=== enemies_hit_collector ===
### Routed metal, one color a layer, enemies_hit_collector

The bar under the picture is 20 um long. Only two layers are drawn.
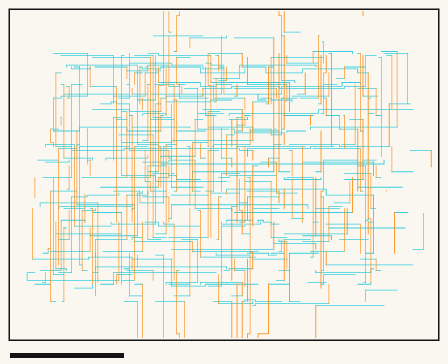

$ cat src/rtl/collision_pkg.sv
// Shared types for the enemy hit collection logic.
// Holds the reporting state encoding and the widest enemy mask supported.
package collision_pkg;

    localparam int N_ENEMIES_MAX = 32;

    typedef enum logic {IDLE, REPORT} hit_state_t;

    typedef logic [N_ENEMIES_MAX-1:0] enemy_mask_t;

endpackage

$ cat src/rtl/lowest_set_index.sv
// Combinational priority encoder.
// Returns the index of the lowest set bit of vec_i and flags whether any bit is set.
module lowest_set_index #(
    parameter int W  = 8,
    parameter int IW = (W > 1) ? $clog2(W) : 1
) (
    input  logic [W-1:0]  vec_i,
    output logic [IW-1:0] index_o,
    output logic          any_o
);

    // Scan from the top down so the lowest set bit is the last one written.
    always_comb begin
        index_o = '0;
        any_o   = 1'b0;
        for (int i = W - 1; i >= 0; i--) begin
            if (vec_i[i]) begin
                index_o = IW'(i);
                any_o   = 1'b1;
            end
        end
    end

endmodule

$ cat src/rtl/enemies_hit_collector.sv
// Collects per-frame missile/enemy and player/enemy overlaps from the pixel stream,
// then reports each hit enemy index over a valid/ready stream after the frame ends.
// Optional build macro: HIT_STATS_EN adds a saturating 16-bit accepted-hit counter (hit_total).
module enemies_hit_collector
    import collision_pkg::*;
#(
    parameter int N_ENEMIES = 8,
    parameter int IDX_W     = (N_ENEMIES > 1) ? $clog2(N_ENEMIES) : 1
) (
    input  logic                 clk,
    input  logic                 reset,
    input  logic                 startOfFrame,
    input  logic [N_ENEMIES-1:0] enemyDR,
    input  logic                 missileDR,
    input  logic                 playerDR,
    output logic                 hit_valid,
    input  logic                 hit_ready,
    output logic [IDX_W-1:0]     hit_index,
    output logic                 missile_hit,
    output logic                 player_hit,
    output logic                 frame_overrun
`ifdef HIT_STATS_EN
    ,
    output logic [15:0]          hit_total
`endif
);

    hit_state_t state_q, state_d;

    logic [N_ENEMIES-1:0] acc_q, acc_d;
    logic                 playerAcc_q, playerAcc_d;
    logic [N_ENEMIES-1:0] pending_q, pending_d;
    logic                 hitValid_q, hitValid_d;
    logic [IDX_W-1:0]     hitIndex_q, hitIndex_d;
    logic                 missileHit_q, missileHit_d;
    logic                 playerHit_q, playerHit_d;
    logic                 overrun_q, overrun_d;

    logic [N_ENEMIES-1:0] accEff;
    logic                 playerEff;
    logic                 accept;
    logic [N_ENEMIES-1:0] clearMask;
    logic [IDX_W-1:0]     nextIndex;
    logic                 pendingAny;

    // The startOfFrame pixel still belongs to the finishing frame, so the effective
    // accumulators include this cycle's overlap term.
    always_comb begin
        accEff    = acc_q | (enemyDR & {N_ENEMIES{missileDR}});
        playerEff = playerAcc_q | (playerDR & (|enemyDR));
        accept    = hitValid_q & hit_ready;
    end

    // One-hot mask of the index being accepted this cycle, removed before new hits merge in.
    always_comb begin
        clearMask = '0;
        if (accept) begin
            clearMask[hitIndex_q] = 1'b1;
        end
    end

    // Accumulators restart each frame; pending keeps old hits and ORs new ones in at the snapshot.
    always_comb begin
        acc_d        = accEff;
        playerAcc_d  = playerEff;
        pending_d    = pending_q & ~clearMask;
        missileHit_d = 1'b0;
        playerHit_d  = 1'b0;
        overrun_d    = 1'b0;
        if (startOfFrame) begin
            acc_d        = '0;
            playerAcc_d  = 1'b0;
            pending_d    = pending_d | accEff;
            missileHit_d = |accEff;
            playerHit_d  = playerEff;
            overrun_d    = |pending_q;
        end
    end

    lowest_set_index #(
        .W (N_ENEMIES),
        .IW(IDX_W)
    ) u_lowest (
        .vec_i  (pending_d),
        .index_o(nextIndex),
        .any_o  (pendingAny)
    );

    // Reporting FSM and registered stream outputs; an unaccepted index is held steady
    // even if a snapshot adds a lower-numbered hit.
    always_comb begin
        state_d    = state_q;
        hitIndex_d = '0;
        if (state_q == IDLE) begin
            if (pendingAny) begin
                state_d = REPORT;
            end
        end else begin
            if (!pendingAny) begin
                state_d = IDLE;
            end
        end
        hitValid_d = (state_d == REPORT);
        if (hitValid_q && !hit_ready) begin
            hitIndex_d = hitIndex_q;
        end else if (pendingAny) begin
            hitIndex_d = nextIndex;
        end
    end

    // State and output registers with synchronous reset.
    always_ff @(posedge clk) begin
        if (reset) begin
            state_q      <= IDLE;
            acc_q        <= '0;
            playerAcc_q  <= 1'b0;
            pending_q    <= '0;
            hitValid_q   <= 1'b0;
            hitIndex_q   <= '0;
            missileHit_q <= 1'b0;
            playerHit_q  <= 1'b0;
            overrun_q    <= 1'b0;
        end else begin
            state_q      <= state_d;
            acc_q        <= acc_d;
            playerAcc_q  <= playerAcc_d;
            pending_q    <= pending_d;
            hitValid_q   <= hitValid_d;
            hitIndex_q   <= hitIndex_d;
            missileHit_q <= missileHit_d;
            playerHit_q  <= playerHit_d;
            overrun_q    <= overrun_d;
        end
    end

    assign hit_valid     = hitValid_q;
    assign hit_index     = hitIndex_q;
    assign missile_hit   = missileHit_q;
    assign player_hit    = playerHit_q;
    assign frame_overrun = overrun_q;

`ifdef HIT_STATS_EN
    logic [15:0] hitTotal_q, hitTotal_d;

    // Count accepted hits, sticking at the maximum instead of wrapping.
    always_comb begin
        hitTotal_d = hitTotal_q;
        if (accept && (hitTotal_q != 16'hFFFF)) begin
            hitTotal_d = hitTotal_q + 16'd1;
        end
    end

    // Hit counter register.
    always_ff @(posedge clk) begin
        if (reset) begin
            hitTotal_q <= '0;
        end else begin
            hitTotal_q <= hitTotal_d;
        end
    end

    assign hit_total = hitTotal_q;
`endif

endmodule
$ cat config.mk
export PLATFORM = sky130hd
export DESIGN_NAME = enemies_hit_collector
export DESIGN_NICKNAME = d
export VERILOG_FILES = /design/src/rtl/collision_pkg.sv /design/src/rtl/lowest_set_index.sv /design/src/rtl/enemies_hit_collector.sv
export SDC_FILE = /design/constraint.sdc
export NUM_CORES = 1
export LEC_CHECK = 0
export ABC_AREA = 0
export CELL_PAD_IN_SITES_DETAIL_PLACEMENT = 2
export CELL_PAD_IN_SITES_GLOBAL_PLACEMENT = 2
export CORE_ASPECT_RATIO = 0.75
export CORE_MARGIN = 3
export CORE_UTILIZATION = 29
export DETAILED_ROUTE_END_ITERATION = 10
export PLACE_DENSITY = 0.75
export RECOVER_POWER = 25
export SYNTH_ARGS = -nofsm -noshare
export SYNTH_HDL_FRONTEND = slang
export SYNTH_SLANG_ARGS = --single-unit
export TNS_END_PERCENT = 5
$ cat constraint.sdc
create_clock -name clk -period 1.9 [get_ports clk]
set_input_delay 0.38 -clock clk [delete_from_list [all_inputs] [get_ports clk]]
set_output_delay 0.38 -clock clk [all_outputs]
set_load 0.03 [all_outputs]
=== int_event_capture ===
===== config.mk =====
export PLATFORM = sky130hd
export DESIGN_NAME = int_event_capture
export DESIGN_NICKNAME = d
export VERILOG_FILES = /design/src/rtl/int_event_pkg.sv /design/src/rtl/int_event_bit.sv /design/src/rtl/int_event_capture.sv
export SDC_FILE = /design/constraint.sdc
export NUM_CORES = 1
export LEC_CHECK = 0
export ABC_AREA = 1
export CAP_MARGIN = 20
export CORE_MARGIN = 2
export CORE_UTILIZATION = 58
export DETAILED_ROUTE_END_ITERATION = 8
export GPL_ROUTABILITY_DRIVEN = 0
export PLACE_DENSITY = 0.95
export RECOVER_POWER = 50
export SKIP_CTS_REPAIR_TIMING = 1
export SLEW_MARGIN = 5
export SYNTH_ARGS = -nofsm -noshare
export SYNTH_HDL_FRONTEND = slang
export SYNTH_SLANG_ARGS = --single-unit

===== constraint.sdc =====
create_clock -name Clk -period 2.88 [get_ports Clk]
set_input_delay 0.432 -clock Clk [delete_from_list [all_inputs] [get_ports Clk]]
set_output_delay 0.432 -clock Clk [all_outputs]
set_load 0.03 [all_outputs]

===== src/rtl/int_event_pkg.sv =====
`default_nettype none
// +----------------------------------------------------------------------------+
// | int_event_pkg                                                              |
// | Shared constants for the interrupt event capture block.                    |
// | Rev 1.0 - initial release                                                  |
// +----------------------------------------------------------------------------+
package int_event_pkg;

  localparam int NUM_SRC = 32;

  localparam logic [2:0] ADDR_POL_LO  = 3'd0;
  localparam logic [2:0] ADDR_POL_HI  = 3'd1;
  localparam logic [2:0] ADDR_MODE_LO = 3'd2;
  localparam logic [2:0] ADDR_MODE_HI = 3'd3;
  localparam logic [2:0] ADDR_OVF_LO  = 3'd4;
  localparam logic [2:0] ADDR_OVF_HI  = 3'd5;
  localparam logic [2:0] ADDR_STAT_LO = 3'd6;
  localparam logic [2:0] ADDR_STAT_HI = 3'd7;

  localparam logic MODE_EDGE  = 1'b0;
  localparam logic MODE_LEVEL = 1'b1;
  localparam logic POL_HIGH   = 1'b0;
  localparam logic POL_LOW    = 1'b1;

  typedef logic [NUM_SRC-1:0] src_vec_t;

endpackage
`default_nettype wire


===== src/rtl/int_event_bit.sv =====
`default_nettype none
// +----------------------------------------------------------------------------+
// | int_event_bit                                                              |
// | One event source: optional synchronizer, edge/level detect, sticky status  |
// | and overflow flag. Synchronizer enabled by INT_EVENT_CAPTURE_SYNC_EN.      |
// | Rev 1.0 - initial release                                                  |
// +----------------------------------------------------------------------------+
module int_event_bit
  import int_event_pkg::*;
(
  input  logic Clk,
  input  logic Reset,
  input  logic evt,
  input  logic pol,
  input  logic mode,
  input  logic int_reset,
  input  logic ovf_clr,
  output logic status,
  output logic ovf
);

  logic s;
  logic s_d;
  logic e;
  logic e_d;
  logic set;

`ifdef INT_EVENT_CAPTURE_SYNC_EN
  logic sync_q1;
  logic sync_q2;

  // Sample path is deliberately unreset so it settles while Reset is held.
  always_ff @(posedge Clk) begin
    sync_q1 <= evt;
    sync_q2 <= sync_q1;
  end

  assign s = sync_q2;
`else
  assign s = evt;
`endif

  always_ff @(posedge Clk) begin
    s_d <= s;
  end

  // Both taps use the current polarity, so a polarity change is never an edge.
  assign e   = s ^ pol;
  assign e_d = s_d ^ pol;
  assign set = (mode == MODE_LEVEL) ? e : (e & ~e_d);

  always_ff @(posedge Clk) begin
    if (Reset) begin
      status <= 1'b0;
      ovf    <= 1'b0;
    end else begin
      status <= set | (status & ~int_reset);
      if ((mode == MODE_EDGE) && set && status && !int_reset)
        ovf <= 1'b1;
      else if (ovf_clr)
        ovf <= 1'b0;
    end
  end

endmodule
`default_nettype wire


===== src/rtl/int_event_capture.sv =====
`default_nettype none
// +----------------------------------------------------------------------------+
// | int_event_capture                                                          |
// | Captures peripheral events into sticky IntStatus bits with a 16-bit        |
// | register window. Optional synchronizer: INT_EVENT_CAPTURE_SYNC_EN.         |
// | Rev 1.0 - initial release                                                  |
// +----------------------------------------------------------------------------+
module int_event_capture
  import int_event_pkg::*;
#(
  parameter logic [31:0] POL_RESET = 32'h0000_0000
) (
  input  logic        Clk,
  input  logic        Reset,
  input  logic [2:0]  Addr,
  output logic [15:0] DataRd,
  input  logic [15:0] DataWr,
  input  logic        En,
  input  logic        Rd,
  input  logic        Wr,
  input  logic [31:0] Event,
  output logic [31:0] IntStatus,
  input  logic [31:0] IntReset
);

  src_vec_t pol;
  src_vec_t mode;
  src_vec_t ovf;
  src_vec_t ovf_clr;
  src_vec_t status;
  logic     wr_en;
  logic     unused_rd;

  assign wr_en     = Wr & En;
  assign unused_rd = Rd;

  always_ff @(posedge Clk) begin
    if (Reset) begin
      pol  <= POL_RESET;
      mode <= '0;
    end else if (wr_en) begin
      case (Addr)
        ADDR_POL_LO:  pol[15:0]   <= DataWr;
        ADDR_POL_HI:  pol[31:16]  <= DataWr;
        ADDR_MODE_LO: mode[15:0]  <= DataWr;
        ADDR_MODE_HI: mode[31:16] <= DataWr;
        default: ;
      endcase
    end
  end

  always_comb begin
    ovf_clr = '0;
    if (wr_en && (Addr == ADDR_OVF_LO)) ovf_clr[15:0]  = DataWr;
    if (wr_en && (Addr == ADDR_OVF_HI)) ovf_clr[31:16] = DataWr;
  end

  generate
    for (genvar i = 0; i < NUM_SRC; i++) begin : g_src
      int_event_bit u_bit (
        .Clk       (Clk),
        .Reset     (Reset),
        .evt       (Event[i]),
        .pol       (pol[i]),
        .mode      (mode[i]),
        .int_reset (IntReset[i]),
        .ovf_clr   (ovf_clr[i]),
        .status    (status[i]),
        .ovf       (ovf[i])
      );
    end
  endgenerate

  assign IntStatus = status;

  always_comb begin
    DataRd = '0;
    case (Addr)
      ADDR_POL_LO:  DataRd = pol[15:0];
      ADDR_POL_HI:  DataRd = pol[31:16];
      ADDR_MODE_LO: DataRd = mode[15:0];
      ADDR_MODE_HI: DataRd = mode[31:16];
      ADDR_OVF_LO:  DataRd = ovf[15:0];
      ADDR_OVF_HI:  DataRd = ovf[31:16];
      ADDR_STAT_LO: DataRd = status[15:0];
      ADDR_STAT_HI: DataRd = status[31:16];
      default:      DataRd = '0;
    endcase
  end

endmodule
`default_nettype wire


### Supply network, int_event_capture

The bar under the picture is 20 um long. Pins as bars on the die edge.
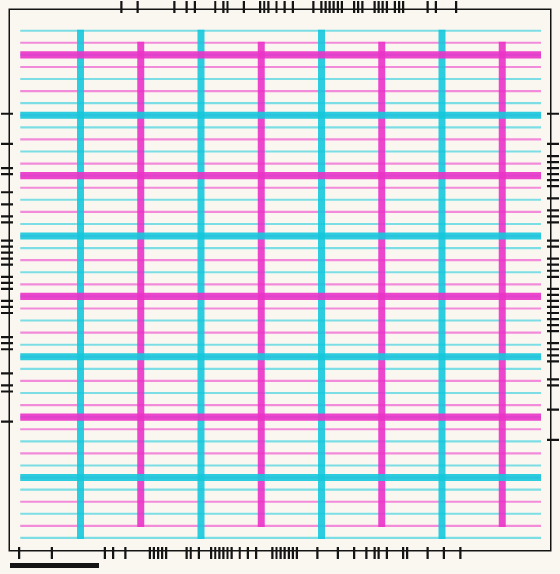
VDD: shown in magenta. VSS: shown in cyan.
The core has 42 rows. 8 straps on met4. 43 met1 rails follow the rows. 136 signal pins sit on the boundary. 8 straps on met5.

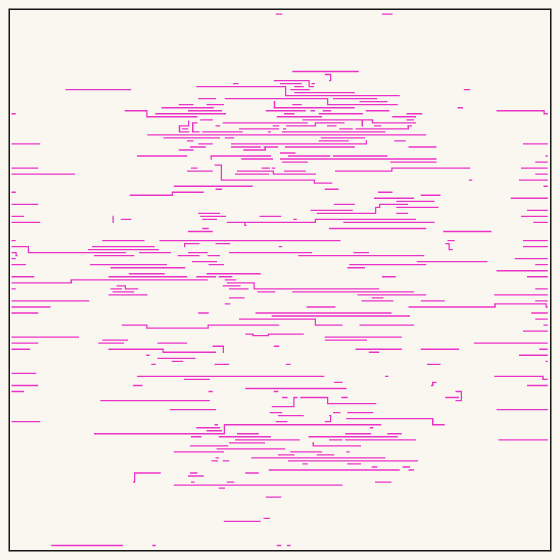
*Signal wires on met3, int_event_capture*
The longest straight run is 62.6 um. The layer carries 2760 um of wire. The wires run mostly horizontal.

==> results.cfg, int_event_capture <==
; synthesis and place-and-route metrics
[sta]
rsz0062_at_grt = no
fin_hold_ws_ns = 0.461
tightest_slew_ns = 0.895
setup_viol = 0

[synthesis]
synth_top_cell_by_area = dfxtp_1
synthArstFlopShare = 0

[worst_hold_path]
hold_path_class = reg -> reg

[cells_and_area]
inv_count = 184
stdcell_area_um2 = 9730
largest_class = logic gates
final_cell_mix = 258 x nand2_1, 209 x nor2_1, 177 x inv_1, 160 x dfxtp_1, 106 x o21ai_0

[power]
p_clk_frac = 0.419
power.leakage_nw = 4.30

[routing]
viasPerCell = 5.60
met2_length_mm = 10.4

[worst_setup_path]
path_class = in -> out
start_kind = primary input
crit_arrival_ns = 2.32

[floorplan]
nWellTaps = 176

[outcome]
status = complete, no violations

[clocking]
clock_path_buffers = 2

[placed_design]
post-place-ws_ns = 0.207
port_buffers = 134

[flow_run]
drv_cap = 0

[global_routing]
grt_pass1_wl_mm = 37.3
==> int_event_capture: critical path, stage by stage <==
cell	delay, ns
clkdlybuf4s50_1	0.73
nand3_2	0.37
o21ai_0	0.37
nor2_1	0.13
nand3_1	0.11
buf_4	0.17
==> int_event_capture: worst min-delay path by stage <==
stage | startpoint | end | slack [ns] | depth (start not counted)
CTS | g_src[21].u_bit.ovf | g_src[21].u_bit.ovf | 0.46 | 2
global route | g_src[21].u_bit.ovf | g_src[21].u_bit.ovf | 0.48 | 2
detailed placement | g_src[16].u_bit.ovf | g_src[16].u_bit.ovf | 0.45 | 2
global placement | g_src[21].u_bit.ovf | g_src[21].u_bit.ovf | 0.45 | 2
floorplan | g_src[16].u_bit.ovf | g_src[16].u_bit.ovf | 0.44 | 2
finish | g_src[17].u_bit.ovf | g_src[17].u_bit.ovf | 0.46 | 2
==> int_event_capture: logic make-up (layout without fill, tap and decap cells) <==
family          after synthesis  count (layout)  share of synthesized area
compound gates              160             160                     0.0998
other cells                   0               1                          0
buf+inv                     268             363                      0.148
flops                       160             160                      0.399
simple gates                653             653                      0.353
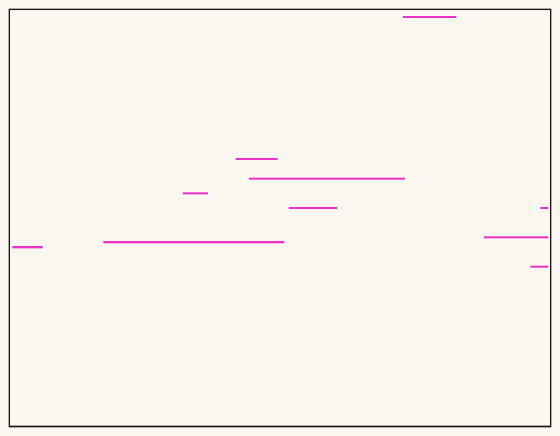
*Signal wires on met3, enemies_hit_collector*
8 nets have wire on it. The layer carries 84.0 um of wire. The wires run mostly horizontal. The layer holds 2.2% of the routed length.

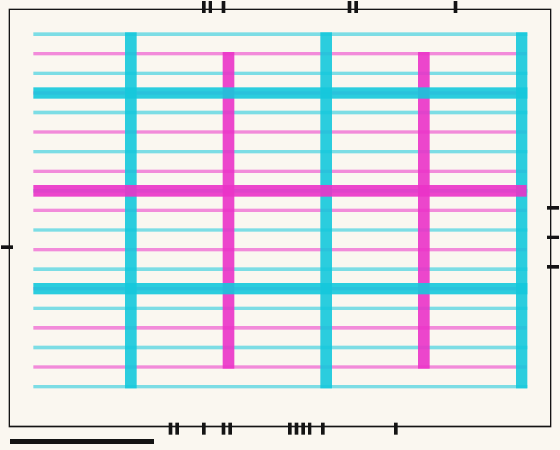
*Supply network, enemies_hit_collector*
The bar under the picture is 20 um long. Pins as bars on the die edge.
VSS: shown in cyan. VDD: shown in magenta.
5 straps on met4. 19 met1 rails follow the rows. 3 straps on met5. 21 signal pins sit on the boundary. The core has 18 rows.

Notes on 'Routed metal, one color a layer' of enemies_hit_collector above:
M2: shown in orange, wire length 1890 um. M1: shown in cyan, wire length 1860 um.

==> results.cfg, enemies_hit_collector <==
; synthesis and place-and-route metrics
[sta]
setup_tns_ns = 0
tightest_slew_ns = 0.548

[synthesis]
simple_gate_area_frac = 0.274
numSynthFlops = 24
avgSynthCellArea_um2 = 8.49
synth_cell_types = 28
yosysChipArea_um2 = 1040
synth.cellmix.compoundShare = 0.239
synth.cells.most_frequent = 24 x dfxtp_1, 17 x nor2_1, 15 x a21oi_1
synthArstFlopShare = 0
synthesis.area_um2 = 1040

[cells_and_area]
fin_util = 0.473
n_all_buffers = 53
nFillCells = 379
sh_comb_area = 0.341
sh_seq_area = 0.304

[placed_design]
port_buffers = 20
gp_congestion = 0.757
place_inst = 211

[global_routing]
antenna_found_initial = 0
track_usage = 0.194
grt_pass1_vias = 1224

[floorplan]
num_io_pins = 21

[flow_run]
log.warning_count = 26
drv_cap = 0

[outcome]
status = complete, no violations

[worst_setup_path]
crit_arrival_ns = 1.46

[power]
power_density_nw_per_um2 = 789
[enemies_hit_collector: logic make-up after synthesis]
logic type / Yosys count
flip-flops: 24
AND-OR/OR-AND: 40
AND/OR/NAND/NOR: 52
buffers and inverters: 6
[enemies_hit_collector: metal layers]
layer | up-vias | track usage | share of wire
li1 | 541 | - | -
met1 | 542 | 0.258 | 0.48
met2 | 14 | 0.333 | 0.49
met3 | 2 | 0.0364 | 0.022
met4 | 0 | 0.0305 | 0.0057
met5 | - | 0 | 0
[enemies_hit_collector: power by group through the flow]
stage	Combinational, W	Clock (W)	Sequential (W)
final	0.000328	0.000356	0.000568
after detailed placement	0.000327	0	0.000578
after floorplan	0.000123	0	0.000595
after CTS	0.000332	0.000360	0.000567
after global routing	0.000359	0.000383	0.000572
after global placement	0.000314	0	0.000573
[enemies_hit_collector: path summary, 6_finish.rpt]
check / startpoint / to / slack [ns] / cells past startpoint
max: hit_index[0] / hit_index[0] / 0.06 / 1
min: hit_index[1] / hit_index[1] / 0.52 / 2
max reg2reg: hit_index[1] / hit_index[2] / 0.12 / 6
min reg2reg: hit_index[1] / hit_index[1] / 0.52 / 2

==> layout pictures side by side <==
M2 wires.
The bar under the picture is 20 um long.
shot_01.png
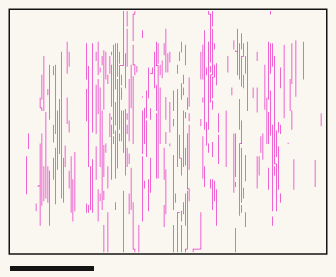
shot_02.png
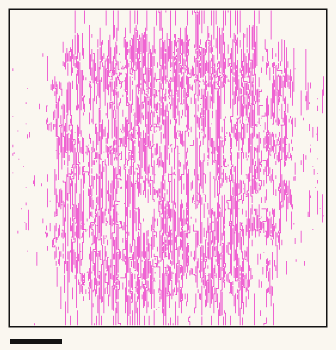
- largest die: shot_02.png
| picture | from |
|---|---|
| shot_01.png | enemies_hit_collector |
| shot_02.png | int_event_capture |

Key to shot_01.png:
The layer carries 1890 um of wire. The layer holds 49% of the routed length. 179 nets have wire on it. The longest straight run is 34.7 um.


=== rr_grant_arbiter_flat ===
--- src/rtl/rr_grant_arbiter_if.sv ---
// Request/grant bundle between requester-side control and the round-robin arbiter.
// The arbiter takes the slave modport; the requester side takes master.
interface rr_grant_arbiter_if #(
    parameter int unsigned NUM_REQ = 4,
    parameter int unsigned IDX_W   = 2
);
    logic [NUM_REQ-1:0] req_i;
    logic               done_i;
    logic [NUM_REQ-1:0] grant_o;
    logic [IDX_W-1:0]   grant_idx_o;
    logic               grant_valid_o;
    logic               timeout_o;

    modport master (
        output req_i,
        output done_i,
        input  grant_o,
        input  grant_idx_o,
        input  grant_valid_o,
        input  timeout_o
    );

    modport slave (
        input  req_i,
        input  done_i,
        output grant_o,
        output grant_idx_o,
        output grant_valid_o,
        output timeout_o
    );
endinterface

--- src/rtl/rr_grant_arbiter.sv ---
// Round-robin arbiter with registered one-hot/binary grant, owner release,
// optional hold timeout, and priority rotation past the last owner.
module rr_grant_arbiter #(
    parameter int unsigned NUM_REQ  = 4,
    parameter int unsigned IDX_W    = 2,
    parameter int unsigned MAX_HOLD = 15
) (
    input  logic                  clk_i,
    input  logic                  rst_i,
    rr_grant_arbiter_if.slave     arb
);

    localparam int unsigned HOLD_W = (MAX_HOLD > 2) ? $clog2(MAX_HOLD) : 1;
    localparam logic [HOLD_W-1:0] HOLD_LAST = HOLD_W'((MAX_HOLD > 0) ? MAX_HOLD - 1 : 0);
    localparam logic [IDX_W-1:0]  LAST_IDX  = IDX_W'(NUM_REQ - 1);
    localparam logic [IDX_W:0]    NUM_REQ_W = (IDX_W + 1)'(NUM_REQ);

    typedef enum logic {
        ST_IDLE,
        ST_BUSY
    } state_t;

    state_t              state_q, state_d;
    logic [IDX_W-1:0]    ptr_q, ptr_d;
    logic [HOLD_W-1:0]   hold_cnt_q, hold_cnt_d;
    logic [NUM_REQ-1:0]  grant_q, grant_d;
    logic [IDX_W-1:0]    grant_idx_q, grant_idx_d;
    logic                grant_valid_q, grant_valid_d;
    logic                timeout_q, timeout_d;

    logic [2*NUM_REQ-1:0] req_dbl;
    logic [NUM_REQ-1:0]   req_rot;
    logic                 pick_found;
    logic [IDX_W-1:0]     pick_off;
    logic [IDX_W:0]       pick_sum;
    logic [IDX_W-1:0]     pick_idx;

    logic                 owner_req;
    logic                 hold_expired;
    logic                 release_now;
    logic [IDX_W-1:0]     ptr_next;

    // Rotate requests so bit 0 is the requester at ptr, then take the lowest set bit.
    always_comb begin
        req_dbl    = {arb.req_i, arb.req_i} >> ptr_q;
        req_rot    = req_dbl[NUM_REQ-1:0];
        pick_found = 1'b0;
        pick_off   = '0;
        for (int unsigned k = 0; k < NUM_REQ; k++) begin
            if (!pick_found && req_rot[IDX_W'(k)]) begin
                pick_found = 1'b1;
                pick_off   = IDX_W'(k);
            end
        end
        pick_sum = {1'b0, ptr_q} + {1'b0, pick_off};
        if (pick_sum >= NUM_REQ_W) begin
            pick_sum = pick_sum - NUM_REQ_W;
        end
        pick_idx = pick_sum[IDX_W-1:0];
    end

    always_comb begin
        owner_req    = arb.req_i[grant_idx_q];
        hold_expired = (MAX_HOLD != 0) && (hold_cnt_q == HOLD_LAST);
        release_now  = arb.done_i || !owner_req || hold_expired;
        ptr_next     = (grant_idx_q == LAST_IDX) ? '0 : grant_idx_q + 1'b1;
    end

    always_comb begin
        state_d       = state_q;
        ptr_d         = ptr_q;
        hold_cnt_d    = hold_cnt_q;
        grant_d       = grant_q;
        grant_idx_d   = grant_idx_q;
        grant_valid_d = grant_valid_q;
        timeout_d     = 1'b0;

        case (state_q)
            ST_IDLE: begin
                if (pick_found) begin
                    state_d       = ST_BUSY;
                    grant_idx_d   = pick_idx;
                    grant_d       = NUM_REQ'(1) << pick_idx;
                    grant_valid_d = 1'b1;
                    hold_cnt_d    = '0;
                end
            end
            ST_BUSY: begin
                if (release_now) begin
                    state_d       = ST_IDLE;
                    grant_d       = '0;
                    grant_valid_d = 1'b0;
                    ptr_d         = ptr_next;
                    // A timeout coinciding with any other release cause is an ordinary release.
                    timeout_d     = hold_expired && !arb.done_i && owner_req;
                end else begin
                    hold_cnt_d = hold_cnt_q + 1'b1;
                end
            end
            default: begin
                state_d = ST_IDLE;
            end
        endcase
    end

    always_ff @(posedge clk_i) begin
        if (rst_i) begin
            state_q       <= ST_IDLE;
            ptr_q         <= '0;
            hold_cnt_q    <= '0;
            grant_q       <= '0;
            grant_idx_q   <= '0;
            grant_valid_q <= 1'b0;
            timeout_q     <= 1'b0;
        end else begin
            state_q       <= state_d;
            ptr_q         <= ptr_d;
            hold_cnt_q    <= hold_cnt_d;
            grant_q       <= grant_d;
            grant_idx_q   <= grant_idx_d;
            grant_valid_q <= grant_valid_d;
            timeout_q     <= timeout_d;
        end
    end

    assign arb.grant_o       = grant_q;
    assign arb.grant_idx_o   = grant_idx_q;
    assign arb.grant_valid_o = grant_valid_q;
    assign arb.timeout_o     = timeout_q;

endmodule

--- src/flat_wrapper.sv ---
// flat-port wrapper written by rule: the top's interface ports become plain ports
module rr_grant_arbiter_flat 
#(
    parameter int unsigned NUM_REQ  = 4,
    parameter int unsigned IDX_W    = 2,
    parameter int unsigned MAX_HOLD = 15
)
  (clk_i, rst_i, arb_req_i, arb_done_i, arb_grant_o, arb_grant_idx_o, arb_grant_valid_o, arb_timeout_o);
  rr_grant_arbiter_if #(.NUM_REQ(NUM_REQ), .IDX_W(IDX_W)) arb_i ();
  input  logic clk_i;
  input  logic rst_i;
  input wire logic [$bits(arb_i.req_i)-1:0] arb_req_i;
  input wire logic [$bits(arb_i.done_i)-1:0] arb_done_i;
  output wire logic [$bits(arb_i.grant_o)-1:0] arb_grant_o;
  output wire logic [$bits(arb_i.grant_idx_o)-1:0] arb_grant_idx_o;
  output wire logic [$bits(arb_i.grant_valid_o)-1:0] arb_grant_valid_o;
  output wire logic [$bits(arb_i.timeout_o)-1:0] arb_timeout_o;
  assign arb_i.req_i = arb_req_i;
  assign arb_i.done_i = arb_done_i;
  assign arb_grant_o = arb_i.grant_o;
  assign arb_grant_idx_o = arb_i.grant_idx_o;
  assign arb_grant_valid_o = arb_i.grant_valid_o;
  assign arb_timeout_o = arb_i.timeout_o;
  rr_grant_arbiter #(.NUM_REQ(NUM_REQ), .IDX_W(IDX_W), .MAX_HOLD(MAX_HOLD)) u_core (.clk_i(clk_i), .rst_i(rst_i), .arb(arb_i));
endmodule
--- config.mk ---
export PLATFORM = sky130hd
export DESIGN_NAME = rr_grant_arbiter_flat
export DESIGN_NICKNAME = d
export VERILOG_FILES = /design/src/rtl/rr_grant_arbiter_if.sv /design/src/rtl/rr_grant_arbiter.sv /design/src/flat_wrapper.sv
export SDC_FILE = /design/constraint.sdc
export NUM_CORES = 1
export LEC_CHECK = 0
export CELL_PAD_IN_SITES_DETAIL_PLACEMENT = 2
export CELL_PAD_IN_SITES_GLOBAL_PLACEMENT = 2
export CORE_MARGIN = 8
export CORE_UTILIZATION = 30
export CTS_BUF_LIST = sky130_fd_sc_hd__clkbuf_8 sky130_fd_sc_hd__clkbuf_16
export DETAILED_ROUTE_END_ITERATION = 8
export GPL_ROUTABILITY_DRIVEN = 0
export PLACE_DENSITY = 0.8
export SYNTH_ARGS = -nofsm -noshare
export SYNTH_HDL_FRONTEND = slang
export SYNTH_SLANG_ARGS = --single-unit
--- constraint.sdc ---
create_clock -name clk_i -period 2.6 [get_ports clk_i]
set_clock_uncertainty 0.2 [all_clocks]
set_input_delay 0.39 -clock clk_i [delete_from_list [all_inputs] [get_ports clk_i]]
set_output_delay 0.39 -clock clk_i [all_outputs]
set_load 0.005 [all_outputs]
=== bus_cycle_ctrl ===
## src/rtl/bus_cycle_ctrl.sv

```systemverilog
// Minimum-mode external bus cycle sequencer: T1-T2-T3-[Tw]-T4 per request,
// AD/AS pad multiplexing, bus strobes and hold/hlda bus grant.
module bus_cycle_ctrl #(
   parameter int unsigned WAIT_LIMIT = 0,  // 0 = unlimited wait states
   parameter int unsigned WCNT_W     = 8
) (
   input  logic        clk_i,
   input  logic        rst_i,
   // Request port from BIU
   input  logic        req_i,
   input  logic        req_we_i,
   input  logic        req_io_i,
   input  logic        req_byte_i,
   input  logic [1:0]  req_seg_i,
   input  logic [19:0] req_addr_i,
   input  logic [15:0] req_wdata_i,
   output logic        ack_o,
   output logic        err_o,
   output logic [15:0] rdata_o,
   // Pads
   input  logic [15:0] ad_in_i,
   output logic [15:0] ad_out_o,
   output logic        ad_oe_o,
   output logic [3:0]  as_out_o,
   output logic        ctl_oe_o,
   output logic        ale_o,
   output logic        rd_n_o,
   output logic        wr_n_o,
   output logic        m_n_o,
   output logic        bhe_n_o,
   output logic        den_n_o,
   output logic        dt_o,
   input  logic        rdy_i,
   input  logic        hold_i,
   output logic        hlda_o
);

   localparam logic [2:0] StIdle = 3'd0;
   localparam logic [2:0] StT1   = 3'd1;
   localparam logic [2:0] StT2   = 3'd2;
   localparam logic [2:0] StT3   = 3'd3;
   localparam logic [2:0] StTw   = 3'd4;
   localparam logic [2:0] StT4   = 3'd5;
   localparam logic [2:0] StHold = 3'd6;

   localparam logic [WCNT_W-1:0] WaitLimitW = WCNT_W'(WAIT_LIMIT);

   logic [2:0]        state_q, state_d;
   logic [WCNT_W-1:0] wcnt_q, wcnt_d;
   logic              we_q, io_q, byte_q;
   logic [1:0]        seg_q;
   logic [19:0]       addr_q;
   logic [15:0]       wdata_q;
   logic [15:0]       rdata_q;
   logic              err_q;

   logic              lat_en;
   logic              rd_cap;
   logic              abort;
   logic [15:0]       rd_fmt;

   // Next-state, wait counting and capture strobes
   always_comb begin
      state_d = state_q;
      wcnt_d  = wcnt_q;
      lat_en  = 1'b0;
      rd_cap  = 1'b0;
      abort   = 1'b0;
      case (state_q)
         StIdle: begin
            // hold takes priority over a simultaneous request
            if (hold_i) begin
               state_d = StHold;
            end else if (req_i) begin
               state_d = StT1;
               lat_en  = 1'b1;
            end
         end
         StT1: state_d = StT2;
         StT2: state_d = StT3;
         StT3, StTw: begin
            if (rdy_i) begin
               state_d = StT4;
               rd_cap  = ~we_q;
            end else if ((WAIT_LIMIT != 0) && (wcnt_q == WaitLimitW)) begin
               state_d = StT4;
               abort   = 1'b1;
            end else begin
               state_d = StTw;
               if (wcnt_q != '1) begin
                  wcnt_d = wcnt_q + 1'b1;
               end
            end
         end
         StT4: begin
            state_d = StIdle;
            wcnt_d  = '0;
         end
         StHold: begin
            if (!hold_i) begin
               state_d = StIdle;
            end
         end
         default: state_d = StIdle;
      endcase
   end

   // Read data lane steering for byte transfers
   always_comb begin
      rd_fmt = ad_in_i;
      if (byte_q) begin
         rd_fmt = addr_q[0] ? {8'h00, ad_in_i[15:8]} : {8'h00, ad_in_i[7:0]};
      end
   end

   // State, latched request, wait count and read result registers
   always_ff @(posedge clk_i) begin
      if (rst_i) begin
         state_q <= StIdle;
         wcnt_q  <= '0;
         we_q    <= 1'b0;
         io_q    <= 1'b0;
         byte_q  <= 1'b0;
         seg_q   <= 2'b00;
         addr_q  <= '0;
         wdata_q <= '0;
         rdata_q <= '0;
         err_q   <= 1'b0;
      end else begin
         state_q <= state_d;
         wcnt_q  <= wcnt_d;
         // abort only fires on the edge entering T4, so err_q is high just in T4
         err_q   <= abort;
         if (lat_en) begin
            we_q    <= req_we_i;
            io_q    <= req_io_i;
            byte_q  <= req_byte_i;
            seg_q   <= req_seg_i;
            addr_q  <= req_addr_i;
            wdata_q <= req_wdata_i;
         end
         if (abort) begin
            rdata_q <= 16'hFFFF;
         end else if (rd_cap) begin
            rdata_q <= rd_fmt;
         end
      end
   end

   logic is_t1, data_ph, in_cycle, is_hold;
   logic [15:0] wbus;

   // Pad and strobe decode from registered state and latched request
   always_comb begin
      is_t1    = (state_q == StT1);
      data_ph  = (state_q == StT2) || (state_q == StT3) || (state_q == StTw);
      in_cycle = is_t1 || data_ph || (state_q == StT4);
      is_hold  = (state_q == StHold);
      wbus     = byte_q ? {wdata_q[7:0], wdata_q[7:0]} : wdata_q;

      ad_out_o = is_t1 ? addr_q[15:0] : wbus;
      ad_oe_o  = is_t1 || (data_ph && we_q);
      as_out_o = is_t1 ? addr_q[19:16] : {2'b00, seg_q};
      ale_o    = is_t1;
      rd_n_o   = ~(data_ph && !we_q);
      wr_n_o   = ~(data_ph && we_q);
      den_n_o  = ~data_ph;
      dt_o     = in_cycle && we_q;
      m_n_o    = in_cycle && io_q;
      bhe_n_o  = in_cycle ? (byte_q && !addr_q[0]) : 1'b1;
      ctl_oe_o = ~is_hold;
      hlda_o   = is_hold;
      ack_o    = (state_q == StT4);
      err_o    = err_q;
      rdata_o  = rdata_q;
   end

endmodule
```

## config.mk

```make
export PLATFORM = sky130hd
export DESIGN_NAME = bus_cycle_ctrl
export DESIGN_NICKNAME = d
export VERILOG_FILES = /design/src/rtl/bus_cycle_ctrl.sv
export SDC_FILE = /design/constraint.sdc
export NUM_CORES = 1
export LEC_CHECK = 0
export CAP_MARGIN = 40
export CORE_MARGIN = 1
export CORE_UTILIZATION = 37
export DETAILED_ROUTE_END_ITERATION = 12
export MAX_ROUTING_LAYER = met4
export PLACE_DENSITY_LB_ADDON = 0.1
export SYNTH_ARGS = -nofsm -noshare
export SYNTH_HDL_FRONTEND = slang
export SYNTH_SLANG_ARGS = --single-unit
export TNS_END_PERCENT = 10
```

## constraint.sdc

```tcl
create_clock -name clk_i -period 2.8 [get_ports clk_i]
set_input_delay 0.56 -clock clk_i [delete_from_list [all_inputs] [get_ports clk_i]]
set_output_delay 0.56 -clock clk_i [all_outputs]
set_load 0.02 [all_outputs]
```

=== hazard_ctrl_flat ===
==> config.mk <==
export PLATFORM = sky130hd
export DESIGN_NAME = hazard_ctrl_flat
export DESIGN_NICKNAME = d
export VERILOG_FILES = /design/src/rtl/hazard_ctrl_if.sv /design/src/rtl/hazard_ctrl.sv /design/src/flat_wrapper.sv
export SDC_FILE = /design/constraint.sdc
export NUM_CORES = 1
export LEC_CHECK = 0
export CAP_MARGIN = 30
export CORE_MARGIN = 2
export CORE_UTILIZATION = 55
export CTS_CLUSTER_DIAMETER = 150
export DETAILED_ROUTE_END_ITERATION = 6
export PLACE_DENSITY = 0.85
export SLEW_MARGIN = 30
export SYNTH_ARGS = -nofsm -noshare
export SYNTH_HDL_FRONTEND = slang
export SYNTH_SLANG_ARGS = --single-unit
==> constraint.sdc <==
create_clock -name clk -period 3.7 [get_ports clk]
set_input_delay 0.74 -clock clk [delete_from_list [all_inputs] [get_ports clk]]
set_output_delay 0.74 -clock clk [all_outputs]
set_load 0.02 [all_outputs]
==> src/rtl/hazard_ctrl_if.sv <==
// Signal bundle between the pipeline datapath (master) and the hazard sequencer (slave).
// Carries the ID instruction fields, redirect/memory status, stage controls, bypass selects and counters.
interface hazard_ctrl_if #(parameter int CNT_W = 32);
   logic             id_valid;
   logic [4:0]       id_rs1;
   logic [4:0]       id_rs2;
   logic             id_use_rs1;
   logic             id_use_rs2;
   logic [4:0]       id_wreg;
   logic             id_regwrite;
   logic             id_memread;
   logic             branch_miss;
   logic             dmem_req;
   logic             dmem_ready;
   logic             pc_keep;
   logic             ifid_keep;
   logic             ifid_flush;
   logic             idex_nop;
   logic             exmem_keep;
   logic [1:0]       fwd_ex_pyc;
   logic [1:0]       fwd_mem_pyc;
   logic [1:0]       fwd_load_pyc;
   logic [1:0]       fwd_hazard_pyc;
   logic [CNT_W-1:0] cnt_load_stall;
   logic [CNT_W-1:0] cnt_mem_wait;
   logic [CNT_W-1:0] cnt_flush;

   modport master (
      output id_valid, id_rs1, id_rs2, id_use_rs1, id_use_rs2, id_wreg, id_regwrite,
             id_memread, branch_miss, dmem_req, dmem_ready,
      input  pc_keep, ifid_keep, ifid_flush, idex_nop, exmem_keep,
             fwd_ex_pyc, fwd_mem_pyc, fwd_load_pyc, fwd_hazard_pyc,
             cnt_load_stall, cnt_mem_wait, cnt_flush
   );

   modport slave (
      input  id_valid, id_rs1, id_rs2, id_use_rs1, id_use_rs2, id_wreg, id_regwrite,
             id_memread, branch_miss, dmem_req, dmem_ready,
      output pc_keep, ifid_keep, ifid_flush, idex_nop, exmem_keep,
             fwd_ex_pyc, fwd_mem_pyc, fwd_load_pyc, fwd_hazard_pyc,
             cnt_load_stall, cnt_mem_wait, cnt_flush
   );
endinterface

==> src/rtl/hazard_ctrl.sv <==
// 5-stage pipeline sequencer: stage keep/flush/nop controls (same cycle), registered bypass selects
// (one cycle), per-cause stall counters. A data-memory wait freezes everything and overrides redirects.
module hazard_ctrl #(
   parameter int CNT_W = 32
) (
   input  logic         clk,
   input  logic         rst,
   hazard_ctrl_if.slave bus
);

   typedef enum logic {ST_RUN = 1'b0, ST_WAIT = 1'b1} state_t;

   typedef struct packed {
      logic       valid;
      logic [4:0] wreg;
      logic       regwrite;
      logic       memread;
   } shadow_t;

   state_t           state, state_nxt;
   shadow_t          p1, p2, p3, id_ins;
   logic             frozen, flush, stall, nop, load_use;
   logic [3:0]       sel_rs1, sel_rs2;
   logic [1:0]       fwd_ex, fwd_mem, fwd_load, fwd_hz;
   logic [CNT_W-1:0] cnt_ld, cnt_mw, cnt_fl;

   function automatic logic hit(input shadow_t p, input logic [4:0] r);
      return p.valid && p.regwrite && (p.wreg == r);
   endfunction

   // Returns {ex, mem, load, hazard}; a load one stage ahead is left to the load-use bubble.
   function automatic logic [3:0] fwd_sel(input logic [4:0] r, input logic used,
                                          input shadow_t a, input shadow_t b, input shadow_t c);
      logic [3:0] s;
      s = 4'b0000;
      if (used && (r != 5'd0)) begin
         if (hit(a, r))      s = a.memread ? 4'b0000 : 4'b1000;
         else if (hit(b, r)) s = b.memread ? 4'b0010 : 4'b0100;
         else if (hit(c, r)) s = 4'b0001;
      end
      return s;
   endfunction

   function automatic logic [CNT_W-1:0] sat_inc(input logic [CNT_W-1:0] v, input logic en);
      return (en && !(&v)) ? v + {{(CNT_W-1){1'b0}}, 1'b1} : v;
   endfunction

   assign id_ins   = '{valid: bus.id_valid, wreg: bus.id_wreg,
                       regwrite: bus.id_regwrite, memread: bus.id_memread};
   assign load_use = bus.id_valid && p1.valid && p1.memread && (p1.wreg != 5'd0) &&
                     ((bus.id_use_rs1 && (bus.id_rs1 == p1.wreg)) ||
                      (bus.id_use_rs2 && (bus.id_rs2 == p1.wreg)));
   assign sel_rs1  = fwd_sel(bus.id_rs1, bus.id_valid && bus.id_use_rs1, p1, p2, p3);
   assign sel_rs2  = fwd_sel(bus.id_rs2, bus.id_valid && bus.id_use_rs2, p1, p2, p3);

   always_ff @(posedge clk or negedge rst) begin
      if (!rst) state <= ST_RUN;
      else      state <= state_nxt;
   end

   // The cycle in which a waited access completes advances normally, so a held redirect acts then.
   always_comb begin
      state_nxt       = state;
      frozen          = 1'b0;
      flush           = 1'b0;
      stall           = 1'b0;
      nop             = 1'b0;
      bus.pc_keep     = 1'b0;
      bus.ifid_keep   = 1'b0;
      bus.ifid_flush  = 1'b0;
      bus.idex_nop    = 1'b0;
      bus.exmem_keep  = 1'b0;
      case (state)
         ST_RUN: begin
            if (bus.dmem_req && !bus.dmem_ready) begin
               frozen    = 1'b1;
               state_nxt = ST_WAIT;
            end
         end
         ST_WAIT: begin
            if (bus.dmem_ready) state_nxt = ST_RUN;
            else                frozen    = 1'b1;
         end
         default: state_nxt = ST_RUN;
      endcase
      flush = !frozen && bus.branch_miss;
      stall = !frozen && !bus.branch_miss && load_use;
      nop   = flush || stall;
      if (rst) begin
         bus.pc_keep    = frozen || stall;
         bus.ifid_keep  = frozen || stall;
         bus.ifid_flush = flush;
         bus.idex_nop   = nop;
         bus.exmem_keep = frozen;
      end
   end

   always_ff @(posedge clk or negedge rst) begin
      if (!rst) begin
         p1       <= '0;
         p2       <= '0;
         p3       <= '0;
         fwd_ex   <= 2'b00;
         fwd_mem  <= 2'b00;
         fwd_load <= 2'b00;
         fwd_hz   <= 2'b00;
         cnt_ld   <= '0;
         cnt_mw   <= '0;
         cnt_fl   <= '0;
      end else begin
         if (!frozen) begin
            p3       <= p2;
            p2       <= p1;
            p1       <= nop ? shadow_t'('0) : id_ins;
            fwd_ex   <= nop ? 2'b00 : {sel_rs1[3], sel_rs2[3]};
            fwd_mem  <= nop ? 2'b00 : {sel_rs1[2], sel_rs2[2]};
            fwd_load <= nop ? 2'b00 : {sel_rs1[1], sel_rs2[1]};
            fwd_hz   <= nop ? 2'b00 : {sel_rs1[0], sel_rs2[0]};
         end
         cnt_ld <= sat_inc(cnt_ld, stall);
         cnt_mw <= sat_inc(cnt_mw, frozen);
         cnt_fl <= sat_inc(cnt_fl, flush);
      end
   end

   assign bus.fwd_ex_pyc     = fwd_ex;
   assign bus.fwd_mem_pyc    = fwd_mem;
   assign bus.fwd_load_pyc   = fwd_load;
   assign bus.fwd_hazard_pyc = fwd_hz;
   assign bus.cnt_load_stall = cnt_ld;
   assign bus.cnt_mem_wait   = cnt_mw;
   assign bus.cnt_flush      = cnt_fl;

endmodule

==> src/flat_wrapper.sv <==
// flat-port wrapper written by rule: the top's interface ports become plain ports
module hazard_ctrl_flat 
#(
   parameter int CNT_W = 32
)
  (clk, rst, bus_id_valid, bus_id_rs1, bus_id_rs2, bus_id_use_rs1, bus_id_use_rs2, bus_id_wreg, bus_id_regwrite, bus_id_memread, bus_branch_miss, bus_dmem_req, bus_dmem_ready, bus_pc_keep, bus_ifid_keep, bus_ifid_flush, bus_idex_nop, bus_exmem_keep, bus_fwd_ex_pyc, bus_fwd_mem_pyc, bus_fwd_load_pyc, bus_fwd_hazard_pyc, bus_cnt_load_stall, bus_cnt_mem_wait, bus_cnt_flush);
  hazard_ctrl_if #(.CNT_W(CNT_W)) bus_i ();
  input  logic clk;
  input  logic rst;
  input wire logic [$bits(bus_i.id_valid)-1:0] bus_id_valid;
  input wire logic [$bits(bus_i.id_rs1)-1:0] bus_id_rs1;
  input wire logic [$bits(bus_i.id_rs2)-1:0] bus_id_rs2;
  input wire logic [$bits(bus_i.id_use_rs1)-1:0] bus_id_use_rs1;
  input wire logic [$bits(bus_i.id_use_rs2)-1:0] bus_id_use_rs2;
  input wire logic [$bits(bus_i.id_wreg)-1:0] bus_id_wreg;
  input wire logic [$bits(bus_i.id_regwrite)-1:0] bus_id_regwrite;
  input wire logic [$bits(bus_i.id_memread)-1:0] bus_id_memread;
  input wire logic [$bits(bus_i.branch_miss)-1:0] bus_branch_miss;
  input wire logic [$bits(bus_i.dmem_req)-1:0] bus_dmem_req;
  input wire logic [$bits(bus_i.dmem_ready)-1:0] bus_dmem_ready;
  output wire logic [$bits(bus_i.pc_keep)-1:0] bus_pc_keep;
  output wire logic [$bits(bus_i.ifid_keep)-1:0] bus_ifid_keep;
  output wire logic [$bits(bus_i.ifid_flush)-1:0] bus_ifid_flush;
  output wire logic [$bits(bus_i.idex_nop)-1:0] bus_idex_nop;
  output wire logic [$bits(bus_i.exmem_keep)-1:0] bus_exmem_keep;
  output wire logic [$bits(bus_i.fwd_ex_pyc)-1:0] bus_fwd_ex_pyc;
  output wire logic [$bits(bus_i.fwd_mem_pyc)-1:0] bus_fwd_mem_pyc;
  output wire logic [$bits(bus_i.fwd_load_pyc)-1:0] bus_fwd_load_pyc;
  output wire logic [$bits(bus_i.fwd_hazard_pyc)-1:0] bus_fwd_hazard_pyc;
  output wire logic [$bits(bus_i.cnt_load_stall)-1:0] bus_cnt_load_stall;
  output wire logic [$bits(bus_i.cnt_mem_wait)-1:0] bus_cnt_mem_wait;
  output wire logic [$bits(bus_i.cnt_flush)-1:0] bus_cnt_flush;
  assign bus_i.id_valid = bus_id_valid;
  assign bus_i.id_rs1 = bus_id_rs1;
  assign bus_i.id_rs2 = bus_id_rs2;
  assign bus_i.id_use_rs1 = bus_id_use_rs1;
  assign bus_i.id_use_rs2 = bus_id_use_rs2;
  assign bus_i.id_wreg = bus_id_wreg;
  assign bus_i.id_regwrite = bus_id_regwrite;
  assign bus_i.id_memread = bus_id_memread;
  assign bus_i.branch_miss = bus_branch_miss;
  assign bus_i.dmem_req = bus_dmem_req;
  assign bus_i.dmem_ready = bus_dmem_ready;
  assign bus_pc_keep = bus_i.pc_keep;
  assign bus_ifid_keep = bus_i.ifid_keep;
  assign bus_ifid_flush = bus_i.ifid_flush;
  assign bus_idex_nop = bus_i.idex_nop;
  assign bus_exmem_keep = bus_i.exmem_keep;
  assign bus_fwd_ex_pyc = bus_i.fwd_ex_pyc;
  assign bus_fwd_mem_pyc = bus_i.fwd_mem_pyc;
  assign bus_fwd_load_pyc = bus_i.fwd_load_pyc;
  assign bus_fwd_hazard_pyc = bus_i.fwd_hazard_pyc;
  assign bus_cnt_load_stall = bus_i.cnt_load_stall;
  assign bus_cnt_mem_wait = bus_i.cnt_mem_wait;
  assign bus_cnt_flush = bus_i.cnt_flush;
  hazard_ctrl #(.CNT_W(CNT_W)) u_core (.clk(clk), .rst(rst), .bus(bus_i));
endmodule
=== mem_stage_access ===
--- src/rtl/mem_stage_access.sv ---
// Data-memory stage: byte/halfword/word loads and stores through a req/done handshake with WAIT_CYCLES wait states.
// Optional MEM_STAGE_MISALIGN_TRAP_EN: misaligned accesses are flagged and suppressed instead of force-aligned.
//   state  | meaning
//   IDLE   | waiting for i_req
//   ACCESS | counting down wait states, then performing the access
//   DONE   | o_done pulse; a new i_req restarts immediately
module mem_stage_access #(
  parameter int IO_BUS_SIZE   = 32,
  parameter int MEM_ADDR_SIZE = 5,
  parameter int WAIT_CYCLES   = 0
) (
  input  logic                                    i_clk,
  input  logic                                    i_reset,
  input  logic                                    i_req,
  input  logic                                    i_mem_wr_rd,
  input  logic [1:0]                              i_size,
  input  logic                                    i_unsigned,
  input  logic [IO_BUS_SIZE-1:0]                  i_alu_res,
  input  logic [IO_BUS_SIZE-1:0]                  i_bus_b,
  output logic                                    o_busy,
  output logic                                    o_done,
  output logic [IO_BUS_SIZE-1:0]                  o_mem_rd,
  output logic [IO_BUS_SIZE-1:0]                  o_alu_result,
  output logic                                    o_misaligned,
  output logic [2**MEM_ADDR_SIZE*IO_BUS_SIZE-1:0] o_bus_debug
);

  localparam int NB    = IO_BUS_SIZE / 8;
  localparam int OFF   = $clog2(NB);
  localparam int DEPTH = 2**MEM_ADDR_SIZE;

  typedef enum logic [1:0] {IDLE, ACCESS, DONE} state_t;

  state_t                   state, state_nxt;
  logic [7:0]               cnt;
  logic [IO_BUS_SIZE-1:0]   data_q;
  logic [1:0]               size_q;
  logic                     uns_q;
  logic                     wr_q;
  logic [IO_BUS_SIZE-1:0]   mem [DEPTH];

  logic                     accept;
  logic                     fire;
  logic                     trap;
  logic                     do_write;
  logic [MEM_ADDR_SIZE-1:0] word_idx;
  logic [OFF-1:0]           lane;
  logic [OFF-1:0]           lane_eff;
  logic [OFF+2:0]           shamt;
  logic [NB-1:0]            byte_en;
  logic [IO_BUS_SIZE-1:0]   cur_word;
  logic [IO_BUS_SIZE-1:0]   wr_shift;
  logic [IO_BUS_SIZE-1:0]   wr_word;
  logic [IO_BUS_SIZE-1:0]   rd_shift;
  logic [IO_BUS_SIZE-1:0]   rd_ext;

  assign accept = i_req && (state == IDLE || state == DONE);
  assign fire   = (state == ACCESS) && (cnt == 8'd0);
  assign o_busy = (state == ACCESS);
  assign o_done = (state == DONE);

  always_ff @(posedge i_clk or posedge i_reset) begin
    if (i_reset) state <= IDLE;
    else         state <= state_nxt;
  end

  always_comb begin
    state_nxt = state;
    case (state)
      IDLE:    if (i_req) state_nxt = ACCESS;
      ACCESS:  if (cnt == 8'd0) state_nxt = DONE;
      DONE:    state_nxt = i_req ? ACCESS : IDLE;
      default: state_nxt = IDLE;
    endcase
  end

  assign word_idx = o_alu_result[MEM_ADDR_SIZE+OFF-1:OFF];
  assign lane     = o_alu_result[OFF-1:0];
  assign cur_word = mem[word_idx];

`ifdef MEM_STAGE_MISALIGN_TRAP_EN
  assign trap     = ((size_q == 2'b01) && lane[0]) || (size_q[1] && (lane != '0));
  assign lane_eff = lane;
`else
  assign trap     = 1'b0;
  // Without the trap, low address bits are dropped to the natural alignment of the size.
  assign lane_eff = size_q[1]          ? '0 :
                    (size_q == 2'b01)  ? {lane[OFF-1:1], 1'b0} : lane;
`endif

  assign shamt    = {lane_eff, 3'b000};
  assign wr_shift = data_q << shamt;
  assign rd_shift = cur_word >> shamt;
  assign do_write = fire && wr_q && !trap;

  always_comb begin
    byte_en = '1;
    if (size_q == 2'b00)      byte_en = {{(NB-1){1'b0}}, 1'b1} << lane_eff;
    else if (size_q == 2'b01) byte_en = {{(NB-2){1'b0}}, 2'b11} << lane_eff;
    wr_word = cur_word;
    for (int b = 0; b < NB; b++)
      if (byte_en[b]) wr_word[b*8 +: 8] = wr_shift[b*8 +: 8];
  end

  always_comb begin
    rd_ext = rd_shift;
    if (size_q == 2'b00)
      rd_ext = {{(IO_BUS_SIZE-8){~uns_q & rd_shift[7]}}, rd_shift[7:0]};
    else if (size_q == 2'b01)
      rd_ext = {{(IO_BUS_SIZE-16){~uns_q & rd_shift[15]}}, rd_shift[15:0]};
  end

  always_ff @(posedge i_clk or posedge i_reset) begin
    if (i_reset) begin
      for (int i = 0; i < DEPTH; i++) mem[i] <= '0;
    end else if (do_write) begin
      mem[word_idx] <= wr_word;
    end
  end

  always_ff @(posedge i_clk or posedge i_reset) begin
    if (i_reset) begin
      cnt          <= 8'd0;
      data_q       <= '0;
      size_q       <= 2'b00;
      uns_q        <= 1'b0;
      wr_q         <= 1'b0;
      o_alu_result <= '0;
      o_mem_rd     <= '0;
      o_misaligned <= 1'b0;
    end else if (accept) begin
      cnt          <= 8'(WAIT_CYCLES);
      data_q       <= i_bus_b;
      size_q       <= i_size;
      uns_q        <= i_unsigned;
      wr_q         <= i_mem_wr_rd;
      o_alu_result <= i_alu_res;
    end else if (state == ACCESS) begin
      if (cnt != 8'd0) begin
        cnt <= cnt - 8'd1;
      end else begin
        o_misaligned <= trap;
        if (trap)       o_mem_rd <= '0;
        else if (!wr_q) o_mem_rd <= rd_ext;
      end
    end
  end

  always_comb begin
    o_bus_debug = '0;
    for (int i = 0; i < DEPTH; i++) o_bus_debug[i*IO_BUS_SIZE +: IO_BUS_SIZE] = mem[i];
  end

endmodule

--- config.mk ---
export PLATFORM = sky130hd
export DESIGN_NAME = mem_stage_access
export DESIGN_NICKNAME = d
export VERILOG_FILES = /design/src/rtl/mem_stage_access.sv
export SDC_FILE = /design/constraint.sdc
export NUM_CORES = 2
export LEC_CHECK = 0
export ABC_CLOCK_PERIOD_IN_PS = 48600
export CAP_MARGIN = 10
export CORE_AREA = 3 3 457 459
export CTS_CLUSTER_SIZE = 25
export DETAILED_ROUTE_END_ITERATION = 10
export DIE_AREA = 0 0 460 462
export PLACE_DENSITY = 0.48
export SYNTH_ARGS = -nofsm -noshare
export SYNTH_HDL_FRONTEND = slang
export SYNTH_SLANG_ARGS = --single-unit
--- constraint.sdc ---
create_clock -name i_clk -period 48.6 [get_ports i_clk]
set_input_delay 7.29 -clock i_clk [delete_from_list [all_inputs] [get_ports i_clk]]
set_output_delay 7.29 -clock i_clk [all_outputs]
set_load 0.1 [all_outputs]
### The clock network, hazard_ctrl_flat

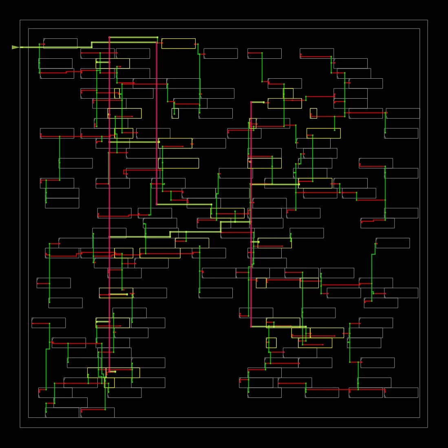
clock latency on the worst-skew pair: 0.41 ns
Clk power: 0.00167 W
clk sinks: 128

==> results.cfg, hazard_ctrl_flat <==
; synthesis and place-and-route metrics
[clocking]
cts_tree = yes
clkTransAtPathRegs_ns = 0.06
root_buffer = clkbuf_16

[sta]
hold_viol_final = 0
setup_viol = 0
relSlewSlack = 0.453
slew_violations = 0

[placed_design]
place_inst = 883
gp_congestion = 0.959
post-place-ws_ns = -0.00530

[cells_and_area]
n_sequential_cell = 128
sh_seq_area = 0.376
inv_count = 6
drive_gt1_frac = 0.105
n_all_buffers = 157

[worst_hold_path]
hold_path_class = in -> async

[power]
power-top-group = the clock network
p_seq_w = 0.00163
switching_power_w = 0.00101

[floorplan]
core-area_um2 = 11300
num_rows = 39

[global_routing]
grt_pass1_vias = 5315
grt_pass1_wl_mm = 26.6
track_usage = 0.267

[synthesis]
synthAdderAreaFrac = 0.00594
synth-warning-count = 0

[outcome]
status = complete, no violations

[routing]
drc = 0
via_count = 5276
hazard_ctrl_flat: flip-flops by register name (all words and copies together) (netlist names):
| name | flops |
|---|---|
| u_core.bus.cnt_load_stall | 32 |
| u_core.bus.cnt_flush | 32 |
| u_core.bus.fwd_ex_pyc | 2 |
| u_core.state | 1 |
| u_core.p1 | 8 |
| u_core.bus.cnt_mem_wait | 32 |
| u_core.bus.fwd_mem_pyc | 2 |
| u_core.bus.fwd_hazard_pyc | 2 |
| u_core.p3 | 7 |
| u_core.p2 | 8 |
| u_core.bus.fwd_load_pyc | 2 |
hazard_ctrl_flat: cell usage in the layout, fill, tap and decap left out, types with 8 or more instances in the layout:
cell type | synthesis | layout
buf_4 | 2 | 25
nor3_1 | 15 | 15
nand2_1 | 85 | 85
clkbuf_16 | 0 | 17
and4_1 | 8 | 8
a22o_1 | 8 | 8
xor2_1 | 42 | 42
nand4_1 | 33 | 33
dfrtp_1 | 128 | 128
and3_1 | 18 | 18
nand3_1 | 55 | 55
nor4_1 | 19 | 19
clkdlybuf4s50_1 | 0 | 129
nor2_1 | 24 | 24
xnor2_1 | 79 | 79
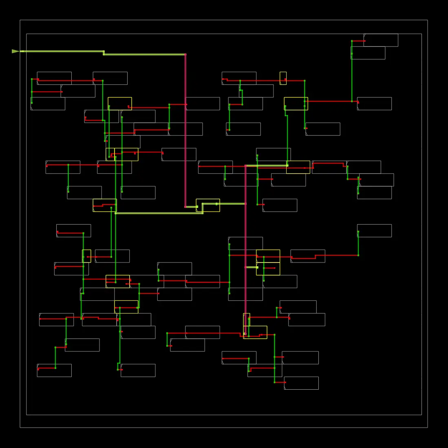
*The clock network, bus_cycle_ctrl*
clock buffers: 13
skew final: 0.00366 ns
Clk power: 0.000667 W
clk sinks: 60
flop count: 60

==> results.cfg, bus_cycle_ctrl <==
; synthesis and place-and-route metrics
[clocking]
hold_buffers = 0

[synthesis]
simple_gate_area_frac = 0.243
ys.flop_type = dfxtp_1
synthesis.area_um2 = 2690
synth-xor-area-share = 0
synthArstFlopShare = 0

[cells_and_area]
syn2layout_area_growth_pct = 49.7
seq_area_um2 = 1200

[worst_hold_path]
hold_path_class = reg -> reg

[sta]
rsz0062_at_grt = yes
setup_tns_ns = 0

[floorplan]
num_io_pins = 110
num_rows = 30

[power]
combPwrFrac = 0.267
power_switching_share = 0.294

[outcome]
status = complete, no violations

[routing]
routed.top_layer = met4

[flow_run]
log.warning_count = 27

[global_routing]
grt_max_degree = 42
-- bus_cycle_ctrl: synth_stat cells (2+ instances only) --
library cell / n
a21oi_1: 52
a311oi_1: 4
a311oi_2: 4
and2_1: 4
and3_1: 2
buf_2: 3
buf_6: 4
clkbuf_1: 19
dfxtp_1: 60
inv_1: 5
mux2_2: 10
mux2i_1: 8
nand2_1: 108
nand2b_1: 3
nand3_1: 17
nor2_1: 6
nor2_2: 4
nor3_1: 4
o21ai_0: 10
-- bus_cycle_ctrl: path summary, 6_finish.rpt --
path,from,cells after the start,end,slack (ns)
worst max-delay path,state_q[2],5,as_out_o[1],0.10
worst min register to register,io_q,2,io_q,0.45
worst min-delay path,io_q,2,io_q,0.45
worst max register to register,state_q[2],5,rdata_o[2],1.01
-- bus_cycle_ctrl: worst register-to-register path: stages (launching register included) --
cell	delay (ns)
dfxtp_2	0.41
or3b_4	0.43
a211oi_4	0.20
buf_4	0.31
nor2_1	0.08
a311oi_1	0.25
-- bus_cycle_ctrl: sequential cells by signal (all words and copies together), names as in the netlist --
register  cells
addr_q       20
state_q       3
io_q          1
seg_q         2
we_q          1
byte_q        1
wdata_q      16
rdata_o      16
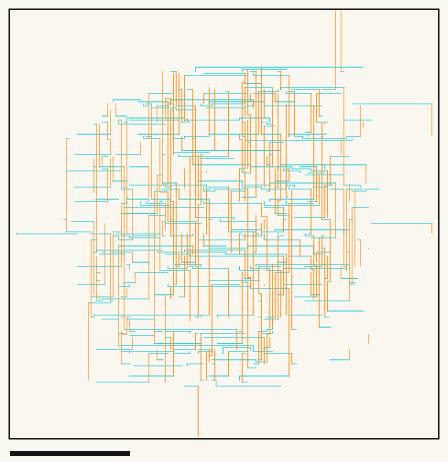
*Routed metal, one color a layer, rr_grant_arbiter_flat*
The bar under the picture is 20 um long. Only two layers are drawn.
M2: shown in orange, wire length 1590 um. M1: shown in cyan, wire length 1400 um.

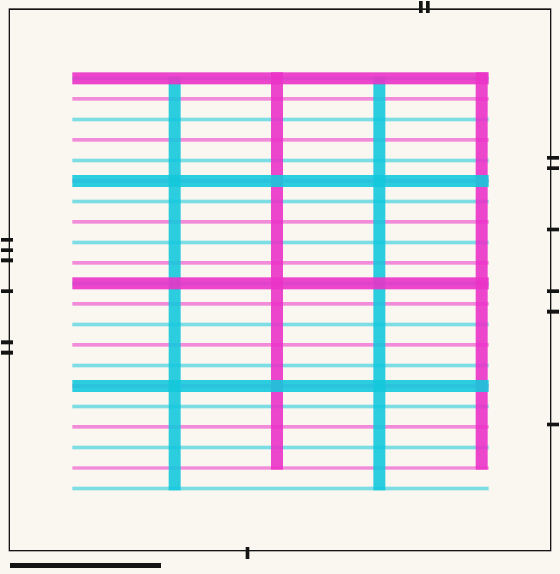
*Supply network, rr_grant_arbiter_flat*
The bar under the picture is 20 um long. Pins as bars on the die edge.
VDD: shown in magenta. VSS: shown in cyan.
4 straps on met5. 4 straps on met4. 21 met1 rails follow the rows. The core has 20 rows.

==> results.cfg, rr_grant_arbiter_flat <==
; synthesis and place-and-route metrics
[outcome]
status = complete, no violations

[worst_setup_path]
path_max_fanout = 3
path_depth = 9
cp-end-kind = register
timing.rr.end = u_core.arb.grant_idx_o[1]
start_kind = primary input
crit_buf_inv = 1

[power]
powerComb_w = 0.000243
switching_power_w = 0.000234
p_int_w = 0.000476
ir_worst_vdd_mv = 0.322

[cells_and_area]
fin_util = 0.425

[routing]
via_count = 954
wl_per_cell_um = 18.7
drc = 0

[floorplan]
die_height_um = 71.6
die_w_um = 71.6

[clocking]
clock_path_buffers = 2

[sta]
relSlewSlack = 0.633

[synthesis]
synth-warning-count = 0
synthArstFlopShare = 0
simple_gate_area_frac = 0.264
rr_grant_arbiter_flat: layout make-up:
class,instances,share of cell area
flip-flops and latches,15,0.235
multi-input cells,87,0.493
clock buffers,3,0.0323
well taps,33,0.0323
repair buffers,28,0.196
inverters,3,0.00881
clock inverters,1,0.00294
rr_grant_arbiter_flat: routing by layer:
metal | vias up | track usage | share of wire
li1 | 462 | - | -
met1 | 475 | 0.142 | 0.44
met2 | 15 | 0.204 | 0.50
met3 | 2 | 0.0460 | 0.052
met4 | 0 | 0.0136 | 0.0060
met5 | - | 0 | 0
rr_grant_arbiter_flat: worst reg2reg max path, delay by kind of cell, from the launching register on:
family	cells	cell delay (ns)
compound gates	5	1.08
buf+inv	1	0.11
flops	1	0.34
fa+ha+maj	1	0.19
xor+xnor	1	0.26
simple gates	1	0.06
rr_grant_arbiter_flat: what timing repair did:
item / CTS / global route
endpoints found under the setup margin: 1 / 5
resized: 1 / 12
pin swaps: 0 / 2
cloned: 0 / 0
hold buffers: 0 / 0
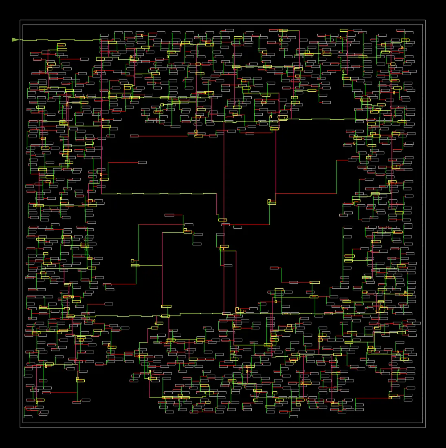
*The clock network, mem_stage_access*
Clk power: 0.00108 W
total clock buffers created by CTS: 141

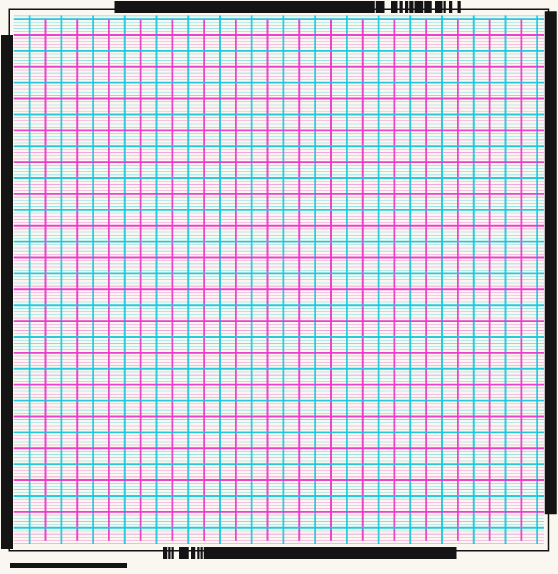
*Supply network, mem_stage_access*
The bar under the picture is 100 um long. Pins as bars on the die edge.
VSS: shown in cyan. VDD: shown in magenta.
33 straps on met4. 33 straps on met5. 1162 signal pins sit on the boundary. 167 met1 rails follow the rows.

==> results.cfg, mem_stage_access <==
; synthesis and place-and-route metrics
[routing]
wl_per_cell_um = 35.6
viasPerCell = 5.13

[flow_run]
drv_cap = 0

[worst_setup_path]
slowest_stage = buf_4
crit_start = i_reset
rr_worst_depth = 11
path_max_fanout = 124
cp-end-kind = async pin
path_delay_family = buffers and inverters

[clocking]
post-cts-setup-buffers = 0

[cells_and_area]
layoutNonFillerInstCount = 8425
layout_top_cell = dfrtp_1

[sta]
post-route-period-util = 0.230

[floorplan]
die_height_um = 462
num_rows = 166

[power]
power-top-group = combinational cells
combPwrFrac = 0.486

[outcome]
status = complete, no violations

[synthesis]
numSynthFlops = 1134
ys_seq_frac = 0.556

[global_routing]
overflow = 0

[placed_design]
port_buffers = 1160
mem_stage_access: synth_stat cells, types with 27 or more instances:
cell / n / area [um^2]
dfrtp_1: 1134 / 28400
nor2_1: 624 / 2340
a21oi_1: 596 / 2980
nand2_1: 483 / 1810
mux2i_1: 317 / 3170
mux2_2: 261 / 2940
buf_2: 220 / 1100
o22ai_1: 156 / 976
o21ai_0: 121 / 606
mux4_2: 88 / 1980
clkbuf_1: 87 / 327
o21ai_1: 84 / 420
a22oi_1: 53 / 398
buf_4: 48 / 360
buf_6: 40 / 450
nor4_1: 35 / 219
buf_1: 27 / 101
mem_stage_access: through the flow:
step                area, um^2  total power, W
finish                   69700         0.00446
global placement         65000         0.00339
detailed placement       65000         0.00340
floorplan                51100         0.00265
CTS                      69700         0.00449
global route             69700         0.00460
mem_stage_access: logic make-up (layout without fill, tap and decap cells):
family,Yosys count,count (layout)
AND-OR/OR-AND,1104,1104
XOR/XNOR,4,4
adder cells (fa/ha/maj),6,6
buffers and inverters,450,1544
flip-flops,1134,1134
multiplexers,682,682
other,1,15
AND/OR/NAND/NOR,1248,1248

## Gallery

Signal wires on met3.
panel A
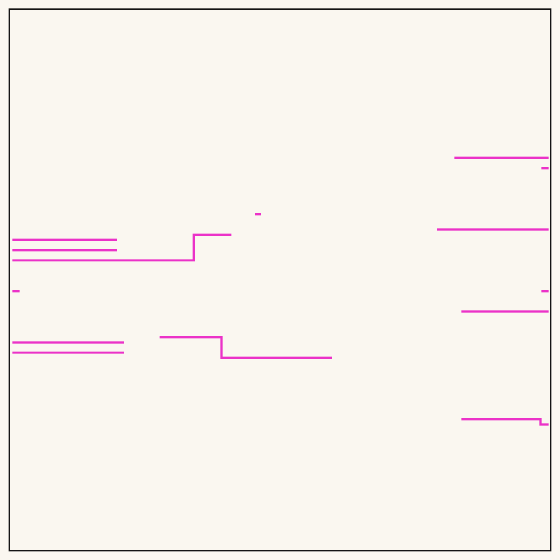
panel B
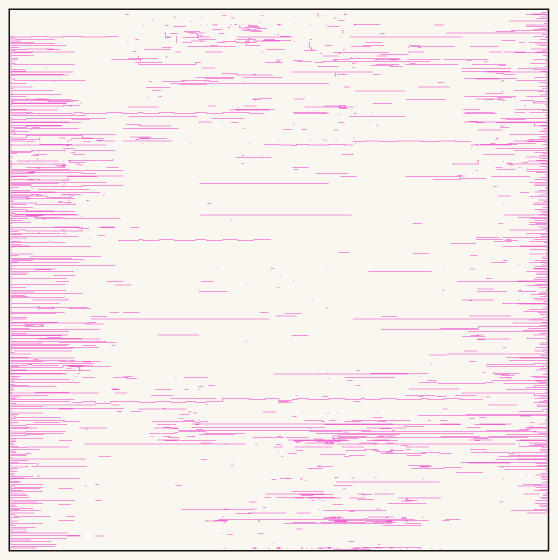
panel C
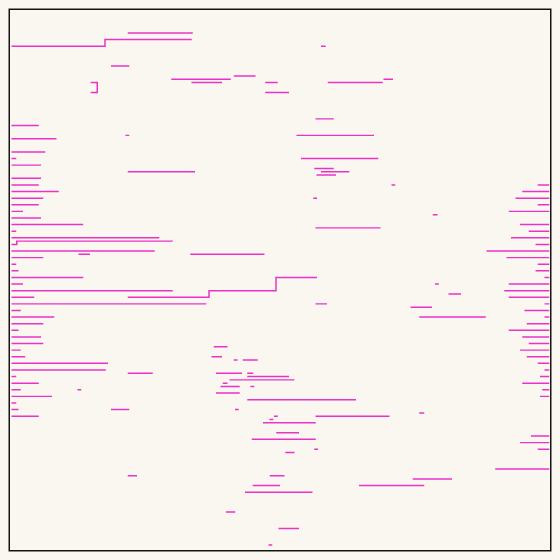
panel D
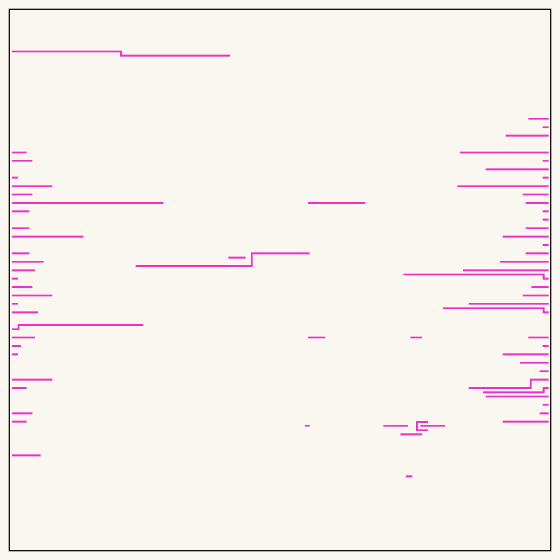
Panel A is rr_grant_arbiter_flat.
Panel B is mem_stage_access.
Panel C is hazard_ctrl_flat.
Panel D is bus_cycle_ctrl.


=== tile_scheduler ===
### src/rtl/tile_pkg.sv
// Shared types and helpers for the tile scheduler: FSM states, the dimension type
// and the edge-clipping function.
package tile_pkg;

  localparam int TILE_DIM_W = 16;

  typedef logic [TILE_DIM_W-1:0] dim_t;

  typedef enum logic [1:0] {
    IDLE,
    ISSUE,
    WAIT,
    NEXT
  } sched_state_t;

  // Tile extent starting at origin, cut back so the tile never runs past limit.
  function automatic dim_t clip_dim(input dim_t nominal, input dim_t limit, input dim_t origin);
    dim_t remain;
    remain = limit - origin;
    return (nominal < remain) ? nominal : remain;
  endfunction

endpackage

### src/rtl/tile_coord_gen.sv
// Row-major tile walker: origin/size/index registers plus the last-tile detect.
// DIM_W must equal tile_pkg::TILE_DIM_W because clipping uses dim_t.
module tile_coord_gen
  import tile_pkg::*;
#(
  parameter int DIM_W = 16,
  parameter int CNT_W = 16
) (
  input  logic             clk,
  input  logic             rst_n,
  input  logic             init,
  input  logic             advance,
  input  logic [DIM_W-1:0] img_h,
  input  logic [DIM_W-1:0] img_w,
  input  logic [DIM_W-1:0] tile_h_nom,
  input  logic [DIM_W-1:0] tile_w_nom,
  output logic [DIM_W-1:0] tile_row,
  output logic [DIM_W-1:0] tile_col,
  output logic [DIM_W-1:0] tile_h,
  output logic [DIM_W-1:0] tile_w,
  output logic [CNT_W-1:0] tile_idx,
  output logic             last_tile
);

  logic [DIM_W-1:0] row_d, row_q, col_d, col_q, h_d, h_q, w_d, w_q;
  logic [CNT_W-1:0] idx_d, idx_q;
  logic [DIM_W:0]   col_step, row_end, col_end;

  always_comb begin
    // NOTE: every variable gets a default first so no path leaves it unassigned (no latch).
    row_d    = row_q;
    col_d    = col_q;
    h_d      = h_q;
    w_d      = w_q;
    idx_d    = idx_q;
    col_step = {1'b0, col_q} + {1'b0, tile_w_nom};
    if (init) begin
      row_d = '0;
      col_d = '0;
      idx_d = '0;
    end else if (advance) begin
      idx_d = idx_q + 1'b1;
      if (col_step >= {1'b0, img_w}) begin
        col_d = '0;
        row_d = row_q + tile_h_nom;
      end else begin
        col_d = col_step[DIM_W-1:0];
      end
    end
    if (init || advance) begin
      h_d = clip_dim(tile_h_nom, img_h, row_d);
      w_d = clip_dim(tile_w_nom, img_w, col_d);
    end
  end

  always_ff @(posedge clk or negedge rst_n) begin
    if (!rst_n) begin
      row_q <= '0;
      col_q <= '0;
      h_q   <= '0;
      w_q   <= '0;
      idx_q <= '0;
    end else begin
      // NOTE: non-blocking assignments so every flop samples pre-edge values.
      row_q <= row_d;
      col_q <= col_d;
      h_q   <= h_d;
      w_q   <= w_d;
      idx_q <= idx_d;
    end
  end

  // One extra bit so origin + size cannot wrap before the compare.
  assign row_end   = {1'b0, row_q} + {1'b0, h_q};
  assign col_end   = {1'b0, col_q} + {1'b0, w_q};
  assign last_tile = (row_end == {1'b0, img_h}) && (col_end == {1'b0, img_w});

  assign tile_row = row_q;
  assign tile_col = col_q;
  assign tile_h   = h_q;
  assign tile_w   = w_q;
  assign tile_idx = idx_q;

endmodule

### src/rtl/tile_scheduler.sv
// Frame-level sequencer: issues one tile_start per tile, waits for the writer's
// wr_done, and pulses frame_done after the last tile. abort returns to idle silently.
module tile_scheduler
  import tile_pkg::*;
#(
  parameter int ADDR_W = 32,
  parameter int DIM_W  = 16,
  parameter int CNT_W  = 16
) (
  input  logic              clk,
  input  logic              rst_n,
  input  logic              start,
  input  logic              abort,
  input  logic [DIM_W-1:0]  cfg_img_h,
  input  logic [DIM_W-1:0]  cfg_img_w,
  input  logic [DIM_W-1:0]  cfg_tile_h,
  input  logic [DIM_W-1:0]  cfg_tile_w,
  input  logic [ADDR_W-1:0] cfg_base_addr,
  output logic              tile_start,
  output logic [DIM_W-1:0]  tile_row,
  output logic [DIM_W-1:0]  tile_col,
  output logic [DIM_W-1:0]  tile_h,
  output logic [DIM_W-1:0]  tile_w,
  output logic [DIM_W-1:0]  out_img_h,
  output logic [DIM_W-1:0]  out_img_w,
  output logic [ADDR_W-1:0] out_base_addr,
  input  logic              wr_done,
  output logic              busy,
  output logic [CNT_W-1:0]  tile_idx,
  output logic              frame_done
);

  sched_state_t      state_d, state_q;
  logic [DIM_W-1:0]  img_h_d, img_h_q, img_w_d, img_w_q;
  logic [DIM_W-1:0]  tile_h_nom_d, tile_h_nom_q, tile_w_nom_d, tile_w_nom_q;
  logic [ADDR_W-1:0] base_d, base_q;
  logic              frame_done_d, frame_done_q;
  logic              init, advance, last_tile, cfg_zero;

  assign cfg_zero = (cfg_img_h == '0) || (cfg_img_w == '0) ||
                    (cfg_tile_h == '0) || (cfg_tile_w == '0);

  always_comb begin
    state_d      = state_q;
    img_h_d      = img_h_q;
    img_w_d      = img_w_q;
    tile_h_nom_d = tile_h_nom_q;
    tile_w_nom_d = tile_w_nom_q;
    base_d       = base_q;
    frame_done_d = 1'b0;
    init         = 1'b0;
    advance      = 1'b0;
    unique case (state_q)
      IDLE: begin
        if (start) begin
          img_h_d      = cfg_img_h;
          img_w_d      = cfg_img_w;
          tile_h_nom_d = cfg_tile_h;
          tile_w_nom_d = cfg_tile_w;
          base_d       = cfg_base_addr;
          if (cfg_zero) begin
            frame_done_d = 1'b1;
          end else begin
            init    = 1'b1;
            state_d = ISSUE;
          end
        end
      end
      ISSUE: state_d = WAIT;
      WAIT: begin
        if (wr_done) begin
          if (last_tile) begin
            frame_done_d = 1'b1;
            state_d      = IDLE;
          end else begin
            state_d = NEXT;
          end
        end
      end
      NEXT: begin
        advance = 1'b1;
        state_d = ISSUE;
      end
      default: state_d = IDLE;
    endcase
    // abort overrides everything, including a same-cycle start in IDLE.
    if (abort) begin
      state_d      = IDLE;
      img_h_d      = img_h_q;
      img_w_d      = img_w_q;
      tile_h_nom_d = tile_h_nom_q;
      tile_w_nom_d = tile_w_nom_q;
      base_d       = base_q;
      frame_done_d = 1'b0;
      init         = 1'b0;
      advance      = 1'b0;
    end
  end

  always_ff @(posedge clk or negedge rst_n) begin
    if (!rst_n) begin
      state_q      <= IDLE;
      img_h_q      <= '0;
      img_w_q      <= '0;
      tile_h_nom_q <= '0;
      tile_w_nom_q <= '0;
      base_q       <= '0;
      frame_done_q <= 1'b0;
    end else begin
      state_q      <= state_d;
      img_h_q      <= img_h_d;
      img_w_q      <= img_w_d;
      tile_h_nom_q <= tile_h_nom_d;
      tile_w_nom_q <= tile_w_nom_d;
      base_q       <= base_d;
      frame_done_q <= frame_done_d;
    end
  end

  // Tile 0 is clipped against the incoming cfg since the latched copy updates on the same edge.
  tile_coord_gen #(.DIM_W(DIM_W), .CNT_W(CNT_W)) u_coord (
    .clk        (clk),
    .rst_n      (rst_n),
    .init       (init),
    .advance    (advance),
    .img_h      (init ? cfg_img_h  : img_h_q),
    .img_w      (init ? cfg_img_w  : img_w_q),
    .tile_h_nom (init ? cfg_tile_h : tile_h_nom_q),
    .tile_w_nom (init ? cfg_tile_w : tile_w_nom_q),
    .tile_row   (tile_row),
    .tile_col   (tile_col),
    .tile_h     (tile_h),
    .tile_w     (tile_w),
    .tile_idx   (tile_idx),
    .last_tile  (last_tile)
  );

  assign tile_start    = (state_q == ISSUE);
  assign busy          = (state_q != IDLE);
  assign frame_done    = frame_done_q;
  assign out_img_h     = img_h_q;
  assign out_img_w     = img_w_q;
  assign out_base_addr = base_q;

endmodule

### config.mk
export PLATFORM = sky130hd
export DESIGN_NAME = tile_scheduler
export DESIGN_NICKNAME = d
export VERILOG_FILES = /design/src/rtl/tile_pkg.sv /design/src/rtl/tile_coord_gen.sv /design/src/rtl/tile_scheduler.sv
export SDC_FILE = /design/constraint.sdc
export NUM_CORES = 1
export LEC_CHECK = 0
export CELL_PAD_IN_SITES_DETAIL_PLACEMENT = 0
export CELL_PAD_IN_SITES_GLOBAL_PLACEMENT = 1
export CORE_UTILIZATION = 35
export CTS_CLUSTER_DIAMETER = 30
export DETAILED_ROUTE_END_ITERATION = 8
export PLACE_DENSITY_LB_ADDON = 0.1
export REMOVE_ABC_BUFFERS = 1
export SYNTH_ARGS = -nofsm -noshare
export SYNTH_HDL_FRONTEND = slang
export SYNTH_HIERARCHICAL = 1
export SYNTH_SLANG_ARGS = --single-unit
### constraint.sdc
create_clock -name clk -period 11 [get_ports clk]
set_input_delay 2.2 -clock clk [delete_from_list [all_inputs] [get_ports clk]]
set_output_delay 2.2 -clock clk [all_outputs]
set_load 0.02 [all_outputs]
=== dsp_mac_sequencer ===
`src/rtl/dsp_mac_sequencer.sv`:
```
// Dot-product sequencer for a single DSP48A1-style slice.
// Operand pairs stream through the A1/B1 -> M -> P pipeline. The first
// pair of a job loads P and each later pair accumulates into it.
//
// state | meaning
// IDLE  | waiting for a job request
// RUN   | accepting operand pairs and issuing them to the slice
// DRAIN | all pairs issued, waiting for the last product to reach P
// DONE  | result held on the result port until consumed
module dsp_mac_sequencer #(
  parameter int LEN_W = 8
) (
  input  logic             clk,
  input  logic             rst,
  input  logic             start,
  input  logic [LEN_W-1:0] len,
  output logic             busy,
  input  logic             in_valid,
  output logic             in_ready,
  input  logic [17:0]      in_a,
  input  logic [17:0]      in_b,
  output logic             res_valid,
  input  logic             res_ready,
  output logic [47:0]      res_data,
  output logic             res_carry,
  output logic [17:0]      dsp_a,
  output logic [17:0]      dsp_b,
  output logic             dsp_cea,
  output logic             dsp_ceb,
  output logic             dsp_cem,
  output logic             dsp_cep,
  output logic             dsp_ceopmode,
  output logic [7:0]       dsp_opmode,
  output logic             dsp_rstm,
  output logic             dsp_rstp,
  input  logic [47:0]      dsp_p,
  input  logic             dsp_carryout
);

  localparam logic [1:0] S_IDLE  = 2'd0;
  localparam logic [1:0] S_RUN   = 2'd1;
  localparam logic [1:0] S_DRAIN = 2'd2;
  localparam logic [1:0] S_DONE  = 2'd3;

  localparam logic [7:0] OPM_LOAD = 8'h01;  // X = M, Z = 0
  localparam logic [7:0] OPM_ACC  = 8'h09;  // X = M, Z = P

  logic [1:0]       state;
  logic [1:0]       state_nxt;
  logic [LEN_W-1:0] len_q;
  logic [LEN_W-1:0] issued;
  logic [LEN_W-1:0] issued_inc;
  logic             in_ready_q;
  logic             start_acc;
  logic             accept;
  logic             first_acc;
  logic             last_acc;

  // Valid pipe tracking each issued pair through A1/B1 -> M -> P.
  // f* marks the first pair of the job, whose CARRYOUT is not meaningful.
  logic             v1, v2, v3;
  logic             f1, f2, f3;
  logic [7:0]       opmode_q;

  logic             sticky;
  logic             step_carry;
  logic             last_visible;

  logic             res_valid_q;
  logic [47:0]      res_data_q;
  logic             res_carry_q;

  assign start_acc    = (state == S_IDLE) && start;
  assign accept       = in_valid && in_ready_q;
  assign issued_inc   = issued + 1'b1;
  assign first_acc    = (issued == '0);
  assign last_acc     = accept && (issued_inc == len_q);
  assign step_carry   = v3 && !f3 && dsp_carryout;
  // In DRAIN no new pairs enter, so an occupied last stage behind an
  // empty pipe can only be the final pair of the job.
  assign last_visible = (state == S_DRAIN) && v3 && !v2 && !v1;

  // Next-state decode.
  always_comb begin
    state_nxt = state;
    case (state)
      S_IDLE: begin
        if (start) begin
          state_nxt = (len == '0) ? S_DONE : S_RUN;
        end
      end
      S_RUN: begin
        if (last_acc) begin
          state_nxt = S_DRAIN;
        end
      end
      S_DRAIN: begin
        if (last_visible) begin
          state_nxt = S_DONE;
        end
      end
      S_DONE: begin
        if (res_ready) begin
          state_nxt = S_IDLE;
        end
      end
      default: state_nxt = S_IDLE;
    endcase
  end

  // State register.
  always_ff @(posedge clk) begin
    if (rst) begin
      state <= S_IDLE;
    end else begin
      state <= state_nxt;
    end
  end

  // Job length latch and issue counter.
  always_ff @(posedge clk) begin
    if (rst) begin
      len_q  <= '0;
      issued <= '0;
    end else if (start_acc) begin
      len_q  <= len;
      issued <= '0;
    end else if (accept) begin
      issued <= issued_inc;
    end
  end

  // Operand-side ready: registered, raised on entry to RUN and dropped
  // once the last pair has been taken.
  always_ff @(posedge clk) begin
    if (rst) begin
      in_ready_q <= 1'b0;
    end else if (start_acc) begin
      in_ready_q <= (len != '0);
    end else if (last_acc) begin
      in_ready_q <= 1'b0;
    end
  end

  // Slice pipeline tracking and per-pair OPMODE selection.
  always_ff @(posedge clk) begin
    if (rst) begin
      v1       <= 1'b0;
      v2       <= 1'b0;
      v3       <= 1'b0;
      f1       <= 1'b0;
      f2       <= 1'b0;
      f3       <= 1'b0;
      opmode_q <= 8'h00;
    end else begin
      v1 <= accept;
      f1 <= accept && first_acc;
      v2 <= v1;
      f2 <= f1;
      v3 <= v2;
      f3 <= f2;
      if (accept) begin
        opmode_q <= first_acc ? OPM_LOAD : OPM_ACC;
      end
    end
  end

  // Sticky carry over all accumulate steps of the current job.
  always_ff @(posedge clk) begin
    if (rst) begin
      sticky <= 1'b0;
    end else if (start_acc) begin
      sticky <= 1'b0;
    end else if (step_carry) begin
      sticky <= 1'b1;
    end
  end

  // Result capture and hold until the consumer takes it.
  always_ff @(posedge clk) begin
    if (rst) begin
      res_valid_q <= 1'b0;
      res_data_q  <= '0;
      res_carry_q <= 1'b0;
    end else if (start_acc && (len == '0)) begin
      res_valid_q <= 1'b1;
      res_data_q  <= '0;
      res_carry_q <= 1'b0;
    end else if (last_visible) begin
      res_valid_q <= 1'b1;
      res_data_q  <= dsp_p;
      res_carry_q <= sticky | step_carry;
    end else if ((state == S_DONE) && res_ready) begin
      res_valid_q <= 1'b0;
    end
  end

  // Slice drive: A/B pass through only on an accepted pair so idle slots
  // present zeros; M/OPMODE/P enables follow the valid pipe.
  always_comb begin
    dsp_a        = accept ? in_a : 18'd0;
    dsp_b        = accept ? in_b : 18'd0;
    dsp_cea      = accept;
    dsp_ceb      = accept;
    dsp_cem      = v1;
    dsp_ceopmode = v1;
    dsp_cep      = v2;
    dsp_opmode   = opmode_q;
    dsp_rstm     = rst;
    dsp_rstp     = rst;
  end

  assign busy      = (state != S_IDLE);
  assign in_ready  = in_ready_q;
  assign res_valid = res_valid_q;
  assign res_data  = res_data_q;
  assign res_carry = res_carry_q;

endmodule

```
`config.mk`:
```
export PLATFORM = sky130hd
export DESIGN_NAME = dsp_mac_sequencer
export DESIGN_NICKNAME = d
export VERILOG_FILES = /design/src/rtl/dsp_mac_sequencer.sv
export SDC_FILE = /design/constraint.sdc
export NUM_CORES = 1
export LEC_CHECK = 0
export CELL_PAD_IN_SITES_DETAIL_PLACEMENT = 2
export CELL_PAD_IN_SITES_GLOBAL_PLACEMENT = 2
export CORE_ASPECT_RATIO = 0.75
export CORE_UTILIZATION = 18
export DETAILED_ROUTE_END_ITERATION = 10
export PLACE_DENSITY_LB_ADDON = 0.1
export SLEW_MARGIN = 20
export SYNTH_ARGS = -nofsm -noshare
export SYNTH_HDL_FRONTEND = slang
export SYNTH_SLANG_ARGS = --single-unit
export TNS_END_PERCENT = 30
```
`constraint.sdc`:
```
create_clock -name clk -period 2.4 [get_ports clk]
set_input_delay 0.24 -clock clk [delete_from_list [all_inputs] [get_ports clk]]
set_output_delay 0.24 -clock clk [all_outputs]
set_load 0.1 [all_outputs]
```
=== mc_ctrl ===
### config.mk
export PLATFORM = sky130hd
export DESIGN_NAME = mc_ctrl
export DESIGN_NICKNAME = d
export VERILOG_FILES = /design/src/rtl/mc_pkg.sv /design/src/rtl/mc_decode.sv /design/src/rtl/mc_ctrl.sv
export SDC_FILE = /design/constraint.sdc
export NUM_CORES = 1
export LEC_CHECK = 0
export CAP_MARGIN = 20
export CORE_AREA = 2 2 65 79
export CTS_BUF_LIST = sky130_fd_sc_hd__clkbuf_4
export DETAILED_ROUTE_END_ITERATION = 12
export DIE_AREA = 0 0 67 81
export GPL_TIMING_DRIVEN = 0
export PLACE_DENSITY = 0.77
export SLEW_MARGIN = 20
export SYNTH_ARGS = -nofsm -noshare
export SYNTH_HDL_FRONTEND = slang
export SYNTH_SLANG_ARGS = --single-unit
### constraint.sdc
create_clock -name clk -period 2.6 [get_ports clk]
set_input_delay 0.52 -clock clk [delete_from_list [all_inputs] [get_ports clk]]
set_output_delay 0.52 -clock clk [all_outputs]
set_load 0.01 [all_outputs]
### src/rtl/mc_pkg.sv
// mc_pkg: shared types and encodings for the multi-cycle MIPS-subset controller.
//   state_t     - FSM states (FETCH, DCD, EXE, MEM, WB)
//   icls_t      - one-hot instruction class produced by mc_decode
//   ex_ctrl_t   - execute-phase controls (eop, alu_src, alu_op) held through MEM/WB
//   OP_*/FN_*   - opcode and funct constants
//   EOP_*, NPC_*, ALU_*, RDST_*, WD_* - datapath select encodings
package mc_pkg;

    localparam int unsigned OP_W     = 6;
    localparam int unsigned NPC_W    = 2;
    localparam int unsigned EOP_W    = 2;
    localparam int unsigned ALU_W    = 3;
    localparam int unsigned RDST_W   = 2;
    localparam int unsigned WD_W     = 2;
    localparam int unsigned STATE_W  = 3;

    typedef enum logic [STATE_W-1:0] {
        ST_FETCH = 3'd0,
        ST_DCD   = 3'd1,
        ST_EXE   = 3'd2,
        ST_MEM   = 3'd3,
        ST_WB    = 3'd4
    } state_t;

    // Opcodes (IR[31:26])
    localparam logic [OP_W-1:0] OP_R   = 6'b000000;
    localparam logic [OP_W-1:0] OP_ORI = 6'b001101;
    localparam logic [OP_W-1:0] OP_LW  = 6'b100011;
    localparam logic [OP_W-1:0] OP_SW  = 6'b101011;
    localparam logic [OP_W-1:0] OP_BEQ = 6'b000100;
    localparam logic [OP_W-1:0] OP_LUI = 6'b001111;
    localparam logic [OP_W-1:0] OP_J   = 6'b000010;
    localparam logic [OP_W-1:0] OP_JAL = 6'b000011;

    // R-type funct codes (IR[5:0]); funct 0 is sll, accepted only as the nop
    localparam logic [OP_W-1:0] FN_SLL  = 6'b000000;
    localparam logic [OP_W-1:0] FN_ADDU = 6'b100001;
    localparam logic [OP_W-1:0] FN_SUBU = 6'b100011;
    localparam logic [OP_W-1:0] FN_JR   = 6'b001000;

    // Immediate extender modes
    localparam logic [EOP_W-1:0] EOP_SIGN     = 2'b00;
    localparam logic [EOP_W-1:0] EOP_ZERO     = 2'b01;
    localparam logic [EOP_W-1:0] EOP_LUI      = 2'b10;
    localparam logic [EOP_W-1:0] EOP_SIGN_SL2 = 2'b11;

    // Next-PC source
    localparam logic [NPC_W-1:0] NPC_PC4 = 2'b00;
    localparam logic [NPC_W-1:0] NPC_BR  = 2'b01;
    localparam logic [NPC_W-1:0] NPC_JMP = 2'b10;
    localparam logic [NPC_W-1:0] NPC_REG = 2'b11;

    // ALU operation
    localparam logic [ALU_W-1:0] ALU_ADD   = 3'b000;
    localparam logic [ALU_W-1:0] ALU_SUB   = 3'b001;
    localparam logic [ALU_W-1:0] ALU_OR    = 3'b010;
    localparam logic [ALU_W-1:0] ALU_PASSB = 3'b011;

    // GRF write-address source
    localparam logic [RDST_W-1:0] RDST_RT = 2'b00;
    localparam logic [RDST_W-1:0] RDST_RD = 2'b01;
    localparam logic [RDST_W-1:0] RDST_RA = 2'b10;

    // GRF write-data source
    localparam logic [WD_W-1:0] WD_ALU = 2'b00;
    localparam logic [WD_W-1:0] WD_MEM = 2'b01;
    localparam logic [WD_W-1:0] WD_PC4 = 2'b10;

    // One-hot instruction class; all-zero means unsupported
    typedef struct packed {
        logic addu;
        logic subu;
        logic nop;
        logic jr;
        logic ori;
        logic lw;
        logic sw;
        logic beq;
        logic lui;
        logic j;
        logic jal;
    } icls_t;

    typedef struct packed {
        logic [EOP_W-1:0] eop;
        logic             alu_src;
        logic [ALU_W-1:0] alu_op;
    } ex_ctrl_t;

    // Register-format instructions write rd rather than rt
    function automatic logic is_rtype(input icls_t c);
        return c.addu | c.subu | c.nop | c.jr;
    endfunction

    // Execute-phase controls for a class; beq's taken-branch eop is added by the FSM
    function automatic ex_ctrl_t ex_ctrl(input icls_t c);
        ex_ctrl_t x;
        x.eop     = EOP_SIGN;
        x.alu_src = 1'b0;
        x.alu_op  = ALU_ADD;
        if (c.subu || c.beq) begin
            x.alu_op = ALU_SUB;
        end else if (c.ori) begin
            x.eop     = EOP_ZERO;
            x.alu_src = 1'b1;
            x.alu_op  = ALU_OR;
        end else if (c.lui) begin
            x.eop     = EOP_LUI;
            x.alu_src = 1'b1;
            x.alu_op  = ALU_PASSB;
        end else if (c.lw || c.sw) begin
            x.alu_src = 1'b1;
        end
        return x;
    endfunction

endpackage

### src/rtl/mc_decode.sv
// mc_decode: combinational op/funct decode into a one-hot instruction class.
//   op        in  IR[31:26]
//   funct     in  IR[5:0]
//   cls_c     out one-hot instruction class (all zero when unsupported)
//   illegal_c out unsupported opcode, or unsupported funct under the R opcode
module mc_decode
    import mc_pkg::*;
(
    input  logic [OP_W-1:0] op,
    input  logic [OP_W-1:0] funct,
    output icls_t           cls_c,
    output logic            illegal_c
);

    always_comb begin
        cls_c = '0;
        case (op)
            OP_R: begin
                case (funct)
                    FN_ADDU: cls_c.addu = 1'b1;
                    FN_SUBU: cls_c.subu = 1'b1;
                    FN_JR:   cls_c.jr   = 1'b1;
                    FN_SLL:  cls_c.nop  = 1'b1;
                    default: ;
                endcase
            end
            OP_ORI:  cls_c.ori = 1'b1;
            OP_LW:   cls_c.lw  = 1'b1;
            OP_SW:   cls_c.sw  = 1'b1;
            OP_BEQ:  cls_c.beq = 1'b1;
            OP_LUI:  cls_c.lui = 1'b1;
            OP_J:    cls_c.j   = 1'b1;
            OP_JAL:  cls_c.jal = 1'b1;
            default: ;
        endcase
        illegal_c = (cls_c == '0);
    end

endmodule

### src/rtl/mc_ctrl.sv
// mc_ctrl: multi-cycle control unit (FETCH, DCD, EXE, MEM, WB) for the MIPS-subset core.
//   clk, rst_n          clock, asynchronous active-low reset
//   op, funct           IR fields (held by the datapath IR from DCD onward)
//   zero                ALU equality flag, used in EXE of beq
//   imem_ack, dmem_ack  memory handshakes; ignored while the matching request is low
//   imem_req, dmem_req  memory requests, held until acknowledged
//   pc_wr, ir_wr, reg_wr, mem_wr  datapath write enables
//   npc_op, eop, alu_src, alu_op, reg_dst, wd_sel  datapath selects
//   illegal             one-cycle pulse in DCD for unsupported instructions
//   instr_cnt           retired-instruction counter, wraps
// Control outputs are combinational from state, IR fields, zero and the acks;
// only the state and instr_cnt are registered.
module mc_ctrl
    import mc_pkg::*;
#(
    parameter int unsigned CNT_W = 32
) (
    input  logic              clk,
    input  logic              rst_n,
    input  logic [OP_W-1:0]   op,
    input  logic [OP_W-1:0]   funct,
    input  logic              zero,
    input  logic              imem_ack,
    input  logic              dmem_ack,
    output logic              imem_req,
    output logic              dmem_req,
    output logic              pc_wr,
    output logic              ir_wr,
    output logic              reg_wr,
    output logic              mem_wr,
    output logic [NPC_W-1:0]  npc_op,
    output logic [EOP_W-1:0]  eop,
    output logic              alu_src,
    output logic [ALU_W-1:0]  alu_op,
    output logic [RDST_W-1:0] reg_dst,
    output logic [WD_W-1:0]   wd_sel,
    output logic              illegal,
    output logic [CNT_W-1:0]  instr_cnt
);

    state_t   state;
    state_t   state_nxt;
    logic     retire_c;
    icls_t    cls;
    logic     dec_illegal;
    ex_ctrl_t ex;

    mc_decode u_decode (
        .op        (op),
        .funct     (funct),
        .cls_c     (cls),
        .illegal_c (dec_illegal)
    );

    assign ex = ex_ctrl(cls);

    // State register; reset returns to FETCH and abandons any instruction in flight
    always_ff @(posedge clk or negedge rst_n) begin
        if (!rst_n) begin
            state <= ST_FETCH;
        end else begin
            state <= state_nxt;
        end
    end

    // Retired-instruction counter, wraps naturally at 2^CNT_W
    always_ff @(posedge clk or negedge rst_n) begin
        if (!rst_n) begin
            instr_cnt <= '0;
        end else if (retire_c) begin
            instr_cnt <= instr_cnt + CNT_W'(1);
        end
    end

    // Next state and control outputs; everything held at 0 while reset is asserted
    always_comb begin
        state_nxt = state;
        retire_c  = 1'b0;
        imem_req  = 1'b0;
        dmem_req  = 1'b0;
        pc_wr     = 1'b0;
        ir_wr     = 1'b0;
        reg_wr    = 1'b0;
        mem_wr    = 1'b0;
        npc_op    = NPC_PC4;
        eop       = EOP_SIGN;
        alu_src   = 1'b0;
        alu_op    = ALU_ADD;
        reg_dst   = RDST_RT;
        wd_sel    = WD_ALU;
        illegal   = 1'b0;

        if (rst_n) begin
            case (state)
                ST_FETCH: begin
                    imem_req = 1'b1;
                    if (imem_ack) begin
                        ir_wr     = 1'b1;
                        pc_wr     = 1'b1;
                        npc_op    = NPC_PC4;
                        state_nxt = ST_DCD;
                    end
                end

                ST_DCD: begin
                    // Jumps and illegal instructions finish here; the rest need the ALU
                    if (dec_illegal) begin
                        illegal   = 1'b1;
                        retire_c  = 1'b1;
                        state_nxt = ST_FETCH;
                    end else if (cls.j || cls.jal) begin
                        pc_wr     = 1'b1;
                        npc_op    = NPC_JMP;
                        if (cls.jal) begin
                            reg_wr  = 1'b1;
                            reg_dst = RDST_RA;
                            wd_sel  = WD_PC4;
                        end
                        retire_c  = 1'b1;
                        state_nxt = ST_FETCH;
                    end else if (cls.jr) begin
                        pc_wr     = 1'b1;
                        npc_op    = NPC_REG;
                        retire_c  = 1'b1;
                        state_nxt = ST_FETCH;
                    end else begin
                        state_nxt = ST_EXE;
                    end
                end

                ST_EXE: begin
                    eop     = ex.eop;
                    alu_src = ex.alu_src;
                    alu_op  = ex.alu_op;
                    if (cls.beq) begin
                        // Taken branch: extender supplies the word offset shifted left by 2
                        if (zero) begin
                            pc_wr  = 1'b1;
                            npc_op = NPC_BR;
                            eop    = EOP_SIGN_SL2;
                        end
                        retire_c  = 1'b1;
                        state_nxt = ST_FETCH;
                    end else if (cls.lw || cls.sw) begin
                        state_nxt = ST_MEM;
                    end else begin
                        state_nxt = ST_WB;
                    end
                end

                ST_MEM: begin
                    eop      = ex.eop;
                    alu_src  = ex.alu_src;
                    alu_op   = ex.alu_op;
                    dmem_req = 1'b1;
                    if (dmem_ack) begin
                        if (cls.sw) begin
                            mem_wr    = 1'b1;
                            retire_c  = 1'b1;
                            state_nxt = ST_FETCH;
                        end else begin
                            state_nxt = ST_WB;
                        end
                    end
                end

                ST_WB: begin
                    eop       = ex.eop;
                    alu_src   = ex.alu_src;
                    alu_op    = ex.alu_op;
                    reg_wr    = 1'b1;
                    reg_dst   = is_rtype(cls) ? RDST_RD : RDST_RT;
                    wd_sel    = cls.lw ? WD_MEM : WD_ALU;
                    retire_c  = 1'b1;
                    state_nxt = ST_FETCH;
                end

                default: begin
                    state_nxt = ST_FETCH;
                end
            endcase
        end
    end

endmodule


==> gallery <==
The clock network.
picture 1
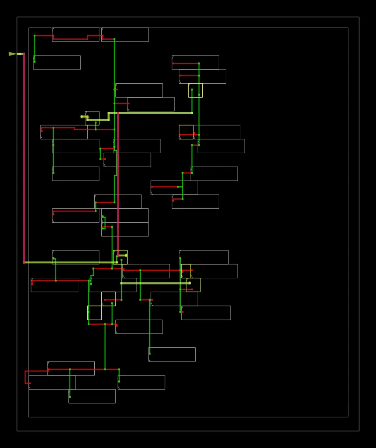
picture 2
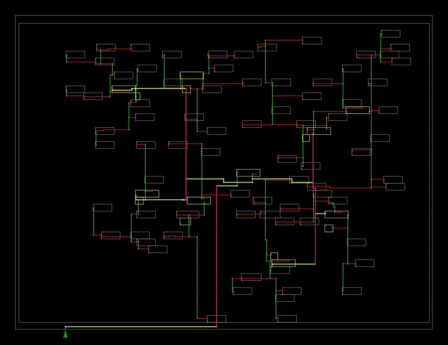
picture 3
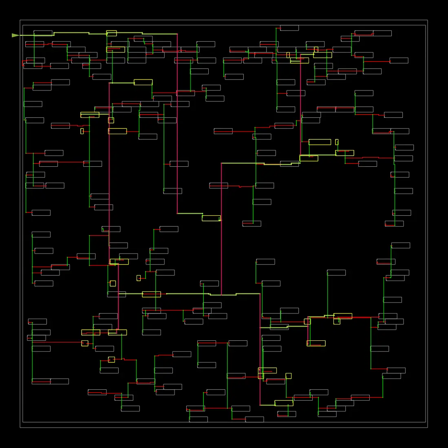
- picture 2 = dsp_mac_sequencer
- picture 3 = tile_scheduler
- picture 1 = mc_ctrl

### Routed metal, one color a layer, tile_scheduler

The bar under the picture is 50 um long. Only two layers are drawn.
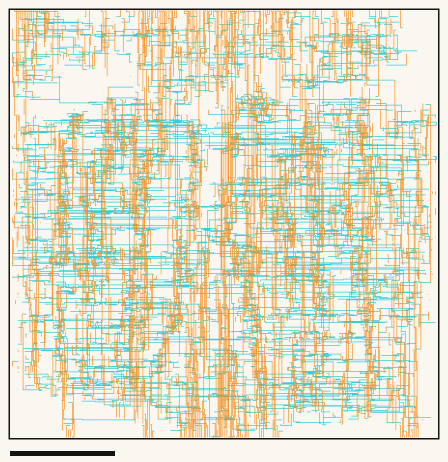
M1: shown in cyan, wire length 20.3 mm. M2: shown in orange, wire length 23.4 mm.

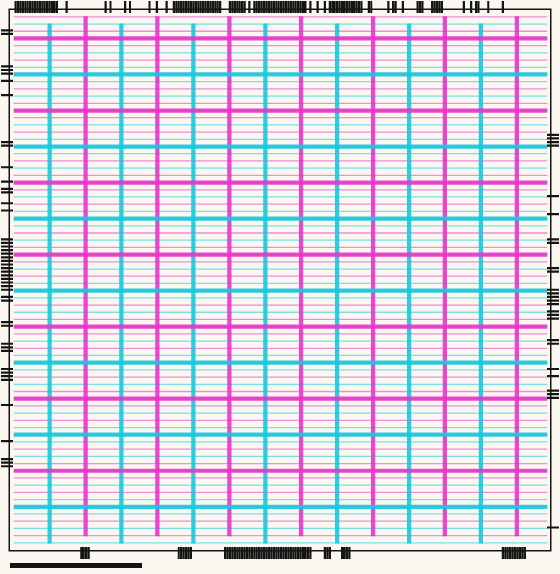
*Supply network, tile_scheduler*
The bar under the picture is 50 um long. Pins as bars on the die edge.
VDD: shown in magenta. VSS: shown in cyan.
248 signal pins sit on the boundary. 14 straps on met5. 74 met1 rails follow the rows. 14 straps on met4. The core has 73 rows.

==> results.cfg, tile_scheduler <==
; synthesis and place-and-route metrics
[outcome]
status = complete, no violations

[worst_setup_path]
path_delay_family = AND-OR/OR-AND gates
cpMostUsedCell = buf_4
required_ns = 11.34

[synthesis]
synth.top_cell.area_share = 0.314
synth.cells.most_frequent = 179 x dfrtp_1, 144 x ha_1, 124 x mux2_2
topCombFamilyByArea = multiplexers
avgSynthCellArea_um2 = 9.84
synth.cellmix.compoundShare = 0.148

[sta]
slew_violations = 0

[flow_run]
log.warning_count = 28

[cells_and_area]
clock_area_frac = 0.0275
sh_seq_area = 0.222
layout_top_cell = buf_4

[global_routing]
grt_pass1_vias = 12900

[routing]
wl_per_cell_um = 18.7
==> tile_scheduler: registers in the layout (all words and copies together) (netlist names) <==
| register | flops |
|---|---|
| u_coord/tile_row | 16 |
| state_q | 2 |
| u_coord/tile_w | 16 |
| u_coord/tile_col | 16 |
| u_coord/tile_idx | 16 |
| tile_h_nom_q | 16 |
| tile_w_nom_q | 16 |
| out_img_w | 16 |
| frame_done | 1 |
| out_base_addr | 32 |
| out_img_h | 16 |
| u_coord/tile_h | 16 |
==> tile_scheduler: metrics by stage <==
stage | util | instances | instance area [um^2] | hold slack, ns
2_1_floorplan | - | 1408 | 14000 | 0.476
3_3_place_gp | 0.476 | 2419 | 19100 | 0.485
3_5_place_dp | 0.476 | 2419 | 19100 | 0.494
4_1_cts | 0.492 | 2453 | 19700 | 0.508
5_1_grt | 0.504 | 2469 | 20200 | 0.514
6_report | 0.504 | 2470 | 20200 | 0.505
==> tile_scheduler: per-layer routing <==
metal,global-route usage,wire (um),vias to the layer above
met4,0.0832,1180,0
met1,0.275,20300,6120
met2,0.390,23400,190
li1,-,-,6229
met5,0,0,-
met3,0.0287,1210,50
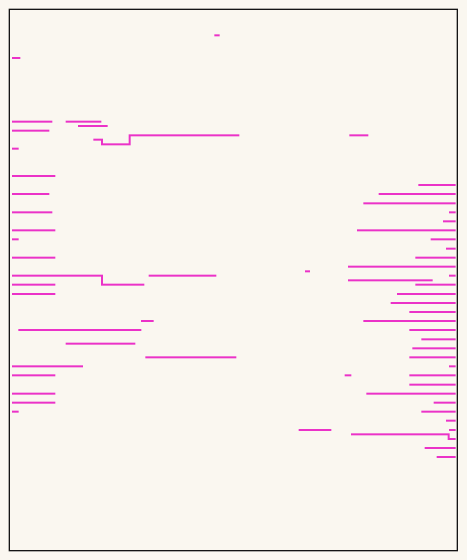
*Signal wires on met3, mc_ctrl*
The longest straight run is 18.2 um. 56 nets have wire on it. The wires run mostly horizontal. The layer holds 7.1% of the routed length. The layer carries 415 um of wire.

==> results.cfg, mc_ctrl <==
; synthesis and place-and-route metrics
[worst_hold_path]
hold_path_class = in -> async

[synthesis]
simple_gate_area_frac = 0.338
ys_cells = 236
synthArstFlopShare = 1.00
synth-warning-count = 0
muxShareOfSynthArea = 0.00518

[cells_and_area]
syn2layout_area_growth_pct = 47.4
fin_util = 0.673
diodes = 0
stdcell_area_um2 = 3210

[floorplan]
core-area_um2 = 4760

[global_routing]
global_route.usage.met3 = 0.0388
grtUsageMet2 = 0.390

[sta]
post-route-worst-setup-slack_ns = 0.0470
skew_ns = 0.0182
tightest_slew_ns = 0.601
min_period_ns = 2.55

[outcome]
status = complete, no violations

[placed_design]
post-place-ws_ns = -1.00

[clocking]
hold_buffers = 1

[worst_setup_path]
required_ns = 2.08
path_class = in -> out

[routing]
viasPerCell = 5.53
==> mc_ctrl: area by class of cell <==
type,instances,area (um^2)
inverters,7,26.3
plain buffers,9,66.3
flip-flops and latches,35,878
well taps,60,75.1
fillers,422,1560
clock inverters,3,20.0
multi-input cells,183,1300
repair buffers,84,800
clock buffers,5,37.5
==> mc_ctrl: critical path, delay by kind of cell <==
family / cells / cell delay [ns]
and+or+nand+nor: 3 / 0.86
buffers and inverters: 3 / 0.45
AOI/OAI and AO/OA: 1 / 0.20
==> mc_ctrl: registers in the layout (all words and copies together) (netlist names) <==
register / cells
instr_cnt: 32
state: 3
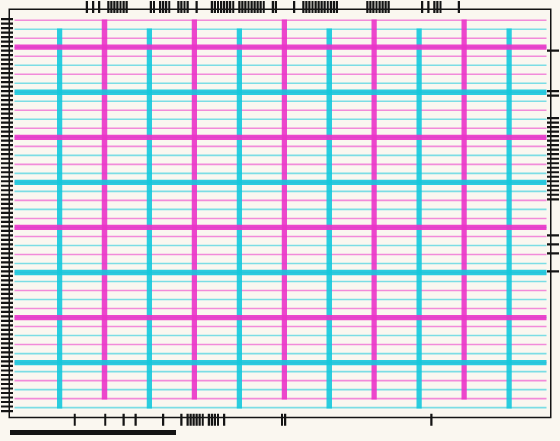
*Supply network, dsp_mac_sequencer*
The bar under the picture is 50 um long. Pins as bars on the die edge.
VSS: shown in cyan. VDD: shown in magenta.
The core has 43 rows. 8 straps on met5. 201 signal pins sit on the boundary. 11 straps on met4. 44 met1 rails follow the rows.

==> results.cfg, dsp_mac_sequencer <==
; synthesis and place-and-route metrics
[synthesis]
topCombFamilyByArea = simple AND/OR/NAND/NOR gates
synth-xor-area-share = 0.0375
synth_cell_types = 44
synth.top_cell.area_share = 0.446
synth-warning-count = 0
yosysChipArea_um2 = 3500

[sta]
post-route-worst-setup-slack_ns = 0.131
slew_violations = 0

[global_routing]
grtUsageMet2 = 0.257
track_usage = 0.151
grt_pass1_wl_mm = 22.5
global_route.usage.met3 = 0.0703

[cells_and_area]
largest_register_ffs = 48
fin_util = 0.331

[routing]
ant_nets = 0

[clocking]
cts_sinks = 78
cts_tree = yes
clock.latency.late_pin_ns = 0.35
root_buffer = clkbuf_16
hold_buffers = 0

[worst_setup_path]
start_kind = register
path_class = reg -> reg
required_ns = 2.65
crit_buf_inv = 1
path_max_fanout = 5
cpPeakStageDelay_ns = 0.55

[outcome]
status = complete, no violations

[floorplan]
num_rows = 43
==> dsp_mac_sequencer: per-stage QoR <==
stage	std cells	instance area, um^2
3_5_place_dp	857	5920
4_1_cts	873	6210
3_3_place_gp	857	5920
2_1_floorplan	447	3520
5_1_grt	875	6220
6_report	875	6220
==> dsp_mac_sequencer: layout make-up <==
class	count	area [um^2]
clock inverters	7	57.6
well taps	247	309
fillers	2079	12600
repair buffers	209	2340
clock buffers	9	225
multi-input cells	315	1690
flip-flops and latches	78	1570
inverters	10	38.8
==> dsp_mac_sequencer: path summary, 6_finish.rpt <==
kind / end / slack [ns] / cells past startpoint / from
worst max-delay path: state[1] / 0.13 / 8 / issued[0]
worst min-delay path: res_data[2] / 0.43 / 3 / dsp_p[2]
worst max register to register: state[1] / 0.13 / 8 / issued[0]
worst min register to register: f2 / 0.45 / 1 / f1

=== uart_frame_rx_flat ===
### Supply network, uart_frame_rx_flat

The bar under the picture is 20 um long. Pins as bars on the die edge.
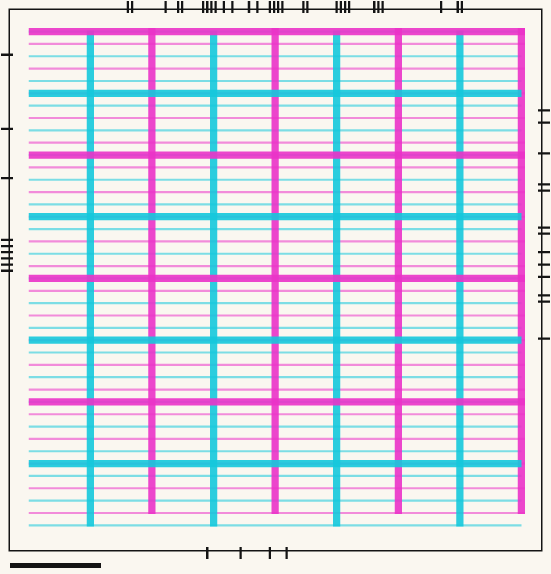
### M2 wires, uart_frame_rx_flat

The bar under the picture is 20 um long.
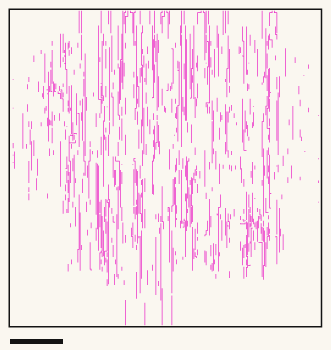
### The clock network, uart_frame_rx_flat

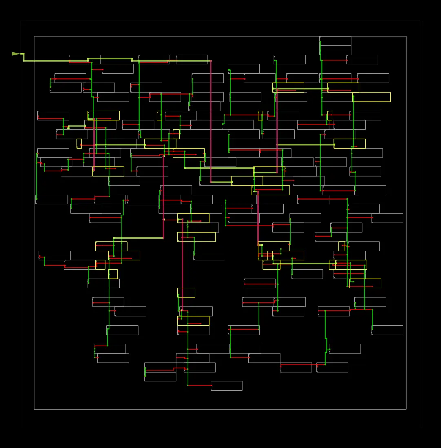
===== src/rtl/uart_frame_rx_if.sv =====
// Receive-side bundle of the UART frame receiver: serial line in, byte/frame strobes out.
// The master modport is the receiver itself; the slave modport is whoever drives the line and consumes frames.
interface uart_frame_rx_if #(
  parameter int W = 40
);
  logic         uart_rx;
  logic [7:0]   byte_data;
  logic         byte_valid;
  logic [W-1:0] frame_data;
  logic         frame_valid;
  logic         frame_err;
  logic         busy;

  modport master (
    input  uart_rx,
    output byte_data, byte_valid, frame_data, frame_valid, frame_err, busy
  );

  modport slave (
    output uart_rx,
    input  byte_data, byte_valid, frame_data, frame_valid, frame_err, busy
  );
endinterface


===== src/rtl/uart_frame_rx.sv =====
// 8N1 UART receiver that packs NUM_BYTES bytes (first byte most significant) into one frame word.
//   state   | meaning
//   S_IDLE  | line idle, waiting for a falling edge; runs the inter-byte timeout
//   S_START | timing to the middle of the start bit to reject glitches
//   S_DATA  | sampling 8 data bits, LSB first, one per bit time
//   S_STOP  | sampling the stop bit; accept the byte or flag a framing error
module uart_frame_rx #(
  parameter int CLK_FREQ     = 50000000,
  parameter int BAUD         = 115200,
  parameter int NUM_BYTES    = 5,
  parameter int TIMEOUT_BITS = 16
) (
  input logic            sys_clk,
  input logic            rst_n,
  uart_frame_rx_if.master bus
);

  localparam int BIT_CYC = CLK_FREQ / BAUD;
  localparam int W       = 8 * NUM_BYTES;
  localparam int CNT_W   = $clog2(BIT_CYC);
  localparam int TO_CYC  = TIMEOUT_BITS * BIT_CYC;
  localparam int IDLE_W  = $clog2(TO_CYC + 1);
  localparam int BC_W    = $clog2(NUM_BYTES + 1);

  localparam logic [CNT_W-1:0]  HALF_M1   = CNT_W'(BIT_CYC / 2 - 1);
  localparam logic [CNT_W-1:0]  FULL_M1   = CNT_W'(BIT_CYC - 1);
  localparam logic [IDLE_W-1:0] TO_M1     = IDLE_W'(TO_CYC - 1);
  localparam logic [BC_W-1:0]   LAST_BYTE = BC_W'(NUM_BYTES - 1);

  typedef enum logic [1:0] {S_IDLE, S_START, S_DATA, S_STOP} state_t;

  state_t state, state_nxt;

  logic rx_meta, rx_s, rx_prev;
  logic fall;

  logic [CNT_W-1:0]  cnt;
  logic [2:0]        bit_idx;
  logic [7:0]        shift;
  logic [BC_W-1:0]   byte_cnt;
  logic [IDLE_W-1:0] idle_cnt;
  logic [W-9:0]      frame_buf;
  logic [W-1:0]      frame_nxt;

  logic [7:0]   byte_data_q;
  logic         byte_valid_q;
  logic [W-1:0] frame_data_q;
  logic         frame_valid_q;
  logic         frame_err_q;

  logic cnt_half, cnt_full;
  logic cnt_clr, start_ok, bit_smp, stop_ok, stop_bad;
  logic idle_run, to_hit;

  // Synchroniser resets to the idle (high) level so reset release never looks like a start edge.
  always_ff @(posedge sys_clk or negedge rst_n) begin
    if (!rst_n) begin
      rx_meta <= 1'b1;
      rx_s    <= 1'b1;
      rx_prev <= 1'b1;
    end else begin
      rx_meta <= bus.uart_rx;
      rx_s    <= rx_meta;
      rx_prev <= rx_s;
    end
  end

  assign fall     = rx_prev & ~rx_s;
  assign cnt_half = (cnt == HALF_M1);
  assign cnt_full = (cnt == FULL_M1);

  always_ff @(posedge sys_clk or negedge rst_n) begin
    if (!rst_n) state <= S_IDLE;
    else        state <= state_nxt;
  end

  always_comb begin
    state_nxt = state;
    case (state)
      S_IDLE:  if (fall) state_nxt = S_START;
      S_START: if (cnt_half) state_nxt = rx_s ? S_IDLE : S_DATA;
      S_DATA:  if (cnt_full && bit_idx == 3'd7) state_nxt = S_STOP;
      S_STOP:  if (cnt_full) state_nxt = S_IDLE;
      default: state_nxt = S_IDLE;
    endcase
  end

  always_comb begin
    cnt_clr  = 1'b0;
    start_ok = 1'b0;
    bit_smp  = 1'b0;
    stop_ok  = 1'b0;
    stop_bad = 1'b0;
    case (state)
      S_IDLE:  cnt_clr = 1'b1;
      S_START: begin
        cnt_clr  = cnt_half;
        start_ok = cnt_half & ~rx_s;
      end
      S_DATA: begin
        cnt_clr = cnt_full;
        bit_smp = cnt_full;
      end
      S_STOP: begin
        cnt_clr  = cnt_full;
        stop_ok  = cnt_full & rx_s;
        stop_bad = cnt_full & ~rx_s;
      end
      default: cnt_clr = 1'b1;
    endcase
  end

  // The timeout only guards a partial frame; a new start edge restarts the idle window.
  assign idle_run  = (state == S_IDLE) && (byte_cnt != '0) && !fall;
  assign to_hit    = idle_run && (idle_cnt == TO_M1);
  assign frame_nxt = {frame_buf, shift};

  always_ff @(posedge sys_clk or negedge rst_n) begin
    if (!rst_n) begin
      cnt           <= '0;
      bit_idx       <= '0;
      shift         <= '0;
      byte_cnt      <= '0;
      idle_cnt      <= '0;
      frame_buf     <= '0;
      byte_data_q   <= '0;
      byte_valid_q  <= 1'b0;
      frame_data_q  <= '0;
      frame_valid_q <= 1'b0;
      frame_err_q   <= 1'b0;
    end else begin
      cnt           <= cnt_clr ? '0 : cnt + 1'b1;
      byte_valid_q  <= stop_ok;
      frame_valid_q <= stop_ok && (byte_cnt == LAST_BYTE);
      frame_err_q   <= stop_bad || to_hit;

      if (start_ok)     bit_idx <= '0;
      else if (bit_smp) bit_idx <= bit_idx + 1'b1;

      if (bit_smp) shift <= {rx_s, shift[7:1]};

      if (idle_run && !to_hit) idle_cnt <= idle_cnt + 1'b1;
      else                     idle_cnt <= '0;

      if (stop_ok) begin
        byte_data_q <= shift;
        frame_buf   <= frame_nxt[W-9:0];
        if (byte_cnt == LAST_BYTE) begin
          frame_data_q <= frame_nxt;
          byte_cnt     <= '0;
        end else begin
          byte_cnt <= byte_cnt + 1'b1;
        end
      end else if (stop_bad || to_hit) begin
        byte_cnt <= '0;
      end
    end
  end

  assign bus.byte_data   = byte_data_q;
  assign bus.byte_valid  = byte_valid_q;
  assign bus.frame_data  = frame_data_q;
  assign bus.frame_valid = frame_valid_q;
  assign bus.frame_err   = frame_err_q;
  assign bus.busy        = (state != S_IDLE) || (byte_cnt != '0);

endmodule


===== src/flat_wrapper.sv =====
// flat-port wrapper written by rule: the top's interface ports become plain ports
module uart_frame_rx_flat 
#(
  parameter int CLK_FREQ     = 50000000,
  parameter int BAUD         = 115200,
  parameter int NUM_BYTES    = 5,
  parameter int TIMEOUT_BITS = 16
)
  (sys_clk, rst_n, bus_uart_rx, bus_byte_data, bus_byte_valid, bus_frame_data, bus_frame_valid, bus_frame_err, bus_busy);
  uart_frame_rx_if #(.W((8 * (5)))) bus_i ();
  input logic sys_clk;
  input logic rst_n;
  input wire logic [$bits(bus_i.uart_rx)-1:0] bus_uart_rx;
  output wire logic [$bits(bus_i.byte_data)-1:0] bus_byte_data;
  output wire logic [$bits(bus_i.byte_valid)-1:0] bus_byte_valid;
  output wire logic [$bits(bus_i.frame_data)-1:0] bus_frame_data;
  output wire logic [$bits(bus_i.frame_valid)-1:0] bus_frame_valid;
  output wire logic [$bits(bus_i.frame_err)-1:0] bus_frame_err;
  output wire logic [$bits(bus_i.busy)-1:0] bus_busy;
  assign bus_i.uart_rx = bus_uart_rx;
  assign bus_byte_data = bus_i.byte_data;
  assign bus_byte_valid = bus_i.byte_valid;
  assign bus_frame_data = bus_i.frame_data;
  assign bus_frame_valid = bus_i.frame_valid;
  assign bus_frame_err = bus_i.frame_err;
  assign bus_busy = bus_i.busy;
  uart_frame_rx #(.CLK_FREQ(CLK_FREQ), .BAUD(BAUD), .NUM_BYTES(NUM_BYTES), .TIMEOUT_BITS(TIMEOUT_BITS)) u_core (.sys_clk(sys_clk), .rst_n(rst_n), .bus(bus_i));
endmodule

===== config.mk =====
export PLATFORM = sky130hd
export DESIGN_NAME = uart_frame_rx_flat
export DESIGN_NICKNAME = d
export VERILOG_FILES = /design/src/rtl/uart_frame_rx_if.sv /design/src/rtl/uart_frame_rx.sv /design/src/flat_wrapper.sv
export SDC_FILE = /design/constraint.sdc
export NUM_CORES = 1
export LEC_CHECK = 0
export ABC_CLOCK_PERIOD_IN_PS = 3900
export CELL_PAD_IN_SITES_DETAIL_PLACEMENT = 0
export CELL_PAD_IN_SITES_GLOBAL_PLACEMENT = 2
export CORE_AREA = 4 4 113 115
export CTS_CLUSTER_DIAMETER = 120
export DETAILED_ROUTE_END_ITERATION = 8
export DIE_AREA = 0 0 117 119
export PLACE_DENSITY = 0.82
export SYNTH_ARGS = -nofsm -noshare
export SYNTH_HDL_FRONTEND = slang
export SYNTH_SLANG_ARGS = --single-unit

===== constraint.sdc =====
create_clock -name sys_clk -period 3.9 [get_ports sys_clk]
set_clock_uncertainty 0.15 [all_clocks]
set_input_delay 0.585 -clock sys_clk [delete_from_list [all_inputs] [get_ports sys_clk]]
set_output_delay 0.585 -clock sys_clk [all_outputs]
set_load 0.02 [all_outputs]

==> results.cfg <==
; synthesis and place-and-route metrics
[sta]
fmax_ghz = 0.366
relSlewSlack = 0.457

[cells_and_area]
logic_area_um2 = 1810
syn2layout_area_growth_pct = 25.1
stdcell_area_um2 = 6110
nFillCells = 1022
clock_area_frac = 0.0975
diodes = 0
n_all_buffers = 58
layout_top_cell = dfrtp_1

[worst_setup_path]
rr_startpoint = u_core.cnt[1]
start_kind = register

[synthesis]
syn_inst = 371
avgSynthCellArea_um2 = 13.2
most_common_cell = dfrtp_1

[routing]
ant_nets = 0
first_pass_iters = 4
viasPerCell = 4.95

[placed_design]
post_dp_cell_area_um2 = 5510

[floorplan]
die_w_um = 117
die_height_um = 119

[power]
switching_power_w = 0.000556
power.leakage_nw = 2.85
pwr-share-seq = 0.433

[global_routing]
grt_busiest_layer = met2
overflow = 0

[clocking]
cts_made_buffers = 17

[outcome]
status = complete, no violations
Notes on 'Supply network' of uart_frame_rx_flat above:
VDD: shown in magenta. VSS: shown in cyan.
The core has 40 rows. 55 signal pins sit on the boundary.

Notes on 'M2 wires' of uart_frame_rx_flat above:
The layer holds 46% of the routed length. The layer carries 4110 um of wire. The longest straight run is 42.2 um. 386 nets have wire on it.

Notes on 'The clock network' of uart_frame_rx_flat above:
Clk power: 0.00155 W
clock buffers: 23
clk sinks: 116
flop count: 116

## power by group through the flow
stage               clock network (W)  logic (W)  registers, W
global route                  0.00164  0.0000573       0.00122
floorplan                           0  0.0000197       0.00123
detailed placement                  0  0.0000520       0.00124
global placement                    0  0.0000514       0.00124
finish                        0.00155  0.0000497       0.00122
CTS                           0.00158  0.0000523       0.00122
## logic make-up (layout without fill, tap and decap cells)
family	Yosys count	in the layout
AND-OR/OR-AND	13	13
multiplexers	75	75
buffers and inverters	28	98
adder cells (fa/ha/maj)	8	8
AND/OR/NAND/NOR	112	112
XOR/XNOR	19	19
flip-flops	116	116
## final timing paths
path                                              to  slack [ns]  depth (start not counted)
max                                         bus_busy        1.16                          5
min in group sys_clk                     u_core.rx_s        0.20                          0
max reg2reg                u_core.bus.frame_data[35]        1.49                          6
min reg2reg                              u_core.rx_s        0.20                          0
max in group asynchronous  u_core.bus.frame_data[16]        2.71                          2
min                             u_core.frame_buf[22]        0.12                          1
## critical path, stage by stage (launching register included)
cell and delay [ns]:
dfrtp_1 0.42, inv_1 0.08, ha_1 0.24, nor2b_1 0.22, nand2_1 0.10, clkdlybuf4s50_1 0.55


## Gallery

Supply network.
The bar under the picture is 20 um long. Pins as bars on the die edge.
image #1
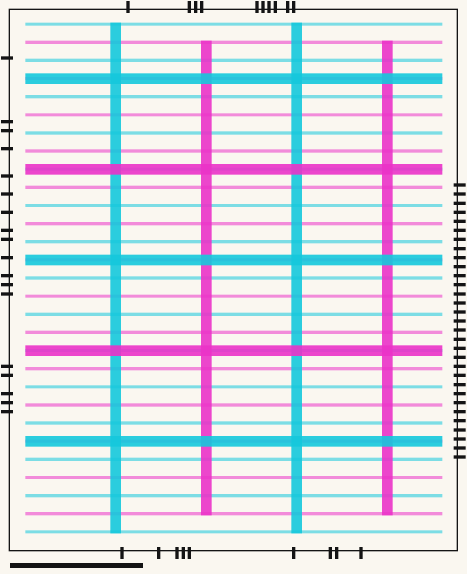
image #2
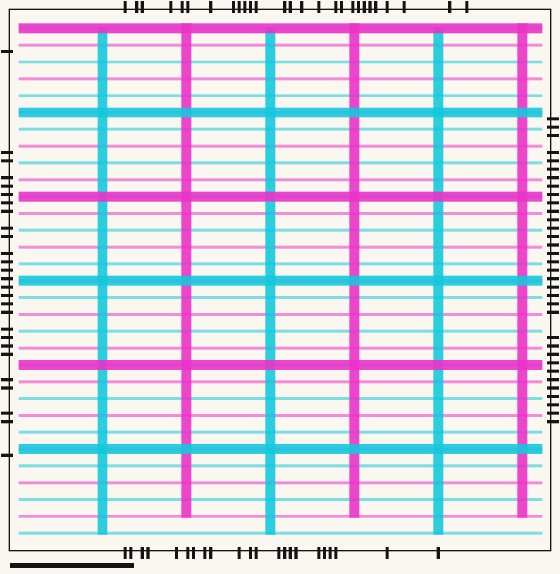
image #3
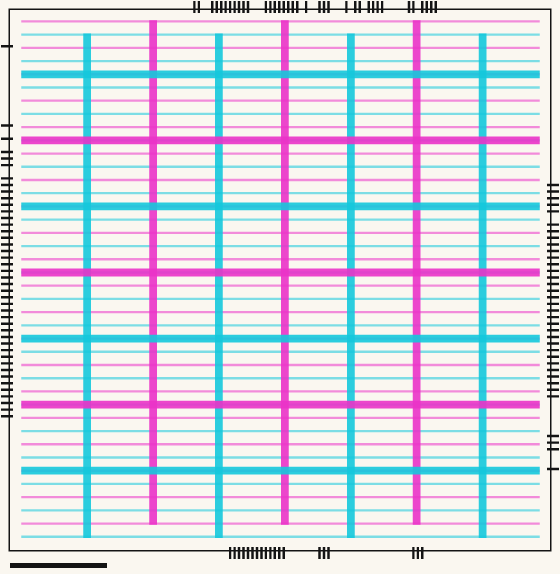
image #3 -> hazard_ctrl_flat
image #2 -> bus_cycle_ctrl
image #1 -> mc_ctrl
Of these, smallest die: image #1
Of these, fewest pins: image #1

Key to image #3:
VSS: shown in cyan. VDD: shown in magenta.
The core has 39 rows. 134 signal pins sit on the boundary. 7 straps on met5. 40 met1 rails follow the rows. 7 straps on met4.


==> notes/layouts.md <==
Pictures saved along the way, in no particular order.

M2 wires.
Plate I
The bar under the picture is 50 um long.
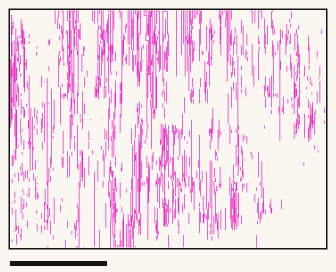
Plate II
The bar under the picture is 20 um long.
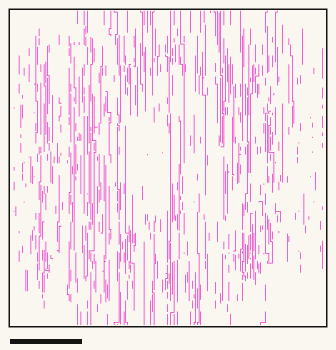
Plate III
The bar under the picture is 100 um long.
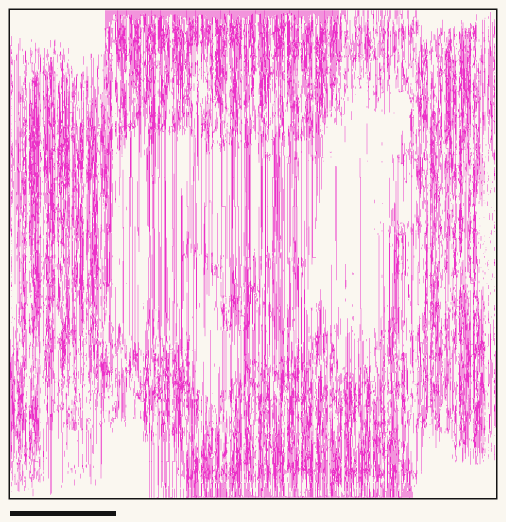
Plate IV
The bar under the picture is 20 um long.
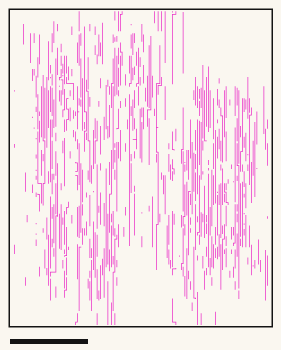
Plate V
The bar under the picture is 20 um long.
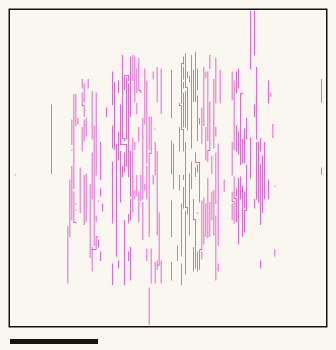
Plate VI
The bar under the picture is 50 um long.
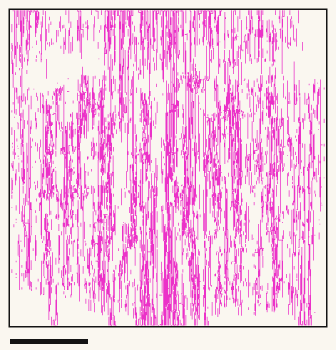
Of these, largest die: Plate III
Plate I -> dsp_mac_sequencer
Plate V -> rr_grant_arbiter_flat
Plate III -> mem_stage_access
Plate VI -> tile_scheduler
Plate II -> bus_cycle_ctrl
Plate IV -> mc_ctrl

Key to Plate V:
The wires run mostly vertical. 139 nets have wire on it.

Power is estimated from default activity; no workload was simulated.
